######## image_block_avg_stream ########
**image_block_avg_stream: clock nets**

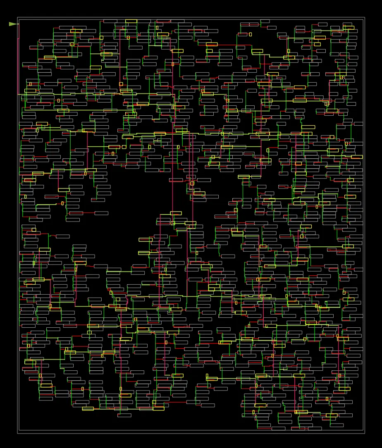

===== config.mk =====
export PLATFORM = sky130hd
export DESIGN_NAME = image_block_avg_stream
export DESIGN_NICKNAME = d
export VERILOG_FILES = /design/src/rtl/img_resize_pkg.sv /design/src/rtl/image_block_avg_stream_seq_udiv.sv /design/src/rtl/image_block_avg_stream.sv
export SDC_FILE = /design/constraint.sdc
export NUM_CORES = 2
export LEC_CHECK = 0
export ABC_AREA = 1
export CAP_MARGIN = 20
export CORE_ASPECT_RATIO = 1.2
export CORE_UTILIZATION = 50
export CTS_CLUSTER_SIZE = 20
export DETAILED_ROUTE_END_ITERATION = 16
export PLACE_DENSITY_LB_ADDON = 0.1
export REMOVE_ABC_BUFFERS = 1
export SETUP_SLACK_MARGIN = 0.5
export SYNTH_ARGS = -nofsm -noshare
export SYNTH_HDL_FRONTEND = slang
export SYNTH_SLANG_ARGS = --single-unit

===== constraint.sdc =====
create_clock -name clk -period 4.14 [get_ports clk]
set_clock_uncertainty 0.05 [all_clocks]
set_input_delay 0.828 -clock clk [delete_from_list [all_inputs] [get_ports clk]]
set_output_delay 0.828 -clock clk [all_outputs]
set_load 0.005 [all_outputs]

===== src/rtl/img_resize_pkg.sv =====
// Shared FSM encoding and geometry helpers for the block-averaging downscaler.
package img_resize_pkg;

  typedef logic [2:0] state_t;

  localparam state_t S_IDLE      = 3'd0;
  localparam state_t S_READ      = 3'd1;
  localparam state_t S_WAIT_DATA = 3'd2;
  localparam state_t S_DIVIDE    = 3'd3;
  localparam state_t S_SEND      = 3'd4;
  localparam state_t S_WAIT_TX   = 3'd5;

  function automatic int calc_bw(input int src_w, input int dst_w);
    return src_w / dst_w;
  endfunction

  function automatic int calc_bh(input int src_h, input int dst_h);
    return src_h / dst_h;
  endfunction

  function automatic int calc_n(input int bw, input int bh);
    return bw * bh;
  endfunction

  function automatic int calc_acc_w(input int pix_w, input int n);
    return pix_w + $clog2(n);
  endfunction

  // Counter width for a range of n values, never narrower than one bit.
  function automatic int idx_w(input int n);
    return (n > 1) ? $clog2(n) : 1;
  endfunction

endpackage


===== src/rtl/image_block_avg_stream_seq_udiv.sv =====
// Restoring unsigned divider: quotient/valid arrive WIDTH+1 cycles after start.
module seq_udiv #(
  parameter int WIDTH = 17
) (
  input  logic             clk,
  input  logic             rst,
  input  logic             start,
  input  logic [WIDTH-1:0] dividend,
  input  logic [WIDTH-1:0] divisor,
  output logic [WIDTH-1:0] quotient,
  output logic             valid
);

  localparam int CNT_W = $clog2(WIDTH + 1);

  logic [WIDTH-1:0] rem;
  logic [WIDTH-1:0] quo;
  logic [WIDTH-1:0] den;
  logic [CNT_W-1:0] cnt;
  logic             run;
  logic [WIDTH:0]   rem_sh;
  logic [WIDTH-1:0] sub;
  logic             ge;

  // The true difference is below the divisor, so WIDTH-bit wraparound is exact.
  always_comb begin
    rem_sh = {rem, quo[WIDTH-1]};
    ge     = (rem_sh >= {1'b0, den});
    sub    = rem_sh[WIDTH-1:0] - den;
  end

  always_ff @(posedge clk) begin
    if (rst) begin
      rem   <= '0;
      quo   <= '0;
      den   <= '0;
      cnt   <= '0;
      run   <= 1'b0;
      valid <= 1'b0;
    end else begin
      valid <= 1'b0;
      if (start) begin
        rem <= '0;
        quo <= dividend;
        den <= divisor;
        cnt <= CNT_W'(WIDTH);
        run <= 1'b1;
      end else if (run) begin
        rem <= ge ? sub : rem_sh[WIDTH-1:0];
        quo <= {quo[WIDTH-2:0], ge};
        cnt <= cnt - 1'b1;
        if (cnt == CNT_W'(1)) begin
          run   <= 1'b0;
          valid <= 1'b1;
        end
      end
    end
  end

  assign quotient = quo;

endmodule


===== src/rtl/image_block_avg_stream.sv =====
// Streaming block-average downscaler: SDRAM raster read -> row accumulators -> divider -> UART.
// Define AVG_ROUND_EN for round-half-up averages instead of floor.
module image_block_avg_stream
  import img_resize_pkg::*;
#(
  parameter int SRC_W     = 640,
  parameter int SRC_H     = 480,
  parameter int DST_W     = 32,
  parameter int DST_H     = 32,
  parameter int PIX_W     = 8,
  parameter int ADDR_W    = 23,
  parameter int BASE_ADDR = 0
) (
  input  logic              clk,
  input  logic              rst,
  input  logic              start,
  output logic              rd_req,
  output logic [ADDR_W-1:0] rd_addr,
  input  logic              rd_valid,
  input  logic [PIX_W-1:0]  rd_data,
  output logic [PIX_W-1:0]  tx_data,
  output logic              tx_trmt,
  input  logic              tx_done,
  output logic              busy,
  output logic              done
);

  localparam int BW    = calc_bw(SRC_W, DST_W);
  localparam int BH    = calc_bh(SRC_H, DST_H);
  localparam int N     = calc_n(BW, BH);
  localparam int ACC_W = calc_acc_w(PIX_W, N);
`ifdef AVG_ROUND_EN
  localparam int DIV_W = ACC_W + 1;
`else
  localparam int DIV_W = ACC_W;
`endif
  localparam int XW  = idx_w(SRC_W);
  localparam int PW  = idx_w(BW);
  localparam int CW  = idx_w(DST_W);
  localparam int RW  = idx_w(BH);
  localparam int BRW = idx_w(DST_H);

  localparam logic [XW-1:0]    X_LAST  = XW'(SRC_W - 1);
  localparam logic [PW-1:0]    P_LAST  = PW'(BW - 1);
  localparam logic [CW-1:0]    C_LAST  = CW'(DST_W - 1);
  localparam logic [RW-1:0]    R_LAST  = RW'(BH - 1);
  localparam logic [BRW-1:0]   BR_LAST = BRW'(DST_H - 1);
  localparam logic [DIV_W-1:0] DIVISOR = DIV_W'(N);
  localparam logic [DIV_W-1:0] Q_MAX   = DIV_W'((1 << PIX_W) - 1);

  state_t            state;
  logic [XW-1:0]     x;
  logic [PW-1:0]     px;
  logic [CW-1:0]     bx;
  logic [CW-1:0]     col;
  logic [CW-1:0]     div_idx;
  logic [RW-1:0]     ry;
  logic [BRW-1:0]    brow;
  logic [ADDR_W-1:0] addr;
  logic              div_run;
  logic              tx_low_seen;
  logic [ACC_W-1:0]  acc  [DST_W];
  logic [PIX_W-1:0]  quot [DST_W];

  logic              div_start;
  logic              div_valid;
  logic [DIV_W-1:0]  div_dividend;
  logic [DIV_W-1:0]  div_quot;
  logic [PIX_W-1:0]  quot_byte;

  always_comb begin
    div_start = (state == S_DIVIDE) && !div_run;
`ifdef AVG_ROUND_EN
    div_dividend = {1'b0, acc[div_idx]} + DIV_W'(N / 2);
`else
    div_dividend = acc[div_idx];
`endif
    quot_byte = (div_quot > Q_MAX) ? '1 : div_quot[PIX_W-1:0];
  end

  seq_udiv #(.WIDTH(DIV_W)) u_div (
    .clk      (clk),
    .rst      (rst),
    .start    (div_start),
    .dividend (div_dividend),
    .divisor  (DIVISOR),
    .quotient (div_quot),
    .valid    (div_valid)
  );

  always_ff @(posedge clk) begin
    if (rst) begin
      state       <= S_IDLE;
      rd_req      <= 1'b0;
      rd_addr     <= '0;
      tx_data     <= '0;
      tx_trmt     <= 1'b0;
      busy        <= 1'b0;
      done        <= 1'b0;
      x           <= '0;
      px          <= '0;
      bx          <= '0;
      col         <= '0;
      div_idx     <= '0;
      ry          <= '0;
      brow        <= '0;
      addr        <= '0;
      div_run     <= 1'b0;
      tx_low_seen <= 1'b0;
      for (int i = 0; i < DST_W; i++) begin
        acc[i]  <= '0;
        quot[i] <= '0;
      end
    end else begin
      rd_req  <= 1'b0;
      tx_trmt <= 1'b0;
      case (state)
        S_IDLE: begin
          if (start) begin
            state   <= S_READ;
            busy    <= 1'b1;
            done    <= 1'b0;
            x       <= '0;
            px      <= '0;
            bx      <= '0;
            ry      <= '0;
            brow    <= '0;
            col     <= '0;
            div_idx <= '0;
            addr    <= ADDR_W'(BASE_ADDR);
          end
        end
        S_READ: begin
          rd_req  <= 1'b1;
          rd_addr <= addr;
          state   <= S_WAIT_DATA;
        end
        S_WAIT_DATA: begin
          if (rd_valid) begin
            acc[bx] <= acc[bx] + ACC_W'(rd_data);
            addr    <= addr + 1'b1;
            if (x == X_LAST) begin
              x  <= '0;
              px <= '0;
              bx <= '0;
              if (ry == R_LAST) begin
                ry      <= '0;
                div_idx <= '0;
                state   <= S_DIVIDE;
              end else begin
                ry    <= ry + 1'b1;
                state <= S_READ;
              end
            end else begin
              x     <= x + 1'b1;
              state <= S_READ;
              if (px == P_LAST) begin
                px <= '0;
                bx <= bx + 1'b1;
              end else begin
                px <= px + 1'b1;
              end
            end
          end
        end
        // Each accumulator is cleared as its quotient is captured, ready for the next block row.
        S_DIVIDE: begin
          if (div_start) div_run <= 1'b1;
          if (div_valid) begin
            quot[div_idx] <= quot_byte;
            acc[div_idx]  <= '0;
            div_run       <= 1'b0;
            if (div_idx == C_LAST) begin
              col   <= '0;
              state <= S_SEND;
            end else begin
              div_idx <= div_idx + 1'b1;
            end
          end
        end
        S_SEND: begin
          if (tx_done) begin
            tx_data     <= quot[col];
            tx_trmt     <= 1'b1;
            tx_low_seen <= 1'b0;
            state       <= S_WAIT_TX;
          end
        end
        S_WAIT_TX: begin
          if (!tx_done) begin
            tx_low_seen <= 1'b1;
          end else if (tx_low_seen) begin
            if (col != C_LAST) begin
              col   <= col + 1'b1;
              state <= S_SEND;
            end else if (brow == BR_LAST) begin
              state <= S_IDLE;
              done  <= 1'b1;
              busy  <= 1'b0;
            end else begin
              brow  <= brow + 1'b1;
              state <= S_READ;
            end
          end
        end
        default: state <= S_IDLE;
      endcase
    end
  end

endmodule


######## spi_slave ########
<file path="config.mk">
export PLATFORM = sky130hd
export DESIGN_NAME = spi_slave
export DESIGN_NICKNAME = d
export VERILOG_FILES = /design/src/rtl/spi_slave.sv
export SDC_FILE = /design/constraint.sdc
export NUM_CORES = 1
export LEC_CHECK = 0
export CAP_MARGIN = 20
export CORE_ASPECT_RATIO = 1.5
export CORE_UTILIZATION = 25
export CTS_CLUSTER_DIAMETER = 60
export DETAILED_ROUTE_END_ITERATION = 16
export PLACE_DENSITY = 0.5
export SYNTH_ARGS = -nofsm -noshare
export SYNTH_HDL_FRONTEND = slang
export SYNTH_SLANG_ARGS = --single-unit
</file>
<file path="constraint.sdc">
create_clock -name i_clk -period 4.78 [get_ports i_clk]
set_input_delay 0.478 -clock i_clk [delete_from_list [all_inputs] [get_ports i_clk]]
set_output_delay 0.478 -clock i_clk [all_outputs]
set_load 0.1 [all_outputs]
</file>
<file path="src/rtl/spi_slave.sv">
`default_nettype none
// ============================================================================
//  Module   : spi_slave
//  Purpose  : Byte-oriented SPI target for one chip-select line. The SPI pins
//             are oversampled in the i_clk domain. All four SPI modes, bit
//             order and CS polarity are selected by a 4-bit config word.
//  Ports    : i_clk, i_rst_n          system clock, async active-low reset
//             i_config_data[3:0]      [3]=CPOL [2]=CPHA [1]=LSB-first
//                                     [0]=CS active-high
//             i_tx_data_valid/_byte   TX holding-register write
//             o_tx_ready              holding register empty
//             o_tx_underrun           frame/byte started with nothing queued
//             o_rx_data_valid/_byte   received byte strobe and data
//             o_busy                  chip select active
//             i_spi_sclk/cs/mosi      SPI inputs (asynchronous)
//             o_spi_miso, o_spi_miso_oe  SPI output and its enable
//  Revision : 1.0  initial release
// ============================================================================
module spi_slave #(
    parameter int         SYNC_STAGES = 2,
    parameter logic [7:0] TX_DEFAULT  = 8'h00
) (
    input  logic       i_clk,
    input  logic       i_rst_n,
    input  logic [3:0] i_config_data,
    input  logic       i_tx_data_valid,
    input  logic [7:0] i_tx_data_byte,
    output logic       o_tx_ready,
    output logic       o_tx_underrun,
    output logic       o_rx_data_valid,
    output logic [7:0] o_rx_data_byte,
    output logic       o_busy,
    input  logic       i_spi_sclk,
    input  logic       i_spi_cs,
    input  logic       i_spi_mosi,
    output logic       o_spi_miso,
    output logic       o_spi_miso_oe
);

    typedef enum logic [0:0] {
        ST_IDLE   = 1'b0,
        ST_ACTIVE = 1'b1
    } state_t;

    state_t                 state_q,       state_d;
    logic [3:0]             cfg_q,         cfg_d;
    logic [SYNC_STAGES-1:0] sclk_sync_q,   sclk_sync_d;
    logic [SYNC_STAGES-1:0] cs_sync_q,     cs_sync_d;
    logic [SYNC_STAGES-1:0] mosi_sync_q,   mosi_sync_d;
    logic                   sclk_prev_q,   sclk_prev_d;
    logic [2:0]             bit_cnt_q,     bit_cnt_d;
    logic [7:0]             rx_shift_q,    rx_shift_d;
    logic [7:0]             tx_shift_q,    tx_shift_d;
    logic [7:0]             hold_q,        hold_d;
    logic                   hold_full_q,   hold_full_d;
    logic                   pend_q,        pend_d;
    logic                   pend_urun_q,   pend_urun_d;
    logic                   rx_done_q,     rx_done_d;
    logic [7:0]             rx_byte_q,     rx_byte_d;
    logic                   rx_valid_q,    rx_valid_d;
    logic                   underrun_q,    underrun_d;

    logic sclk_s, cs_s, mosi_s;
    logic cpol, cpha, lsb_first, cs_high;
    logic cs_act, lead_edge, trail_edge, sample_edge, shift_edge;
    logic [7:0] reload_byte;

    assign sclk_s    = sclk_sync_q[SYNC_STAGES-1];
    assign cs_s      = cs_sync_q[SYNC_STAGES-1];
    assign mosi_s    = mosi_sync_q[SYNC_STAGES-1];
    assign cpol      = cfg_q[3];
    assign cpha      = cfg_q[2];
    assign lsb_first = cfg_q[1];
    assign cs_high   = cfg_q[0];

    assign cs_act      = cs_s ^ ~cs_high;
    assign lead_edge   = (sclk_prev_q == cpol) && (sclk_s != cpol);
    assign trail_edge  = (sclk_prev_q != cpol) && (sclk_s == cpol);
    assign sample_edge = cpha ? trail_edge : lead_edge;
    assign shift_edge  = cpha ? lead_edge  : trail_edge;
    assign reload_byte = hold_full_q ? hold_q : TX_DEFAULT;

    always_comb begin
        sclk_sync_d = {sclk_sync_q[SYNC_STAGES-2:0], i_spi_sclk};
        cs_sync_d   = {cs_sync_q[SYNC_STAGES-2:0],   i_spi_cs};
        mosi_sync_d = {mosi_sync_q[SYNC_STAGES-2:0], i_spi_mosi};
        sclk_prev_d = sclk_s;
        state_d     = state_q;
        cfg_d       = cfg_q;
        bit_cnt_d   = bit_cnt_q;
        rx_shift_d  = rx_shift_q;
        tx_shift_d  = tx_shift_q;
        hold_d      = hold_q;
        hold_full_d = hold_full_q;
        pend_d      = pend_q;
        pend_urun_d = pend_urun_q;
        rx_done_d   = 1'b0;
        rx_byte_d   = rx_byte_q;
        rx_valid_d  = 1'b0;
        underrun_d  = 1'b0;

        if (rx_done_q) begin
            rx_byte_d  = rx_shift_q;
            rx_valid_d = 1'b1;
        end

        case (state_q)
            ST_IDLE: begin
                cfg_d     = i_config_data;
                bit_cnt_d = 3'd0;
                pend_d    = 1'b0;
                if (cs_act) begin
                    state_d     = ST_ACTIVE;
                    tx_shift_d  = reload_byte;
                    underrun_d  = ~hold_full_q;
                    hold_full_d = 1'b0;
                    rx_shift_d  = 8'h00;
                end
            end
            ST_ACTIVE: begin
                if (!cs_act) begin
                    // Partial byte and any speculative reload are dropped.
                    state_d   = ST_IDLE;
                    bit_cnt_d = 3'd0;
                    pend_d    = 1'b0;
                end else if (sample_edge) begin
                    rx_shift_d = lsb_first ? {mosi_s, rx_shift_q[7:1]}
                                           : {rx_shift_q[6:0], mosi_s};
                    bit_cnt_d  = bit_cnt_q + 3'd1;
                    // The inter-byte reload is only committed (holding
                    // register consumed or underrun flagged) once the master
                    // actually clocks the next byte, so the byte after the
                    // last one of a CS window never raises a false underrun.
                    if (bit_cnt_q == 3'd0 && pend_q) begin
                        pend_d = 1'b0;
                        if (pend_urun_q) begin
                            underrun_d = 1'b1;
                        end else begin
                            hold_full_d = 1'b0;
                        end
                    end
                    if (bit_cnt_q == 3'd7) begin
                        rx_done_d   = 1'b1;
                        tx_shift_d  = reload_byte;
                        pend_d      = 1'b1;
                        pend_urun_d = ~hold_full_q;
                    end
                end else if (shift_edge && bit_cnt_q != 3'd0) begin
                    // A shift edge seen with bit_cnt==0 either precedes the
                    // first sample (CPHA=1: bit 0 is already on MISO) or
                    // follows the byte's last sample (CPHA=0: reload already
                    // placed the next bit 0); both must leave tx_shift alone.
                    tx_shift_d = lsb_first ? {1'b0, tx_shift_q[7:1]}
                                           : {tx_shift_q[6:0], 1'b0};
                end
            end
            default: state_d = ST_IDLE;
        endcase

        // Write after the frame-start reload so a same-cycle write lands in
        // the freshly emptied register instead of the byte being shifted.
        if (i_tx_data_valid && !hold_full_q) begin
            hold_d      = i_tx_data_byte;
            hold_full_d = 1'b1;
        end
    end

    always_ff @(posedge i_clk or negedge i_rst_n) begin
        if (!i_rst_n) begin
            state_q     <= ST_IDLE;
            cfg_q       <= 4'h0;
            sclk_sync_q <= '0;
            // CS idles high for the reset config (active-low), so the chain
            // starts inactive and no frame is seen right after reset.
            cs_sync_q   <= '1;
            mosi_sync_q <= '0;
            sclk_prev_q <= 1'b0;
            bit_cnt_q   <= 3'd0;
            rx_shift_q  <= 8'h00;
            tx_shift_q  <= 8'h00;
            hold_q      <= 8'h00;
            hold_full_q <= 1'b0;
            pend_q      <= 1'b0;
            pend_urun_q <= 1'b0;
            rx_done_q   <= 1'b0;
            rx_byte_q   <= 8'h00;
            rx_valid_q  <= 1'b0;
            underrun_q  <= 1'b0;
        end else begin
            state_q     <= state_d;
            cfg_q       <= cfg_d;
            sclk_sync_q <= sclk_sync_d;
            cs_sync_q   <= cs_sync_d;
            mosi_sync_q <= mosi_sync_d;
            sclk_prev_q <= sclk_prev_d;
            bit_cnt_q   <= bit_cnt_d;
            rx_shift_q  <= rx_shift_d;
            tx_shift_q  <= tx_shift_d;
            hold_q      <= hold_d;
            hold_full_q <= hold_full_d;
            pend_q      <= pend_d;
            pend_urun_q <= pend_urun_d;
            rx_done_q   <= rx_done_d;
            rx_byte_q   <= rx_byte_d;
            rx_valid_q  <= rx_valid_d;
            underrun_q  <= underrun_d;
        end
    end

    assign o_tx_ready      = ~hold_full_q;
    assign o_tx_underrun   = underrun_q;
    assign o_rx_data_valid = rx_valid_q;
    assign o_rx_data_byte  = rx_byte_q;
    assign o_busy          = (state_q == ST_ACTIVE);
    assign o_spi_miso_oe   = (state_q == ST_ACTIVE);
    assign o_spi_miso      = (state_q == ST_ACTIVE) &&
                             (lsb_first ? tx_shift_q[0] : tx_shift_q[7]);

endmodule
`default_nettype wire

</file>
######## store_match_cam ########
### config.mk
export PLATFORM = sky130hd
export DESIGN_NAME = store_match_cam
export DESIGN_NICKNAME = d
export VERILOG_FILES = /design/src/rtl/store_match_cam.sv
export SDC_FILE = /design/constraint.sdc
export NUM_CORES = 1
export LEC_CHECK = 0
export CORE_ASPECT_RATIO = 0.6
export CORE_MARGIN = 5
export CORE_UTILIZATION = 32
export DETAILED_ROUTE_END_ITERATION = 8
export PLACE_DENSITY = 0.9
export SYNTH_ARGS = -nofsm -noshare
export SYNTH_HDL_FRONTEND = slang
export SYNTH_SLANG_ARGS = --single-unit
export TNS_END_PERCENT = 50
### constraint.sdc
create_clock -name vclk -period 3.8
set_input_delay 1.14 -clock vclk [all_inputs]
set_output_delay 1.14 -clock vclk [all_outputs]
set_load 0.02 [all_outputs]
### src/rtl/store_match_cam.sv
// store_match_cam: flags whether any valid entry address equals the check address
module store_match_cam #(
  parameter int N = 5,
  parameter int W = 32
) (
  input  logic [N-1:0][W-1:0] entry_addr,
  input  logic [N-1:0]        entry_valid,
  input  logic [W-1:0]        chk_addr,
  output logic                any_match
);
  always_comb begin
    any_match = 1'b0;
    for (int i = 0; i < N; i++) any_match = any_match | (entry_valid[i] && entry_addr[i] == chk_addr);
  end
endmodule

**spi_slave: M2 wires**

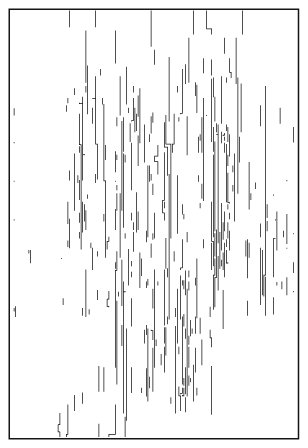
wire length on this layer = 2,240 um
longest straight run = 53.2 um
nets with wire on the layer = 204
share of all routed wire = 51%
met2 Use GR: 17.96%
Routed WL: 4359 um
via count: 1,452

==> results.py, spi_slave <==
# Metrics from the implementation run
metrics = {
    "placement": {
        "dp_hpwl_um": 3087,
        "place_ws_ns": 1.878,
        "postPlaceCellArea_um2": 2750,
        "place_congestion": 0.7216,
    },
    "global_routing": {
        "grt_pass1_wl_um": 7728,
        "grt_max_degree": 54,
    },
    "detailed_routing": {
        "post_drt_wl_per_cell_um": 13.45,
        "top_layer_used": "met4",
        "met1_length_um": 1879,
    },
    "synth": {
        "yosys_warnings": 0,
        "synth_area_um2": 2343,
        "ys_sh_simple_pct": 7.742,
        "synth_nets": 203,
        "netlist-cell-type-count": 29,
        "ys_cells": 182,
    },
    "floorplan": {
        "core_um2": 8986,
    },
    "pwr": {
        "p_sw_share_pct": 36.86,
        "power-top-group": "sequential cells",
        "p_clk_share_pct": 23.9,
        "cellPowerDensity_nw_per_um2": 603.2,
    },
    "cells_and_area": {
        "syn_to_final_growth_pct": 24.88,
        "sequential_cell_total": 53,
        "nNetsFinal": 234,
        "final_cells": 324,
    },
    "sta": {
        "timing.fmax_ghz": 0.3156,
    },
    "run_status": {
        "status": "complete, no violations",
    },
    "clock_network": {
        "clk_pin_slew_worst_paths_ns": 0.07,
    },
    "critical_path": {
        "endpoint": "o_spi_miso",
    },
}
spi_slave: worst max-delay path: stages, from the launching register on:
cell	delay, ns
dfrtp_1	0.64
clkinv_1	0.40
nor2_1	0.21
clkdlybuf4s50_1	1.15
spi_slave: state kept, by name, summed over array words and instances (netlist names), 2 cells and up:
name	flops
hold_q	8
o_rx_data_byte	8
rx_shift_q	8
tx_shift_q	8
cfg_q	4
bit_cnt_q	3
cs_sync_q	2
mosi_sync_q	2
sclk_sync_q	2
spi_slave: routing by layer:
layer	vias to the layer above	GRT usage [%]
met2	25	17.96
met3	6	2.868
met1	726	11.89
li1	695	-
met5	-	0
met4	0	5.357
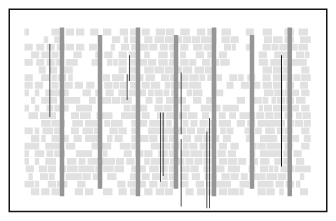
**Above:** store_match_cam (the metal 4 layer).
Supply wires on this layer in grey. Cells faint in the background.
longest straight run = 39.4 um
nets with wire on the layer = 10
main direction = vertical
via count: 2,630
Routed WL: 11,230 um

==> results.py, store_match_cam <==
# Metrics from the implementation run
metrics = {
    "run_status": {
        "status": "finished, violations left",
        "violations": "setup timing",
    },
    "cells_and_area": {
        "final_core_util_pct": 72.36,
        "nonClockBufferCount": 255,
        "syn_to_final_growth_pct": 118.2,
        "fill_cells": 516,
        "design_area_um2": 4442,
        "layout.cells.most_common_list": "dlygate4sd2_1, xnor2_1, clkdlybuf4s50_1",
        "sh_comb_area_pct": 47.38,
    },
    "sta": {
        "layout_min_cycle_time_ns": 3.850,
        "finalWorstSetupSlack_ns": -0.05007,
        "timing.final.max_slew_violations": 0,
        "setup_viol": 1,
    },
    "pwr": {
        "power.total_w": 0.0004896,
        "p_leak_nw": 1.836,
        "internal-power_w": 0.0002939,
    },
    "synth": {
        "adder_share_pct": 0,
    },
    "critical_path": {
        "cp_max_fo": 3,
        "worstPathRequired_ns": 2.66,
    },
    "floorplan": {
        "die_h_um": 71.78,
    },
}
store_match_cam: critical path, delay by kind of cell:
kind,cells,cell delay [ns]
buffers and inverters,3,0.41
XOR/XNOR,1,0.17
AND/OR/NAND/NOR,5,0.99
store_match_cam: metal layers:
| metal | wire length, um | GRT usage, % | vias to the layer above |
|---|---|---|---|
| li1 | - | - | 1271 |
| met1 | 4530 | 30.77 | 1197 |
| met2 | 5317 | 47.05 | 141 |
| met3 | 1150 | 8.354 | 21 |
| met4 | 234 | 5.733 | 0 |
| met5 | 0 | 0 | - |
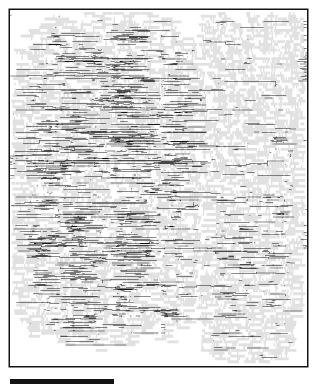
**Above:** image_block_avg_stream (M3 wires).
Bar = 100 um. Cells faint in the background.
nets with wire on the layer = 635
wire length on this layer = 16,400 um
share of all routed wire = 9.4%
main direction = horizontal
via count: 42,570
met3 Usage GRT: 4.947%
Routed WL: 175,400 um

## Picture notes: 'clock nets' of image_block_avg_stream
Num CTS Buffers: 100
clk_buf instances: 126
Skew-Pair Late Insertion Delay: 0.69 ns
Clock net power: 0.00885 W
Seq cells: 954

==> results.py, image_block_avg_stream <==
# Metrics from the implementation run
metrics = {
    "run_status": {
        "status": "complete, no violations",
    },
    "pwr": {
        "seq_power_share_pct": 31.0,
        "powerSeq_w": 0.0114,
    },
    "synth": {
        "ys_sh_xor_pct": 0.3094,
        "common_cells": "nor2_1, edfxtp_1, nand2_1",
        "yosys_area_um2": 48120,
        "ys_seq_share_pct": 56.33,
        "synthCells": 5542,
        "topCombFamilyByArea": "simple AND/OR/NAND/NOR gates",
        "top_cell": "nor2_1",
        "top_cell_area_share_pct": 49.92,
    },
    "floorplan": {
        "nWellTaps": 1260,
    },
    "sta": {
        "setup_tns_ns": 0,
    },
    "cells_and_area": {
        "nonClockBufferCount": 353,
    },
    "detailed_routing": {
        "post_drt_wl_per_cell_um": 25.32,
    },
}
==> image_block_avg_stream: state kept, by name, summed over array words and instances (netlist names), 5 cells and up, named ones only <==
| register | flops |
|---|---|
| col | 5 |
| px | 5 |
| x | 10 |
| div_idx | 5 |
| tx_data | 8 |
| u_div.rem | 17 |
| u_div.quotient | 17 |
| u_div.cnt | 5 |
| brow | 5 |
| rd_addr | 23 |
| quot | 256 |
| addr | 23 |
| acc | 544 |
| bx | 5 |

######## internal_regf_cmdq ########
===== src/rtl/internal_regf_pkg.sv =====
// Shared types and constants for the internal register file / descriptor queue.
// Optional feature macro: INTERNAL_REGF_IRQ_EN (adds o_irq, CTRL bit3, STAT bit8).
package internal_regf_pkg;

    // 64-bit command descriptor, MSB first
    typedef struct packed {
        logic [10:0] rsvd_hi;    // [63:53]
        logic        sre;        // [52]
        logic        dbp;        // [51]
        logic [2:0]  dtt;        // [50:48]
        logic [15:0] data_len;   // [47:32]
        logic        toc;        // [31]
        logic        wroc;       // [30]
        logic        rnw;        // [29]
        logic [2:0]  mode;       // [28:26]
        logic [4:0]  rsvd_lo;    // [25:21]
        logic [4:0]  dev_index;  // [20:16]
        logic        cp;         // [15]
        logic [7:0]  cmd;        // [14:7]
        logic [3:0]  tid;        // [6:3]
        logic [2:0]  cmd_attr;   // [2:0]
    } desc_t;

    // Register map
    localparam int unsigned CTRL_ADDR = 0;
    localparam int unsigned STG_BASE  = 1;

    // CTRL pulse bits
    localparam int unsigned CTRL_PUSH    = 0;
    localparam int unsigned CTRL_FLUSH   = 1;
    localparam int unsigned CTRL_CLR_OVF = 2;
    localparam int unsigned CTRL_CLR_IRQ = 3;

    // STAT bits
    localparam int unsigned STAT_CNT_W = 5;
    localparam int unsigned STAT_EMPTY = 5;
    localparam int unsigned STAT_FULL  = 6;
    localparam int unsigned STAT_OVF   = 7;
    localparam int unsigned STAT_IRQ   = 8;

    // Dummy configuration: CMD_ATTR=1, CP=1, MODE=6
    localparam desc_t DUMMY_DESC = desc_t'(64'h0000_0000_1800_8001);

    // Assemble the 16-bit status word; callers truncate to the bus width
    function automatic logic [15:0] stat_word(input logic [STAT_CNT_W-1:0] cnt,
                                              input logic empty, input logic full,
                                              input logic ovf, input logic irq);
        logic [15:0] w;
        w = '0;
        w[STAT_CNT_W-1:0] = cnt;
        w[STAT_EMPTY]     = empty;
        w[STAT_FULL]      = full;
        w[STAT_OVF]       = ovf;
        w[STAT_IRQ]       = irq;
        return w;
    endfunction

endpackage


===== src/rtl/regf_desc_fifo.sv =====
// DEPTH-entry descriptor queue with simultaneous push/pop and flush priority.
module regf_desc_fifo
    import internal_regf_pkg::*;
#(
    parameter int unsigned DEPTH = 4
) (
    input  logic                     clk,
    input  logic                     rst_n,
    input  logic                     push_i,
    input  logic                     pop_i,
    input  logic                     flush_i,
    input  desc_t                    wdata_i,
    output desc_t                    head_o,
    output logic [$clog2(DEPTH):0]   count_o,
    output logic                     empty_o,
    output logic                     full_o,
    output logic                     push_ok_o,
    output logic                     pop_ok_o,
    output logic                     ovf_o
);

    localparam int unsigned PW = $clog2(DEPTH);

    desc_t          mem_q [DEPTH];
    logic [PW-1:0]  wr_ptr_q, wr_ptr_d;
    logic [PW-1:0]  rd_ptr_q, rd_ptr_d;
    logic [PW:0]    count_q, count_d;

    assign empty_o = (count_q == '0);
    assign full_o  = (count_q == (PW+1)'(DEPTH));
    assign count_o = count_q;
    assign head_o  = mem_q[rd_ptr_q];

    // A pop frees a slot in the same cycle, so push is accepted when full if popping
    assign pop_ok_o  = pop_i & ~empty_o & ~flush_i;
    assign push_ok_o = push_i & (~full_o | pop_ok_o) & ~flush_i;
    assign ovf_o     = push_i & full_o & ~pop_ok_o & ~flush_i;

    // Next pointers and occupancy
    always_comb begin
        wr_ptr_d = wr_ptr_q;
        rd_ptr_d = rd_ptr_q;
        count_d  = count_q;
        if (flush_i) begin
            wr_ptr_d = '0;
            rd_ptr_d = '0;
            count_d  = '0;
        end else begin
            if (push_ok_o) wr_ptr_d = wr_ptr_q + 1'b1;
            if (pop_ok_o)  rd_ptr_d = rd_ptr_q + 1'b1;
            case ({push_ok_o, pop_ok_o})
                2'b10:   count_d = count_q + 1'b1;
                2'b01:   count_d = count_q - 1'b1;
                default: count_d = count_q;
            endcase
        end
    end

    // Pointer and count registers
    always_ff @(posedge clk or negedge rst_n) begin
        if (!rst_n) begin
            wr_ptr_q <= '0;
            rd_ptr_q <= '0;
            count_q  <= '0;
        end else begin
            wr_ptr_q <= wr_ptr_d;
            rd_ptr_q <= rd_ptr_d;
            count_q  <= count_d;
        end
    end

    // Descriptor storage
    always_ff @(posedge clk or negedge rst_n) begin
        if (!rst_n) begin
            for (int unsigned i = 0; i < DEPTH; i++) mem_q[i] <= '0;
        end else if (push_ok_o) begin
            mem_q[wr_ptr_q] <= wdata_i;
        end
    end

endmodule


===== src/rtl/internal_regf_cmdq.sv =====
// Register-bus staging window, descriptor queue and head-field decode.
// Optional feature macro: INTERNAL_REGF_IRQ_EN (o_irq output, CTRL bit3 clear).
module internal_regf_cmdq
    import internal_regf_pkg::*;
#(
    parameter int unsigned DATA_W = 8,
    parameter int unsigned ADDR_W = 5,
    parameter int unsigned DEPTH  = 4
) (
    input  logic              clk,
    input  logic              reset,
    input  logic              wr_en,
    input  logic              rd_en,
    input  logic [ADDR_W-1:0] addr,
    input  logic [DATA_W-1:0] data_in,
    output logic [DATA_W-1:0] data_out,
    input  logic              i_engine_pop,
    input  logic              i_engine_Dummy_conf,
    output logic              o_desc_valid,
    output logic [2:0]        o_cccnt_CMD_ATTR,
    output logic [3:0]        o_engine_TID,
    output logic [7:0]        o_ccc_CMD,
    output logic              o_engine_CP,
    output logic [4:0]        o_cccnt_DEV_INDEX,
    output logic [2:0]        o_engine_MODE,
    output logic              o_cccnt_RnW,
    output logic              o_cccnt_WROC,
    output logic              o_cccnt_TOC,
    output logic [15:0]       o_frmcnt_data_len,
    output logic [2:0]        o_frmcnt_DTT,
    output logic              o_cccnt_DBP,
    output logic              o_cccnt_SRE
`ifdef INTERNAL_REGF_IRQ_EN
    ,
    output logic              o_irq
`endif
);

    localparam int unsigned NW = 64 / DATA_W;
    localparam int unsigned CW = $clog2(DEPTH) + 1;

    logic [63:0]       stg_q, stg_d;
    logic [DATA_W-1:0] data_out_q, data_out_d, rdata;
    logic              ovf_q, ovf_d;
    logic              irq;

    logic              ctrl_wr, push_req, flush_req, clr_ovf;
    desc_t             fifo_head, head;
    logic [CW-1:0]     fifo_count;
    logic              fifo_empty, fifo_full, push_ok, pop_ok, ovf_evt;

    assign ctrl_wr   = wr_en && (addr == ADDR_W'(CTRL_ADDR));
    assign push_req  = ctrl_wr & data_in[CTRL_PUSH];
    assign flush_req = ctrl_wr & data_in[CTRL_FLUSH];
    assign clr_ovf   = ctrl_wr & data_in[CTRL_CLR_OVF];

    regf_desc_fifo #(.DEPTH(DEPTH)) u_fifo (
        .clk       (clk),
        .rst_n     (reset),
        .push_i    (push_req),
        .pop_i     (i_engine_pop & ~i_engine_Dummy_conf),
        .flush_i   (flush_req),
        .wdata_i   (desc_t'(stg_q)),
        .head_o    (fifo_head),
        .count_o   (fifo_count),
        .empty_o   (fifo_empty),
        .full_o    (fifo_full),
        .push_ok_o (push_ok),
        .pop_ok_o  (pop_ok),
        .ovf_o     (ovf_evt)
    );

    // Staging window writes
    always_comb begin
        stg_d = stg_q;
        for (int unsigned k = 0; k < NW; k++) begin
            if (wr_en && (addr == ADDR_W'(STG_BASE + k)))
                stg_d[k*DATA_W +: DATA_W] = data_in;
        end
    end

    // Sticky overflow; a new overflow wins over a clear
    always_comb begin
        ovf_d = ovf_q;
        if (clr_ovf) ovf_d = 1'b0;
        if (ovf_evt) ovf_d = 1'b1;
    end

`ifdef INTERNAL_REGF_IRQ_EN
    logic irq_q, irq_d;
    // Interrupt on overflow or on the pop that drains the queue; set wins over clear
    always_comb begin
        irq_d = irq_q;
        if (ctrl_wr & data_in[CTRL_CLR_IRQ]) irq_d = 1'b0;
        if (ovf_evt || (pop_ok && !push_ok && fifo_count == CW'(1))) irq_d = 1'b1;
    end

    // Interrupt register
    always_ff @(posedge clk or negedge reset) begin
        if (!reset) irq_q <= 1'b0;
        else        irq_q <= irq_d;
    end

    assign irq   = irq_q;
    assign o_irq = irq_q;
`else
    assign irq = 1'b0;
`endif

    // Read mux; STAT is built 16 bits wide so bit8 vanishes on an 8-bit bus
    always_comb begin
        rdata = '0;
        if (addr == ADDR_W'(CTRL_ADDR))
            rdata = DATA_W'(stat_word(STAT_CNT_W'(fifo_count), fifo_empty, fifo_full, ovf_q, irq));
        for (int unsigned k = 0; k < NW; k++) begin
            if (addr == ADDR_W'(STG_BASE + k))
                rdata = stg_q[k*DATA_W +: DATA_W];
        end
        data_out_d = rd_en ? rdata : data_out_q;
    end

    // Staging, overflow and read-data registers
    always_ff @(posedge clk or negedge reset) begin
        if (!reset) begin
            stg_q      <= '0;
            ovf_q      <= 1'b0;
            data_out_q <= '0;
        end else begin
            stg_q      <= stg_d;
            ovf_q      <= ovf_d;
            data_out_q <= data_out_d;
        end
    end

    assign data_out = data_out_q;

    // Head decode: dummy overrides, otherwise zero when empty
    always_comb begin
        head = '0;
        if (i_engine_Dummy_conf) head = DUMMY_DESC;
        else if (!fifo_empty)    head = fifo_head;
    end

    assign o_desc_valid      = i_engine_Dummy_conf | ~fifo_empty;
    assign o_cccnt_CMD_ATTR  = head.cmd_attr;
    assign o_engine_TID      = head.tid;
    assign o_ccc_CMD         = head.cmd;
    assign o_engine_CP       = head.cp;
    assign o_cccnt_DEV_INDEX = head.dev_index;
    assign o_engine_MODE     = head.mode;
    assign o_cccnt_RnW       = head.rnw;
    assign o_cccnt_WROC      = head.wroc;
    assign o_cccnt_TOC       = head.toc;
    assign o_frmcnt_data_len = head.data_len;
    assign o_frmcnt_DTT      = head.dtt;
    assign o_cccnt_DBP       = head.dbp;
    assign o_cccnt_SRE       = head.sre;

    logic unused_rsvd;
    assign unused_rsvd = ^{head.rsvd_hi, head.rsvd_lo};

endmodule


===== config.mk =====
export PLATFORM = sky130hd
export DESIGN_NAME = internal_regf_cmdq
export DESIGN_NICKNAME = d
export VERILOG_FILES = /design/src/rtl/internal_regf_pkg.sv /design/src/rtl/regf_desc_fifo.sv /design/src/rtl/internal_regf_cmdq.sv
export SDC_FILE = /design/constraint.sdc
export NUM_CORES = 1
export LEC_CHECK = 0
export ABC_AREA = 1
export CORE_MARGIN = 1
export CORE_UTILIZATION = 30
export DETAILED_ROUTE_END_ITERATION = 10
export GPL_ROUTABILITY_DRIVEN = 0
export GPL_TIMING_DRIVEN = 0
export MAX_ROUTING_LAYER = met4
export RECOVER_POWER = 25
export SYNTH_ARGS = -nofsm -noshare
export SYNTH_HDL_FRONTEND = slang
export SYNTH_SLANG_ARGS = --single-unit

===== constraint.sdc =====
create_clock -name clk -period 2.05 [get_ports clk]
set_clock_uncertainty 0.15 [all_clocks]
set_input_delay 0.41 -clock clk [delete_from_list [all_inputs] [get_ports clk]]
set_output_delay 0.41 -clock clk [all_outputs]
set_load 0.005 [all_outputs]

######## alu_op_sequencer ########
===== config.mk =====
export PLATFORM = sky130hd
export DESIGN_NAME = alu_op_sequencer
export DESIGN_NICKNAME = d
export VERILOG_FILES = /design/src/rtl/alu_op_sequencer.sv
export SDC_FILE = /design/constraint.sdc
export NUM_CORES = 1
export LEC_CHECK = 0
export CORE_ASPECT_RATIO = 0.75
export CORE_MARGIN = 3
export CORE_UTILIZATION = 28
export CTS_CLUSTER_DIAMETER = 120
export CTS_CLUSTER_SIZE = 28
export DETAILED_ROUTE_END_ITERATION = 8
export PLACE_DENSITY_LB_ADDON = 0.05
export SYNTH_ARGS = -nofsm -noshare
export SYNTH_HDL_FRONTEND = slang
export SYNTH_SLANG_ARGS = --single-unit

===== constraint.sdc =====
create_clock -name clock -period 1.45 [get_ports clock]
set_input_delay 0.29 -clock clock [delete_from_list [all_inputs] [get_ports clock]]
set_output_delay 0.29 -clock clock [all_outputs]
set_load 0.005 [all_outputs]

===== src/rtl/alu_op_sequencer.sv =====
// Request/response sequencer for a combinational ALU: registers operands onto the ALU,
// captures result and flags one cycle later, and keeps an accumulator plus sticky overflow.
module alu_op_sequencer #(
    parameter int unsigned WIDTH  = 32,
    parameter int unsigned CTRL_W = 3
) (
    input  logic              clock,
    input  logic              reset,

    input  logic              req_valid,
    output logic              req_ready,
    input  logic [CTRL_W-1:0] req_control,
    input  logic [WIDTH-1:0]  req_a,
    input  logic [WIDTH-1:0]  req_b,
    input  logic              req_use_acc,
    input  logic              req_write_acc,

    output logic [WIDTH-1:0]  alu_a,
    output logic [WIDTH-1:0]  alu_b,
    output logic [CTRL_W-1:0] alu_control,
    input  logic [WIDTH-1:0]  alu_out,
    input  logic              alu_overflow,
    input  logic              alu_zero,
    input  logic              alu_negative,

    output logic              rsp_valid,
    input  logic              rsp_ready,
    output logic [WIDTH-1:0]  rsp_out,
    output logic              rsp_overflow,
    output logic              rsp_zero,
    output logic              rsp_negative,

    output logic [WIDTH-1:0]  acc,
    output logic              sticky_ovf,
    input  logic              clear_sticky
);

    localparam logic [1:0] IDLE = 2'd0;
    localparam logic [1:0] EXEC = 2'd1;
    localparam logic [1:0] RESP = 2'd2;

    logic [1:0] state_q;
    logic [1:0] state_d;
    logic       write_acc_q;
    logic       accept;
    logic       capture;
    logic       sticky_d;

    assign req_ready = (state_q == IDLE);
    assign rsp_valid = (state_q == RESP);
    assign accept    = req_valid & req_ready;
    assign capture   = (state_q == EXEC);

    always_comb begin
        state_d = state_q;
        unique case (state_q)
            IDLE:    if (accept) state_d = EXEC;
            EXEC:    state_d = RESP;
            RESP:    if (rsp_ready) state_d = IDLE;
            default: state_d = IDLE;
        endcase
    end

    // A capture with overflow outranks a simultaneous clear.
    always_comb begin
        sticky_d = (clear_sticky ? 1'b0 : sticky_ovf) | (capture & alu_overflow);
    end

    always_ff @(posedge clock) begin
        if (reset) begin
            state_q      <= IDLE;
            write_acc_q  <= 1'b0;
            alu_a        <= '0;
            alu_b        <= '0;
            alu_control  <= '0;
            rsp_out      <= '0;
            rsp_overflow <= 1'b0;
            rsp_zero     <= 1'b0;
            rsp_negative <= 1'b0;
            acc          <= '0;
            sticky_ovf   <= 1'b0;
        end else begin
            state_q    <= state_d;
            sticky_ovf <= sticky_d;
            if (accept) begin
                alu_a       <= req_use_acc ? acc : req_a;
                alu_b       <= req_b;
                alu_control <= req_control;
                write_acc_q <= req_write_acc;
            end
            if (capture) begin
                rsp_out      <= alu_out;
                rsp_overflow <= alu_overflow;
                rsp_zero     <= alu_zero;
                rsp_negative <= alu_negative;
                if (write_acc_q) begin
                    acc <= alu_out;
                end
            end
        end
    end

    a_state_legal: assert property (@(posedge clock) disable iff (reset) state_q != 2'd3);

endmodule


**alu_op_sequencer: the metal 4 layer**

Supply wires on this layer in grey. Cells faint in the background.
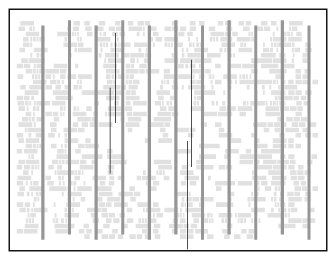
main direction = vertical
longest straight run = 55.1 um
share of all routed wire = 1.2%
nets with wire on the layer = 3
via count: 4,806
Routed WL: 17,010 um

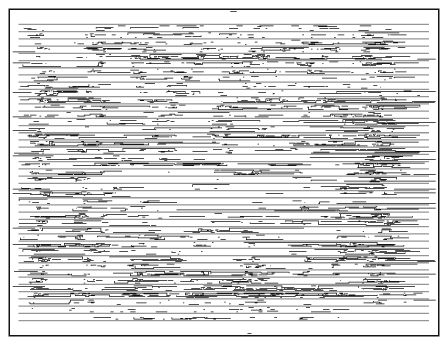
**Above:** alu_op_sequencer (met1 routing).
Supply wires on this layer in grey.
main direction = horizontal
longest straight run = 49.2 um
wire length on this layer = 7,620 um
nets with wire on the layer = 812
met1 usage: 21.32%

==> results.py, alu_op_sequencer <==
# Metrics from the implementation run
metrics = {
    "job": {
        "warnings": 28,
    },
    "pwr": {
        "pg_clk_w": 0.00462,
        "peakVddDrop_uv": 854.9,
        "p_leak_nw": 3.692,
        "powerSeq_w": 0.00406,
    },
    "clock_network": {
        "cts_setup_buffers": 2,
    },
    "worst_hold_path": {
        "hp-class": "in -> reg",
    },
    "run_status": {
        "status": "complete, no violations",
    },
    "cells_and_area": {
        "layout.cells.most_common": "nand2_1",
        "final_cells": 1065,
        "layout.cells.most_common_list": "nand2_1, dlygate4sd2_1, dfxtp_1",
    },
    "critical_path": {
        "critPathMaxStageDelay_ns": 0.35,
    },
    "floorplan": {
        "core_um2": 17240,
        "fp_util_pct": 29.34,
        "die_x_um": 161.2,
    },
    "detailed_routing": {
        "top_layer_used": "met4",
        "drc_errors": 0,
        "met1_length_um": 7620,
        "post_drt_wl_per_cell_um": 15.97,
        "met2_wirelength_um": 7730,
    },
    "synth": {
        "synthTopCellsByArea": "dfxtp_1, nand2_1, a21oi_1",
        "ys_sh_xor_pct": 0,
        "ys.flop_type": "dfxtp_1",
        "yosys_warnings": 0,
        "synth_flops": 138,
    },
    "sta": {
        "setup_viol": 0,
        "finalHoldViolations": 0,
    },
}
-- alu_op_sequencer: layout make-up --
cell class	count	area (um2)
Clock buffer	19	432.9
Clock inverter	13	191.4
Fill cell	1709	8886
Inverter	1	3.754
Multi-Input combinational cell	387	2008
Sequential cell	138	2799
Tap cell	236	295.3
Timing Repair Buffer	271	2620
-- alu_op_sequencer: worst paths after layout --
check	startpoint	endpoint	slack, ns	depth (start not counted)
worst max-delay path	state_q[0]	alu_a[0]	0.03	6
worst min-delay path	reset	write_acc_q	0.20	2
worst max register to register	state_q[0]	alu_a[0]	0.03	6
worst min register to register	alu_b[26]	alu_b[26]	0.45	2
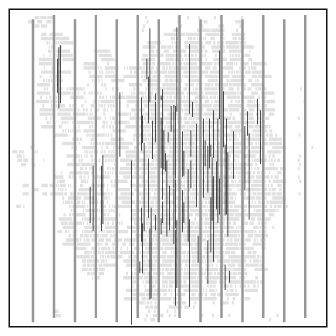
**Above:** internal_regf_cmdq (the metal 4 layer).
Supply wires on this layer in grey. Cells faint in the background.
share of all routed wire = 5.4%
wire length on this layer = 2,700 um
longest straight run = 106 um
Routed WL: 50,050 um
via count: 12,150

==> results.py, internal_regf_cmdq <==
# Metrics from the implementation run
metrics = {
    "run_status": {
        "status": "finished, violations left",
        "violations": "setup timing",
    },
    "synth": {
        "netlist-cell-type-count": 33,
        "ys_sh_xor_pct": 0.1419,
        "yosys_warnings": 0,
    },
    "global_routing": {
        "gr-usage-met1_pct": 28.44,
    },
    "critical_path": {
        "worstPathBufferInverterCount": 2,
        "crit_cells": 6,
        "r2r-end": "u_fifo.count_o[0]",
    },
    "detailed_routing": {
        "met1_length_um": 19770,
        "top_layer_used": "met4",
    },
    "placement": {
        "dp.cells": 2090,
        "port_buffers": 74,
    },
    "sta": {
        "finalWorstSetupSlack_ns": -0.7099,
        "setup_viol": 287,
        "setup_tns_ns": -91.06,
    },
    "cells_and_area": {
        "n_antenna_cell": 1,
        "clockBufferCount": 45,
        "layout.cells.most_common": "dfrtp_1",
    },
    "floorplan": {
        "die_x_um": 204.8,
    },
    "pwr": {
        "pg_clk_w": 0.00547,
        "p_clk_share_pct": 27.4,
    },
    "clock_network": {
        "cts_max_path_buffers": 3,
    },
}
internal_regf_cmdq: worst min path at each step:
stage                          start               end  slack (ns)  depth (start not counted)
CTS                            wr_en             ovf_q        0.17                          4
finish                         wr_en             ovf_q        0.17                          4
floorplan                      reset       data_out[0]       -0.04                          0
global placement    u_fifo.mem_q[52]  u_fifo.mem_q[52]        0.31                          2
detailed placement             reset          stg_q[0]        0.24                          1
global route                   wr_en             ovf_q        0.19                          4

==> screenshots <==
Clock nets.
shot_01.png
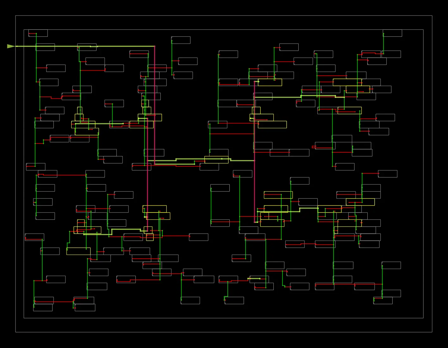
shot_02.png
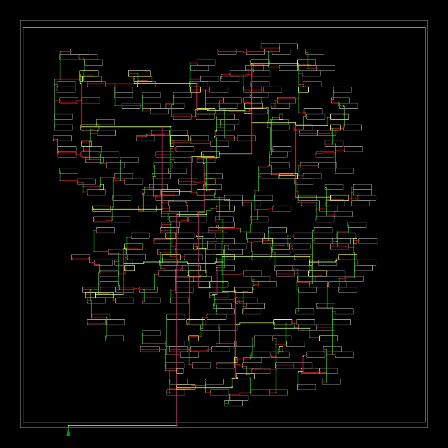
shot_02.png comes from internal_regf_cmdq.
shot_01.png comes from alu_op_sequencer.
Of these, most sequential cells: shot_02.png


######## qcs_dyn_pre_out_tx_flat ########
**qcs_dyn_pre_out_tx_flat: the metal 4 layer**

Supply wires on this layer in grey. Cells faint in the background.
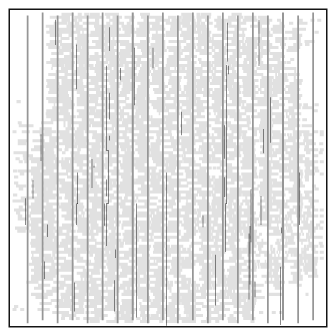

## config.mk

```make
export PLATFORM = sky130hd
export DESIGN_NAME = qcs_dyn_pre_out_tx_flat
export DESIGN_NICKNAME = d
export VERILOG_FILES = /design/src/rtl/qcs_dyn_pre_out_tx_if.sv /design/src/rtl/qcs_dyn_pre_out_tx.sv /design/src/flat_wrapper.sv
export SDC_FILE = /design/constraint.sdc
export NUM_CORES = 1
export LEC_CHECK = 0
export CORE_MARGIN = 2
export CORE_UTILIZATION = 55
export DETAILED_ROUTE_END_ITERATION = 8
export PLACE_DENSITY_LB_ADDON = 0.2
export SLEW_MARGIN = 10
export SYNTH_ARGS = -nofsm -noshare
export SYNTH_HDL_FRONTEND = slang
export SYNTH_SLANG_ARGS = --single-unit
```

## constraint.sdc

```tcl
create_clock -name clk -period 8.4 [get_ports clk]
set_input_delay 1.68 -clock clk [delete_from_list [all_inputs] [get_ports clk]]
set_output_delay 1.68 -clock clk [all_outputs]
set_load 0.02 [all_outputs]
```

## src/rtl/qcs_dyn_pre_out_tx_if.sv

```systemverilog
// Push, control and sample-output bundle for qcs_dyn_pre_out_tx.
// master: the side that pushes samples and issues commands; slave: the transmitter.
interface qcs_dyn_pre_out_tx_if #(
  parameter int unsigned DW   = 16,
  parameter int unsigned LW   = 12,
  parameter int unsigned DIVW = 4
);
  logic            wr_en;
  logic [DW-1:0]   wr_i_0;
  logic [DW-1:0]   wr_q_0;
  logic [DW-1:0]   wr_i_1;
  logic [DW-1:0]   wr_q_1;
  logic            full;
  logic            start;
  logic            stop;
  logic [LW-1:0]   pkt_len;
  logic [DIVW-1:0] div;
  logic            nhtp_re;
  logic [DW-1:0]   data_i_0;
  logic [DW-1:0]   data_q_0;
  logic [DW-1:0]   data_i_1;
  logic [DW-1:0]   data_q_1;
  logic            busy;
  logic            done;
  logic            underflow;
  logic            overflow;

  modport master (
    output wr_en, wr_i_0, wr_q_0, wr_i_1, wr_q_1, start, stop, pkt_len, div,
    input  full, nhtp_re, data_i_0, data_q_0, data_i_1, data_q_1,
           busy, done, underflow, overflow
  );

  modport slave (
    input  wr_en, wr_i_0, wr_q_0, wr_i_1, wr_q_1, start, stop, pkt_len, div,
    output full, nhtp_re, data_i_0, data_q_0, data_i_1, data_q_1,
           busy, done, underflow, overflow
  );
endinterface

```

## src/rtl/qcs_dyn_pre_out_tx.sv

```systemverilog
// Dynamic preamble output transmitter: FIFO-buffered dual-stream I/Q pairs
// emitted on nhtp_re at one slot every div+1 cycles.
// Optional macro QCS_DYN_PRE_OUT_TX_ZERO_FILL_EN: an attempt on an empty FIFO
// emits an all-zero pair instead of stalling, keeping packet duration fixed.
module qcs_dyn_pre_out_tx #(
  parameter int unsigned DW    = 16,
  parameter int unsigned DEPTH = 16,
  parameter int unsigned LW    = 12,
  parameter int unsigned DIVW  = 4
) (
  input logic               clk,
  input logic               reset_n,
  qcs_dyn_pre_out_tx_if.slave bus
);
  localparam int unsigned AW = (DEPTH > 1) ? $clog2(DEPTH) : 1;
  localparam int unsigned CW = AW + 1;
  localparam int unsigned PW = 4 * DW;

  typedef enum logic {IDLE, RUN} state_t;

  state_t          state_q, state_d;
  logic [PW-1:0]   mem [DEPTH];
  logic [AW-1:0]   wr_q, rd_q;
  logic [CW-1:0]   cnt_q;
  logic [LW-1:0]   len_q, len_d;
  logic [DIVW-1:0] div_q, div_d;
  logic [DIVW-1:0] slot_q, slot_d;
  logic [PW-1:0]   data_q, data_d;
  logic            nhtp_q, nhtp_d;
  logic            done_q, done_d;
  logic            pend_q, pend_d;
  logic            under_q, under_d;
  logic            over_q, over_d;
  logic            empty, full, push, pop, emit;

  assign empty = (cnt_q == '0);
  assign full  = (cnt_q == CW'(DEPTH));

  // Sample storage; no reset needed, validity is tracked by the count.
  always_ff @(posedge clk) begin
    if (push) mem[wr_q] <= {bus.wr_i_0, bus.wr_q_0, bus.wr_i_1, bus.wr_q_1};
  end

  // FIFO pointers and occupancy; stop flushes.
  always_ff @(posedge clk or negedge reset_n) begin
    if (!reset_n) begin
      wr_q  <= '0;
      rd_q  <= '0;
      cnt_q <= '0;
    end else if (bus.stop) begin
      wr_q  <= '0;
      rd_q  <= '0;
      cnt_q <= '0;
    end else begin
      if (push) wr_q <= wr_q + AW'(1);
      if (pop)  rd_q <= rd_q + AW'(1);
      cnt_q <= cnt_q + CW'(push) - CW'(pop);
    end
  end

  // Control state and registered outputs.
  always_ff @(posedge clk or negedge reset_n) begin
    if (!reset_n) begin
      state_q <= IDLE;
      len_q   <= '0;
      div_q   <= '0;
      slot_q  <= '0;
      data_q  <= '0;
      nhtp_q  <= 1'b0;
      done_q  <= 1'b0;
      pend_q  <= 1'b0;
      under_q <= 1'b0;
      over_q  <= 1'b0;
    end else begin
      state_q <= state_d;
      len_q   <= len_d;
      div_q   <= div_d;
      slot_q  <= slot_d;
      data_q  <= data_d;
      nhtp_q  <= nhtp_d;
      done_q  <= done_d;
      pend_q  <= pend_d;
      under_q <= under_d;
      over_q  <= over_d;
    end
  end

  // Next-state: start/stop handling, slot pacing, emission and FIFO accept.
  always_comb begin
    state_d = state_q;
    len_d   = len_q;
    div_d   = div_q;
    slot_d  = slot_q;
    data_d  = data_q;
    nhtp_d  = 1'b0;
    done_d  = pend_q;
    pend_d  = 1'b0;
    under_d = under_q;
    over_d  = over_q;
    push    = 1'b0;
    pop     = 1'b0;
    emit    = 1'b0;
    if (bus.stop) begin
      state_d = IDLE;
      done_d  = 1'b0;
    end else begin
      case (state_q)
        IDLE: begin
          if (bus.start) begin
            if (bus.pkt_len != '0) begin
              state_d = RUN;
              len_d   = bus.pkt_len;
              div_d   = bus.div;
              slot_d  = '0;
              under_d = 1'b0;
              over_d  = 1'b0;
            end else begin
              done_d = 1'b1;
            end
          end
        end
        RUN: begin
          if (slot_q == div_q) begin
            if (!empty) begin
              pop    = 1'b1;
              emit   = 1'b1;
              data_d = mem[rd_q];
            end else begin
              under_d = 1'b1;
`ifdef QCS_DYN_PRE_OUT_TX_ZERO_FILL_EN
              emit   = 1'b1;
              data_d = '0;
`endif
            end
            if (emit) begin
              nhtp_d = 1'b1;
              slot_d = '0;
              len_d  = len_q - LW'(1);
              if (len_q == LW'(1)) begin
                state_d = IDLE;
                pend_d  = 1'b1;
              end
            end
          end else begin
            slot_d = slot_q + DIVW'(1);
          end
        end
        default: state_d = IDLE;
      endcase
      push = bus.wr_en && (!full || pop);
      if (bus.wr_en && full && !pop) over_d = 1'b1;
    end
  end

  assign bus.full      = full;
  assign bus.nhtp_re   = nhtp_q;
  assign bus.data_i_0  = data_q[PW-1 -: DW];
  assign bus.data_q_0  = data_q[PW-DW-1 -: DW];
  assign bus.data_i_1  = data_q[2*DW-1 -: DW];
  assign bus.data_q_1  = data_q[DW-1:0];
  assign bus.busy      = (state_q == RUN);
  assign bus.done      = done_q;
  assign bus.underflow = under_q;
  assign bus.overflow  = over_q;
endmodule

```

## src/flat_wrapper.sv

```systemverilog
// flat-port wrapper written by rule: the top's interface ports become plain ports
module qcs_dyn_pre_out_tx_flat 
#(
  parameter int unsigned DW    = 16,
  parameter int unsigned DEPTH = 16,
  parameter int unsigned LW    = 12,
  parameter int unsigned DIVW  = 4
)
  (clk, reset_n, bus_wr_en, bus_wr_i_0, bus_wr_q_0, bus_wr_i_1, bus_wr_q_1, bus_start, bus_stop, bus_pkt_len, bus_div, bus_full, bus_nhtp_re, bus_data_i_0, bus_data_q_0, bus_data_i_1, bus_data_q_1, bus_busy, bus_done, bus_underflow, bus_overflow);
  qcs_dyn_pre_out_tx_if #(.DW(DW), .LW(LW), .DIVW(DIVW)) bus_i ();
  input logic clk;
  input logic reset_n;
  input wire logic [$bits(bus_i.wr_en)-1:0] bus_wr_en;
  input wire logic [$bits(bus_i.wr_i_0)-1:0] bus_wr_i_0;
  input wire logic [$bits(bus_i.wr_q_0)-1:0] bus_wr_q_0;
  input wire logic [$bits(bus_i.wr_i_1)-1:0] bus_wr_i_1;
  input wire logic [$bits(bus_i.wr_q_1)-1:0] bus_wr_q_1;
  input wire logic [$bits(bus_i.start)-1:0] bus_start;
  input wire logic [$bits(bus_i.stop)-1:0] bus_stop;
  input wire logic [$bits(bus_i.pkt_len)-1:0] bus_pkt_len;
  input wire logic [$bits(bus_i.div)-1:0] bus_div;
  output wire logic [$bits(bus_i.full)-1:0] bus_full;
  output wire logic [$bits(bus_i.nhtp_re)-1:0] bus_nhtp_re;
  output wire logic [$bits(bus_i.data_i_0)-1:0] bus_data_i_0;
  output wire logic [$bits(bus_i.data_q_0)-1:0] bus_data_q_0;
  output wire logic [$bits(bus_i.data_i_1)-1:0] bus_data_i_1;
  output wire logic [$bits(bus_i.data_q_1)-1:0] bus_data_q_1;
  output wire logic [$bits(bus_i.busy)-1:0] bus_busy;
  output wire logic [$bits(bus_i.done)-1:0] bus_done;
  output wire logic [$bits(bus_i.underflow)-1:0] bus_underflow;
  output wire logic [$bits(bus_i.overflow)-1:0] bus_overflow;
  assign bus_i.wr_en = bus_wr_en;
  assign bus_i.wr_i_0 = bus_wr_i_0;
  assign bus_i.wr_q_0 = bus_wr_q_0;
  assign bus_i.wr_i_1 = bus_wr_i_1;
  assign bus_i.wr_q_1 = bus_wr_q_1;
  assign bus_i.start = bus_start;
  assign bus_i.stop = bus_stop;
  assign bus_i.pkt_len = bus_pkt_len;
  assign bus_i.div = bus_div;
  assign bus_full = bus_i.full;
  assign bus_nhtp_re = bus_i.nhtp_re;
  assign bus_data_i_0 = bus_i.data_i_0;
  assign bus_data_q_0 = bus_i.data_q_0;
  assign bus_data_i_1 = bus_i.data_i_1;
  assign bus_data_q_1 = bus_i.data_q_1;
  assign bus_busy = bus_i.busy;
  assign bus_done = bus_i.done;
  assign bus_underflow = bus_i.underflow;
  assign bus_overflow = bus_i.overflow;
  qcs_dyn_pre_out_tx #(.DW(DW), .DEPTH(DEPTH), .LW(LW), .DIVW(DIVW)) u_core (.clk(clk), .reset_n(reset_n), .bus(bus_i));
endmodule
```

######## stun_manager ########
File: src/rtl/stun_manager_pkg.sv
// Shared game definitions for the stun manager: channel states, player
// indices, hit-count width and the saturating hit-count adder.
package stun_manager_pkg;

    typedef enum logic [1:0] {
        CH_IDLE     = 2'd0,
        CH_STUNNED  = 2'd1,
        CH_CLEARING = 2'd2,
        CH_COOLDOWN = 2'd3
    } chan_state_e;

    localparam int BLUE_VER    = 0;
    localparam int BLUE_HOR    = 1;
    localparam int RED_VER     = 2;
    localparam int RED_HOR     = 3;
    localparam int NUM_PLAYERS = 4;

    localparam int HIT_W = 8;

    // Adds 0..2 new stuns to a team count, pinning at all-ones instead of wrapping.
    function automatic logic [HIT_W-1:0] sat_add_hits(input logic [HIT_W-1:0] cnt,
                                                      input logic [1:0]       inc);
        logic [HIT_W:0] sum;
        sum = {1'b0, cnt} + {{(HIT_W-1){1'b0}}, inc};
        if (sum[HIT_W]) begin
            sat_add_hits = {HIT_W{1'b1}};
        end else begin
            sat_add_hits = sum[HIT_W-1:0];
        end
    endfunction

endpackage

File: src/rtl/stun_manager_channel.sv
// One player's stun channel: IDLE -> STUNNED -> CLEARING -> COOLDOWN with a
// tick-driven down counter; frozen/clean are registered from the next state.
module stun_channel
    import stun_manager_pkg::*;
#(
    parameter int STUN_TICKS     = 120,
    parameter int COOLDOWN_TICKS = 60,
    parameter int CNT_W          = 7
) (
    input  logic clk,
    input  logic rst,
    input  logic tick,
    input  logic enable,
    input  logic bludged,
    output logic clean,
    output logic frozen,
    output logic hit_pulse
);

    localparam logic [CNT_W-1:0] STUN_LOAD = CNT_W'(STUN_TICKS);
    localparam logic [CNT_W-1:0] COOL_LOAD = CNT_W'(COOLDOWN_TICKS);
    localparam logic [CNT_W-1:0] CNT_ONE   = CNT_W'(1);
    localparam logic             COOL_ZERO = 1'(COOLDOWN_TICKS == 0);

    chan_state_e      state_q, state_d;
    logic [CNT_W-1:0] cnt_q, cnt_d;
    logic             frozen_q, frozen_d;
    logic             clean_q, clean_d;

    // Next-state, counter and output decode for the channel.
    always_comb begin
        state_d   = state_q;
        cnt_d     = cnt_q;
        hit_pulse = 1'b0;
        if (!enable) begin
            state_d = CH_IDLE;
            cnt_d   = {CNT_W{1'b0}};
        end else begin
            case (state_q)
                CH_IDLE: begin
                    // Freshly loaded counter is never decremented on the entry edge.
                    if (bludged) begin
                        state_d   = CH_STUNNED;
                        cnt_d     = STUN_LOAD;
                        hit_pulse = 1'b1;
                    end else begin
                        state_d = CH_IDLE;
                    end
                end
                CH_STUNNED: begin
                    if (tick && (cnt_q <= CNT_ONE)) begin
                        state_d = CH_CLEARING;
                        cnt_d   = {CNT_W{1'b0}};
                    end else if (tick) begin
                        cnt_d = cnt_q - CNT_ONE;
                    end else begin
                        cnt_d = cnt_q;
                    end
                end
                CH_CLEARING: begin
                    if (!bludged) begin
                        state_d = CH_COOLDOWN;
                        cnt_d   = COOL_LOAD;
                    end else begin
                        state_d = CH_CLEARING;
                    end
                end
                CH_COOLDOWN: begin
                    if (COOL_ZERO || (tick && (cnt_q <= CNT_ONE))) begin
                        state_d = CH_IDLE;
                        cnt_d   = {CNT_W{1'b0}};
                    end else if (tick) begin
                        cnt_d = cnt_q - CNT_ONE;
                    end else begin
                        cnt_d = cnt_q;
                    end
                end
                default: begin
                    state_d = CH_IDLE;
                    cnt_d   = {CNT_W{1'b0}};
                end
            endcase
        end
        frozen_d = (state_d == CH_STUNNED) || (state_d == CH_CLEARING);
        // A disable during CLEARING still owes the bludger stage one clean cycle.
        if (enable) begin
            clean_d = (state_d == CH_CLEARING);
        end else begin
            clean_d = (state_q == CH_CLEARING);
        end
    end

    // Channel state, counter and registered outputs.
    always_ff @(posedge clk or posedge rst) begin
        if (rst) begin
            state_q  <= CH_IDLE;
            cnt_q    <= {CNT_W{1'b0}};
            frozen_q <= 1'b0;
            clean_q  <= 1'b0;
        end else begin
            state_q  <= state_d;
            cnt_q    <= cnt_d;
            frozen_q <= frozen_d;
            clean_q  <= clean_d;
        end
    end

    assign frozen = frozen_q;
    assign clean  = clean_q;

endmodule

File: src/rtl/stun_manager.sv
// Stun manager top: game-tick divider, four stun channels and the per-team
// saturating hit counters.
module stun_manager
    import stun_manager_pkg::*;
#(
    parameter int TICK_DIVIDER   = 500000,
    parameter int STUN_TICKS     = 120,
    parameter int COOLDOWN_TICKS = 60
) (
    input  logic             clk,
    input  logic             rst,
    input  logic             game_initiated,
    input  logic             blue_ver_bludged,
    input  logic             blue_hor_bludged,
    input  logic             red_ver_bludged,
    input  logic             red_hor_bludged,
    output logic             blue_ver_clean,
    output logic             blue_hor_clean,
    output logic             red_ver_clean,
    output logic             red_hor_clean,
    output logic             blue_ver_frozen,
    output logic             blue_hor_frozen,
    output logic             red_ver_frozen,
    output logic             red_hor_frozen,
    output logic [HIT_W-1:0] blue_hits,
    output logic [HIT_W-1:0] red_hits,
    output logic             tick
);

    localparam int MAX_TICKS = (STUN_TICKS > COOLDOWN_TICKS) ? STUN_TICKS : COOLDOWN_TICKS;
    localparam int CNT_W     = (MAX_TICKS > 0) ? $clog2(MAX_TICKS + 1) : 1;
    localparam int DIV_W     = (TICK_DIVIDER > 1) ? $clog2(TICK_DIVIDER) : 1;
    localparam logic [DIV_W-1:0] DIV_LAST = DIV_W'(TICK_DIVIDER - 1);

    logic [DIV_W-1:0]       div_q, div_d;
    logic                   tick_q, tick_d;
    logic [HIT_W-1:0]       blue_hits_q, blue_hits_d;
    logic [HIT_W-1:0]       red_hits_q, red_hits_d;
    logic [NUM_PLAYERS-1:0] bludged_s, clean_s, frozen_s, hit_s;

    assign bludged_s[BLUE_VER] = blue_ver_bludged;
    assign bludged_s[BLUE_HOR] = blue_hor_bludged;
    assign bludged_s[RED_VER]  = red_ver_bludged;
    assign bludged_s[RED_HOR]  = red_hor_bludged;

    for (genvar p = 0; p < NUM_PLAYERS; p++) begin : g_ch
        stun_channel #(
            .STUN_TICKS     (STUN_TICKS),
            .COOLDOWN_TICKS (COOLDOWN_TICKS),
            .CNT_W          (CNT_W)
        ) u_ch (
            .clk       (clk),
            .rst       (rst),
            .tick      (tick_q),
            .enable    (game_initiated),
            .bludged   (bludged_s[p]),
            .clean     (clean_s[p]),
            .frozen    (frozen_s[p]),
            .hit_pulse (hit_s[p])
        );
    end

    // Tick divider and team hit counters; tick is registered from the next count.
    always_comb begin
        if (div_q == DIV_LAST) begin
            div_d = {DIV_W{1'b0}};
        end else begin
            div_d = div_q + DIV_W'(1);
        end
        tick_d      = (div_d == DIV_LAST);
        blue_hits_d = sat_add_hits(blue_hits_q,
                                   {1'b0, hit_s[BLUE_VER]} + {1'b0, hit_s[BLUE_HOR]});
        red_hits_d  = sat_add_hits(red_hits_q,
                                   {1'b0, hit_s[RED_VER]} + {1'b0, hit_s[RED_HOR]});
    end

    // Divider, tick strobe and hit count registers.
    always_ff @(posedge clk or posedge rst) begin
        if (rst) begin
            div_q       <= {DIV_W{1'b0}};
            tick_q      <= 1'b0;
            blue_hits_q <= {HIT_W{1'b0}};
            red_hits_q  <= {HIT_W{1'b0}};
        end else begin
            div_q       <= div_d;
            tick_q      <= tick_d;
            blue_hits_q <= blue_hits_d;
            red_hits_q  <= red_hits_d;
        end
    end

    assign tick            = tick_q;
    assign blue_hits       = blue_hits_q;
    assign red_hits        = red_hits_q;
    assign blue_ver_clean  = clean_s[BLUE_VER];
    assign blue_hor_clean  = clean_s[BLUE_HOR];
    assign red_ver_clean   = clean_s[RED_VER];
    assign red_hor_clean   = clean_s[RED_HOR];
    assign blue_ver_frozen = frozen_s[BLUE_VER];
    assign blue_hor_frozen = frozen_s[BLUE_HOR];
    assign red_ver_frozen  = frozen_s[RED_VER];
    assign red_hor_frozen  = frozen_s[RED_HOR];

endmodule

File: config.mk
export PLATFORM = sky130hd
export DESIGN_NAME = stun_manager
export DESIGN_NICKNAME = d
export VERILOG_FILES = /design/src/rtl/stun_manager_pkg.sv /design/src/rtl/stun_manager_channel.sv /design/src/rtl/stun_manager.sv
export SDC_FILE = /design/constraint.sdc
export NUM_CORES = 1
export LEC_CHECK = 0
export CAP_MARGIN = 15
export CORE_MARGIN = 10
export CORE_UTILIZATION = 35
export CTS_BUF_LIST = sky130_fd_sc_hd__clkbuf_4 sky130_fd_sc_hd__clkbuf_8
export DETAILED_ROUTE_END_ITERATION = 6
export GPL_ROUTABILITY_DRIVEN = 0
export SLEW_MARGIN = 20
export SYNTH_ARGS = -nofsm -noshare
export SYNTH_HDL_FRONTEND = slang
export SYNTH_SLANG_ARGS = --single-unit
export TNS_END_PERCENT = 5
File: constraint.sdc
create_clock -name clk -period 3.87 [get_ports clk]
set_input_delay 0.774 -clock clk [delete_from_list [all_inputs] [get_ports clk]]
set_output_delay 0.774 -clock clk [all_outputs]
set_load 0.02 [all_outputs]
######## ddr4_cmd_issuer ########
## src/rtl/ddr4_cmd_issuer.sv

```systemverilog
// DDR4 command issuer: holds one abstract command, enforces per-bank state and
// command spacing, then drives the registered DDR4 command/address pins.
// Optional CA parity is enabled with the CA_PARITY_EN macro.
module ddr4_cmd_issuer #(
  parameter int TRCD = 4,
  parameter int TRP  = 4,
  parameter int TRAS = 10,
  parameter int TRFC = 20,
  parameter int TCCD = 4,
  parameter int TMOD = 8,
  parameter int TXP  = 3
) (
  input  logic        clk,
  input  logic        rst,
  input  logic        req_valid,
  output logic        req_ready,
  input  logic [3:0]  req_cmd,
  input  logic [1:0]  req_bg,
  input  logic [1:0]  req_ba,
  input  logic [16:0] req_adr,
  output logic        err,
  output logic        busy,
  output logic        act_n,
  output logic [16:0] adr,
  output logic [1:0]  ba,
  output logic [1:0]  bg,
  output logic        cs_n,
  output logic        cke,
  output logic        par,
  output logic        reset_n
);

  typedef enum logic [3:0] {
    C_NOP  = 4'd0,
    C_ACT  = 4'd1,
    C_RD   = 4'd2,
    C_RDA  = 4'd3,
    C_WR   = 4'd4,
    C_WRA  = 4'd5,
    C_PR   = 4'd6,
    C_PRA  = 4'd7,
    C_REF  = 4'd8,
    C_MRW  = 4'd9,
    C_CKEL = 4'd10,
    C_CKEH = 4'd11
  } cmd_e;

  // A spacing of T cycles loads T-1; 0 or 1 means no wait at all.
  function automatic logic [7:0] f_load(input int t);
    if (t > 1) return 8'(t - 1);
    return '0;
  endfunction

  // Hold register
  logic        r_hold_valid;
  logic [3:0]  r_cmd;
  logic [1:0]  r_bg;
  logic [1:0]  r_ba;
  logic [16:0] r_adr;

  // Bank state and timers
  logic [15:0] r_open;
  logic [7:0]  r_act_t [16];
  logic [7:0]  r_col_t [16];
  logic [7:0]  r_pre_t [16];
  logic [7:0]  r_ccd_t;
  logic [7:0]  r_rfc_t;
  logic [7:0]  r_mod_t;
  logic [7:0]  r_xp_t;

  // Pin registers
  logic        r_cs_n;
  logic        r_act_n;
  logic [16:0] r_pin_adr;
  logic [1:0]  r_pin_bg;
  logic [1:0]  r_pin_ba;
  logic        r_cke;
  logic        r_err;
  logic        r_reset_n;

  logic [3:0]  w_bank;
  logic [15:0] w_hit;
  logic        w_bank_open;
  logic        w_any_open;
  logic        w_gate;
  logic        w_act_idle;
  logic        w_pra_ok;
  logic        w_issue;
  logic        w_err;
  logic        w_drop;
  logic        w_consume;
  logic        w_close;
  logic        w_cs_n;
  logic        w_act_n;
  logic [16:0] w_adr;
  logic [1:0]  w_bg;
  logic [1:0]  w_ba;

  assign w_bank      = {r_bg, r_ba};
  assign w_hit       = 16'd1 << w_bank;
  assign w_bank_open = r_open[w_bank];
  assign w_any_open  = |r_open;
  assign w_gate      = (r_rfc_t == '0) && (r_mod_t == '0) && (r_xp_t == '0);
  assign w_consume   = w_issue | w_err | w_drop;
  assign w_close     = (r_cmd == C_PR) || (r_cmd == C_RDA) || (r_cmd == C_WRA);

  assign req_ready = r_reset_n & (~r_hold_valid | w_consume);
  assign busy      = r_hold_valid | ~w_gate;
  assign err       = r_err;
  assign cs_n      = r_cs_n;
  assign act_n     = r_act_n;
  assign adr       = r_pin_adr;
  assign bg        = r_pin_bg;
  assign ba        = r_pin_ba;
  assign cke       = r_cke;
  assign reset_n   = r_reset_n;

  // Scan all banks for outstanding ACT spacing and precharge readiness.
  always_comb begin
    w_act_idle = 1'b1;
    w_pra_ok   = 1'b1;
    for (int unsigned b = 0; b < 16; b++) begin
      if (r_act_t[b] != '0) w_act_idle = 1'b0;
      if (r_open[b] && (r_pre_t[b] != '0)) w_pra_ok = 1'b0;
    end
  end

  // Decide whether the held command issues, errors out, or keeps waiting.
  // Protocol violations are flagged before any timer wait; CKE low stalls all but CKEH.
  always_comb begin
    w_issue = 1'b0;
    w_err   = 1'b0;
    w_drop  = 1'b0;
    if (r_hold_valid) begin
      if (r_cmd == C_NOP) begin
        w_drop = 1'b1;
      end else if (r_cke || (r_cmd == C_CKEH)) begin
        case (r_cmd)
          C_ACT:
            if (w_bank_open) w_err = 1'b1;
            else w_issue = w_gate && (r_act_t[w_bank] == '0);
          C_RD, C_RDA, C_WR, C_WRA:
            if (!w_bank_open) w_err = 1'b1;
            else w_issue = w_gate && (r_col_t[w_bank] == '0) && (r_ccd_t == '0);
          C_PR:
            if (!w_bank_open) w_err = 1'b1;
            else w_issue = w_gate && (r_pre_t[w_bank] == '0);
          C_PRA:
            w_issue = w_gate && w_pra_ok;
          C_REF, C_MRW:
            if (w_any_open) w_err = 1'b1;
            else w_issue = w_gate && w_act_idle;
          C_CKEL, C_CKEH:
            w_issue = w_gate;
          default:
            w_err = 1'b1;
        endcase
      end
    end
  end

  // Encode the issuing command onto the pin values; DES otherwise.
  always_comb begin
    w_cs_n  = 1'b1;
    w_act_n = 1'b1;
    w_adr   = '0;
    w_bg    = '0;
    w_ba    = '0;
    if (w_issue) begin
      case (r_cmd)
        C_ACT: begin
          w_cs_n  = 1'b0;
          w_act_n = 1'b0;
          w_adr   = r_adr;
          w_bg    = r_bg;
          w_ba    = r_ba;
        end
        C_RD, C_RDA, C_WR, C_WRA: begin
          w_cs_n       = 1'b0;
          w_adr[16:14] = ((r_cmd == C_RD) || (r_cmd == C_RDA)) ? 3'b101 : 3'b100;
          w_adr[10]    = (r_cmd == C_RDA) || (r_cmd == C_WRA);
          w_adr[9:0]   = r_adr[9:0];
          w_bg         = r_bg;
          w_ba         = r_ba;
        end
        C_PR: begin
          w_cs_n       = 1'b0;
          w_adr[16:14] = 3'b010;
          w_bg         = r_bg;
          w_ba         = r_ba;
        end
        C_PRA: begin
          w_cs_n       = 1'b0;
          w_adr[16:14] = 3'b010;
          w_adr[10]    = 1'b1;
        end
        C_REF: begin
          w_cs_n       = 1'b0;
          w_adr[16:14] = 3'b001;
        end
        C_MRW: begin
          w_cs_n       = 1'b0;
          w_adr[13:0]  = r_adr[13:0];
          w_bg         = r_bg;
          w_ba         = r_ba;
        end
        default: ;
      endcase
    end
  end

  // Hold register: load on handshake, free when the held command is consumed.
  always_ff @(posedge clk) begin
    if (rst) begin
      r_hold_valid <= 1'b0;
      r_cmd        <= '0;
      r_bg         <= '0;
      r_ba         <= '0;
      r_adr        <= '0;
    end else if (req_valid && req_ready) begin
      r_hold_valid <= 1'b1;
      r_cmd        <= req_cmd;
      r_bg         <= req_bg;
      r_ba         <= req_ba;
      r_adr        <= req_adr;
    end else if (w_consume) begin
      r_hold_valid <= 1'b0;
    end
  end

  // Per-bank state and timers: load on issue, otherwise count down to zero.
  always_ff @(posedge clk) begin
    if (rst) begin
      r_open <= '0;
      for (int unsigned b = 0; b < 16; b++) begin
        r_act_t[b] <= '0;
        r_col_t[b] <= '0;
        r_pre_t[b] <= '0;
      end
    end else begin
      for (int unsigned b = 0; b < 16; b++) begin
        if (w_issue && (r_cmd == C_ACT) && w_hit[b]) begin
          r_col_t[b] <= f_load(TRCD);
          r_pre_t[b] <= f_load(TRAS);
          r_open[b]  <= 1'b1;
        end else begin
          r_col_t[b] <= (r_col_t[b] != '0) ? r_col_t[b] - 8'd1 : '0;
          r_pre_t[b] <= (r_pre_t[b] != '0) ? r_pre_t[b] - 8'd1 : '0;
        end
        if (w_issue && ((w_close && w_hit[b]) || ((r_cmd == C_PRA) && r_open[b]))) begin
          r_act_t[b] <= f_load(TRP);
          r_open[b]  <= 1'b0;
        end else begin
          r_act_t[b] <= (r_act_t[b] != '0) ? r_act_t[b] - 8'd1 : '0;
        end
      end
    end
  end

  // Global timers: column spacing, refresh, mode register and power-down exit.
  always_ff @(posedge clk) begin
    if (rst) begin
      r_ccd_t <= '0;
      r_rfc_t <= '0;
      r_mod_t <= '0;
      r_xp_t  <= '0;
    end else begin
      if (w_issue && (r_cmd inside {C_RD, C_RDA, C_WR, C_WRA})) r_ccd_t <= f_load(TCCD);
      else r_ccd_t <= (r_ccd_t != '0) ? r_ccd_t - 8'd1 : '0;
      if (w_issue && (r_cmd == C_REF)) r_rfc_t <= f_load(TRFC);
      else r_rfc_t <= (r_rfc_t != '0) ? r_rfc_t - 8'd1 : '0;
      if (w_issue && (r_cmd == C_MRW)) r_mod_t <= f_load(TMOD);
      else r_mod_t <= (r_mod_t != '0) ? r_mod_t - 8'd1 : '0;
      if (w_issue && (r_cmd == C_CKEH)) r_xp_t <= f_load(TXP);
      else r_xp_t <= (r_xp_t != '0) ? r_xp_t - 8'd1 : '0;
    end
  end

  // Registered pins: one cycle of command, then back to DES.
  always_ff @(posedge clk) begin
    if (rst) begin
      r_cs_n    <= 1'b1;
      r_act_n   <= 1'b1;
      r_pin_adr <= '0;
      r_pin_bg  <= '0;
      r_pin_ba  <= '0;
      r_cke     <= 1'b0;
      r_err     <= 1'b0;
      r_reset_n <= 1'b0;
    end else begin
      r_cs_n    <= w_cs_n;
      r_act_n   <= w_act_n;
      r_pin_adr <= w_adr;
      r_pin_bg  <= w_bg;
      r_pin_ba  <= w_ba;
      r_err     <= w_err;
      r_reset_n <= 1'b1;
      if (w_issue && (r_cmd == C_CKEL)) r_cke <= 1'b0;
      else if (w_issue && (r_cmd == C_CKEH)) r_cke <= 1'b1;
    end
  end

`ifdef CA_PARITY_EN
  logic r_par;
  assign par = r_par;

  // Even CA parity registered alongside the command; zero during DES.
  always_ff @(posedge clk) begin
    if (rst) r_par <= 1'b0;
    else r_par <= ~w_cs_n & (^{w_act_n, w_adr, w_bg, w_ba});
  end
`else
  assign par = 1'b0;
`endif

endmodule

```

## config.mk

```make
export PLATFORM = sky130hd
export DESIGN_NAME = ddr4_cmd_issuer
export DESIGN_NICKNAME = d
export VERILOG_FILES = /design/src/rtl/ddr4_cmd_issuer.sv
export SDC_FILE = /design/constraint.sdc
export NUM_CORES = 1
export LEC_CHECK = 0
export CAP_MARGIN = 20
export CORE_UTILIZATION = 42
export CTS_BUF_LIST = sky130_fd_sc_hd__clkbuf_16
export CTS_CLUSTER_DIAMETER = 120
export DETAILED_ROUTE_END_ITERATION = 8
export REMOVE_ABC_BUFFERS = 1
export SYNTH_ARGS = -nofsm -noshare
export SYNTH_HDL_FRONTEND = slang
export SYNTH_SLANG_ARGS = --single-unit
```

## constraint.sdc

```tcl
create_clock -name clk -period 4.6 [get_ports clk]
set_input_delay 0.46 -clock clk [delete_from_list [all_inputs] [get_ports clk]]
set_output_delay 0.46 -clock clk [all_outputs]
set_load 0.02 [all_outputs]
```

**stun_manager: M2 wires**

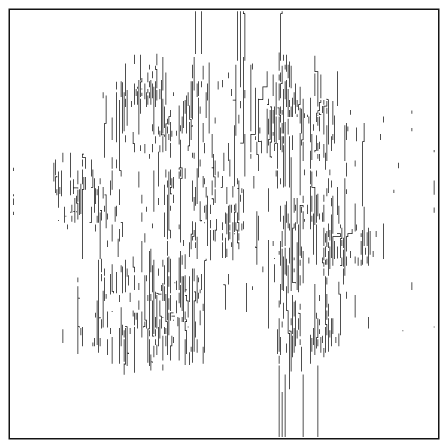
main direction = vertical
wire length on this layer = 4,230 um
share of all routed wire = 46%
via count: 3,439
Routed WL: 9247 um
met2 Use GR: 17.08%

==> results.py, stun_manager <==
# Metrics from the implementation run
metrics = {
    "clock_network": {
        "cts_max_path_buffers": 2,
    },
    "sta": {
        "setup_viol": 0,
        "finalWorstSetupSlack_ns": 0.9039,
        "period_used_pct": 76.64,
        "skew_ns": 0.007102,
    },
    "critical_path": {
        "worstSetupEndpointType": "register",
        "worstPathArrival_ns": 3.26,
        "r2r-start": "tick",
        "r2r-end": "red_hits[0]",
    },
    "cells_and_area": {
        "layout.cells.most_common_list": "dfrtp_1, nand2_1, clkdlybuf4s50_1",
        "n_antenna_cell": 0,
        "clock_area_share_pct": 3.405,
    },
    "pwr": {
        "internal-power_w": 0.001412,
    },
    "run_status": {
        "status": "complete, no violations",
    },
    "global_routing": {
        "grt_pass1_wl_um": 16340,
    },
    "detailed_routing": {
        "ant_nets": 0,
    },
    "synth": {
        "ys_cells": 461,
        "ys_sh_simple_pct": 24.32,
        "ys.flop_type": "dfrtp_1",
    },
    "floorplan": {
        "fp_util_pct": 36.12,
        "rows": 40,
    },
}
[stun_manager: synth_stat cells (11+ instances only)]
cell / count
xor2_1: 22
ha_1: 15
nand4_1: 11
a31oi_1: 11
nor2_1: 30
dfrtp_1: 80
inv_1: 22
nand3_1: 24
nand2_1: 50
clkbuf_1: 13
o21ai_0: 30
nor3_1: 13
nor2b_1: 16
[stun_manager: metal layers]
metal	track usage [%]	vias up	part of all wire [%]
li1	-	1699	-
met2	17.08	61	46
met3	3.697	11	4.7
met5	0	-	0
met4	4.079	0	1.4
met1	13.90	1668	48
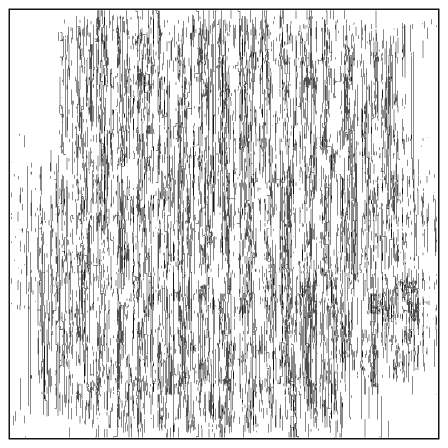
**Above:** qcs_dyn_pre_out_tx_flat (M2 wires).
nets with wire on the layer = 2,131
share of all routed wire = 50%
wire length on this layer = 45.0 mm
main direction = vertical
via count: 21,340
met2 Use GR: 36.95%
Routed WL: 90,220 um

Notes on 'the metal 4 layer' of qcs_dyn_pre_out_tx_flat above:
longest straight run = 138 um
main direction = vertical
share of all routed wire = 1.8%
wire length on this layer = 1,600 um
nets with wire on the layer = 21

==> results.py, qcs_dyn_pre_out_tx_flat <==
# Metrics from the implementation run
metrics = {
    "clock_network": {
        "cts_resized": 0,
        "cts_buffers": 113,
        "cts_tree": "built",
    },
    "critical_path": {
        "worstPathBufferInverterCount": 6,
        "r2r_setup_slack_ns": 4.20,
        "crit_cells": 15,
    },
    "synth": {
        "ys.flop_type": "edfxtp_1",
        "synthCells": 2119,
        "syn_area_per_cell_um2": 20.55,
        "mux_area_share_pct": 14.62,
    },
    "sta": {
        "setup_viol": 0,
        "timing.fmax_ghz": 0.2107,
    },
    "pwr": {
        "powerSeq_w": 0.00653,
    },
    "cells_and_area": {
        "fill_cells": 5205,
    },
    "floorplan": {
        "die_h_um": 285.4,
        "num_io_pins": 155,
        "die_x_um": 285.4,
        "rows": 103,
    },
    "run_status": {
        "status": "complete, no violations",
    },
    "placement": {
        "port_buffers": 154,
        "dp.cells": 3231,
        "place_ws_ns": 2.881,
    },
    "worst_hold_path": {
        "hp-class": "reg -> reg",
    },
    "detailed_routing": {
        "first_pass_iters": 5,
        "drtIter0Drc": 1973,
    },
    "global_routing": {
        "grt-busiest-layer": "met2",
    },
}
==> qcs_dyn_pre_out_tx_flat: worst register-to-register path: stages (launching register included) <==
cell	delay, ns
dfrtp_1	0.43
xnor2_1	0.17
nand4_1	0.41
o21ai_0	0.36
nand2b_1	0.56
inv_1	0.45
and4b_4	0.70
buf_4	0.70
==> qcs_dyn_pre_out_tx_flat: cell type report <==
class	instances	area [um2]	area share (%)
multi-input combinational	845	9518	19.14
tap	1050	1314	2.642
sequential	1127	33340	67.05
clock inverter	62	559.3	1.125
timing repair buffer	191	1842	3.704
clock buffer	151	3074	6.183
antenna	2	5.005	0.01007
inverter	18	70.07	0.1409
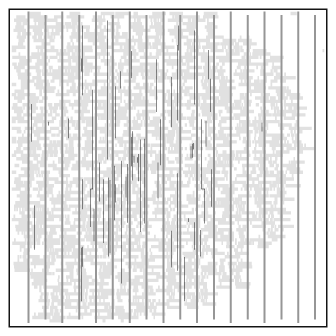
**Above:** ddr4_cmd_issuer (the metal 4 layer).
Supply wires on this layer in grey. Cells faint in the background.
share of all routed wire = 3.0%
wire length on this layer = 1,910 um
nets with wire on the layer = 40
Routed WL: 64,440 um
via count: 20,280

==> results.py, ddr4_cmd_issuer <==
# Metrics from the implementation run
metrics = {
    "run_status": {
        "status": "complete, no violations",
    },
    "synth": {
        "yosys_warnings": 0,
        "ys_async_sr_fraction_pct": 0,
    },
    "cells_and_area": {
        "final_core_util_pct": 50.27,
        "layout.cells.most_common_list": "conb_1, edfxtp_1, nor2_1",
        "seq-cell-share_pct": 43.01,
        "clock_area_share_pct": 5.649,
    },
    "sta": {
        "timing.final.max_slew_violations": 0,
        "skew_ns": 0.03659,
    },
    "clock_network": {
        "clock_latency_ns": 0.62,
    },
    "pwr": {
        "power.switching_w": 0.003119,
    },
    "global_routing": {
        "use_met2_pct": 33.16,
        "antenna_found_initial": 1,
    },
    "detailed_routing": {
        "drtIter0Drc": 1371,
        "first_pass_iters": 5,
        "vias_per_cell": 5.133,
    },
    "placement": {
        "place_congestion": 0.9041,
    },
    "floorplan": {
        "die_x_um": 254.4,
    },
}
[ddr4_cmd_issuer: power groups by stage]
stage	Sequential (W)	Clock, W	Combinational [W]
final	0.00557	0.00432	0.00169
after global placement	0.00563	0	0.00162
after detailed placement	0.00565	0	0.00167
after CTS	0.00556	0.00443	0.00169
after global routing	0.00562	0.00459	0.00192
after floorplan	0.00557	0	0.00127
[ddr4_cmd_issuer: flip-flops by register name, summed over array words and instances (netlist names), 16 cells and up, named ones only]
register  count
r_open       16
r_act_t     128
r_col_t     128
r_pre_t     128
adr          17
r_adr        17

==> screenshots <==
M3 wires.
image #1
Bar = 50 um. Cells faint in the background.
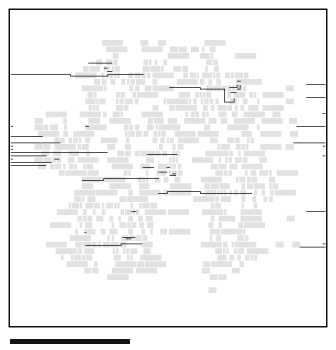
image #2
Bar = 100 um. Cells faint in the background.
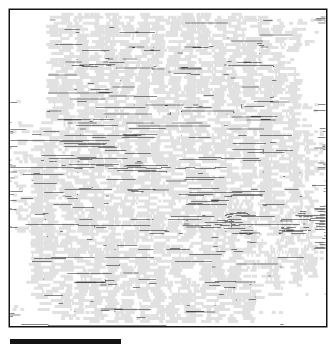
image #3
Bar = 100 um. Cells faint in the background.
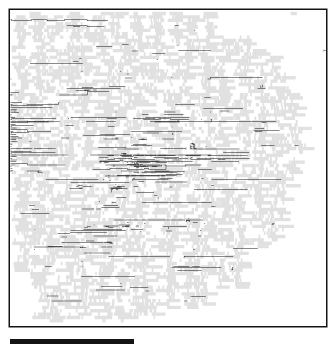
qcs_dyn_pre_out_tx_flat: image #2
ddr4_cmd_issuer: image #3
stun_manager: image #1
- largest die: image #2
- smallest die: image #1



==> screenshots <==
M2 wires.
Plate I
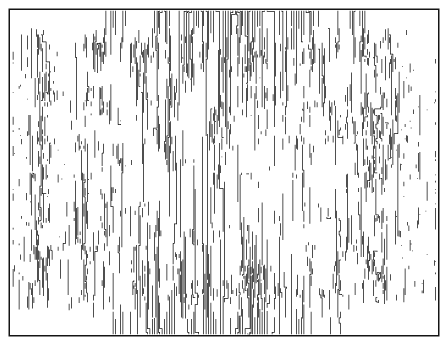
Plate II
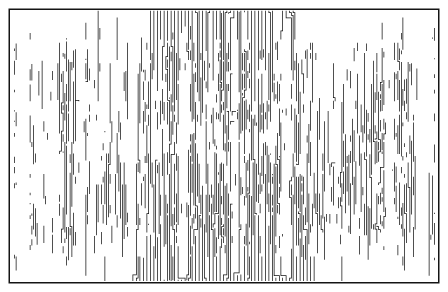
Plate III
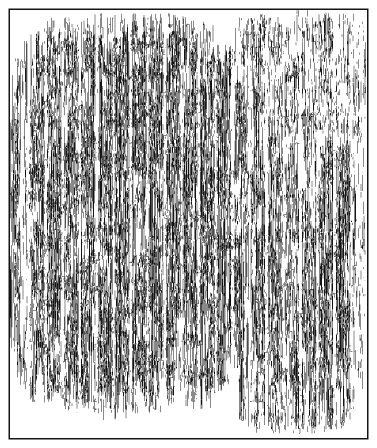
Plate IV
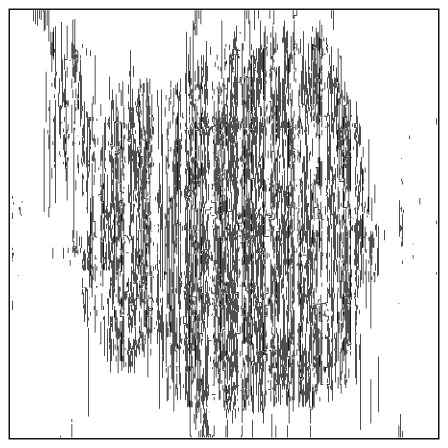
Plate V
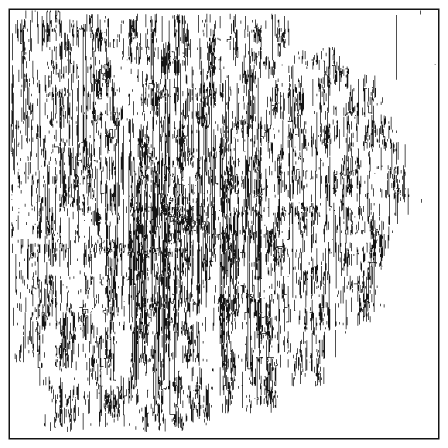
Plate IV -> internal_regf_cmdq
Plate III -> image_block_avg_stream
Plate I -> alu_op_sequencer
Plate II -> store_match_cam
Plate V -> ddr4_cmd_issuer


==> layout pictures side by side <==
M3 wires.
panel A
Bar = 50 um. Cells faint in the background.
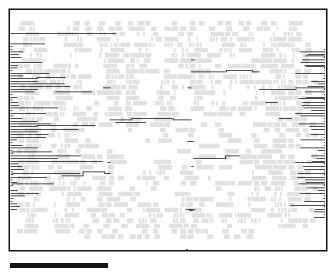
panel B
Bar = 20 um. Cells faint in the background.
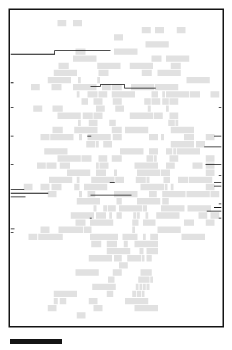
panel C
Bar = 50 um. Cells faint in the background.
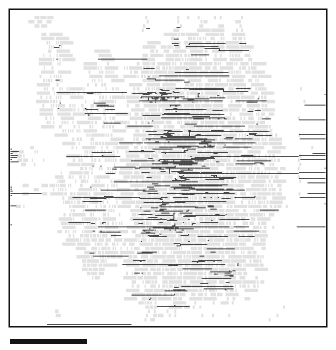
panel D
Bar = 20 um. Cells faint in the background.
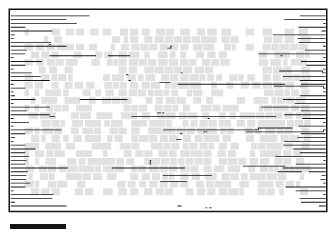
internal_regf_cmdq is panel C.
spi_slave is panel B.
alu_op_sequencer is panel A.
store_match_cam is panel D.

Key to panel C:
wire length on this layer = 3,850 um
longest straight run = 84.6 um
main direction = horizontal

Power and IR drop assume default switching activity.
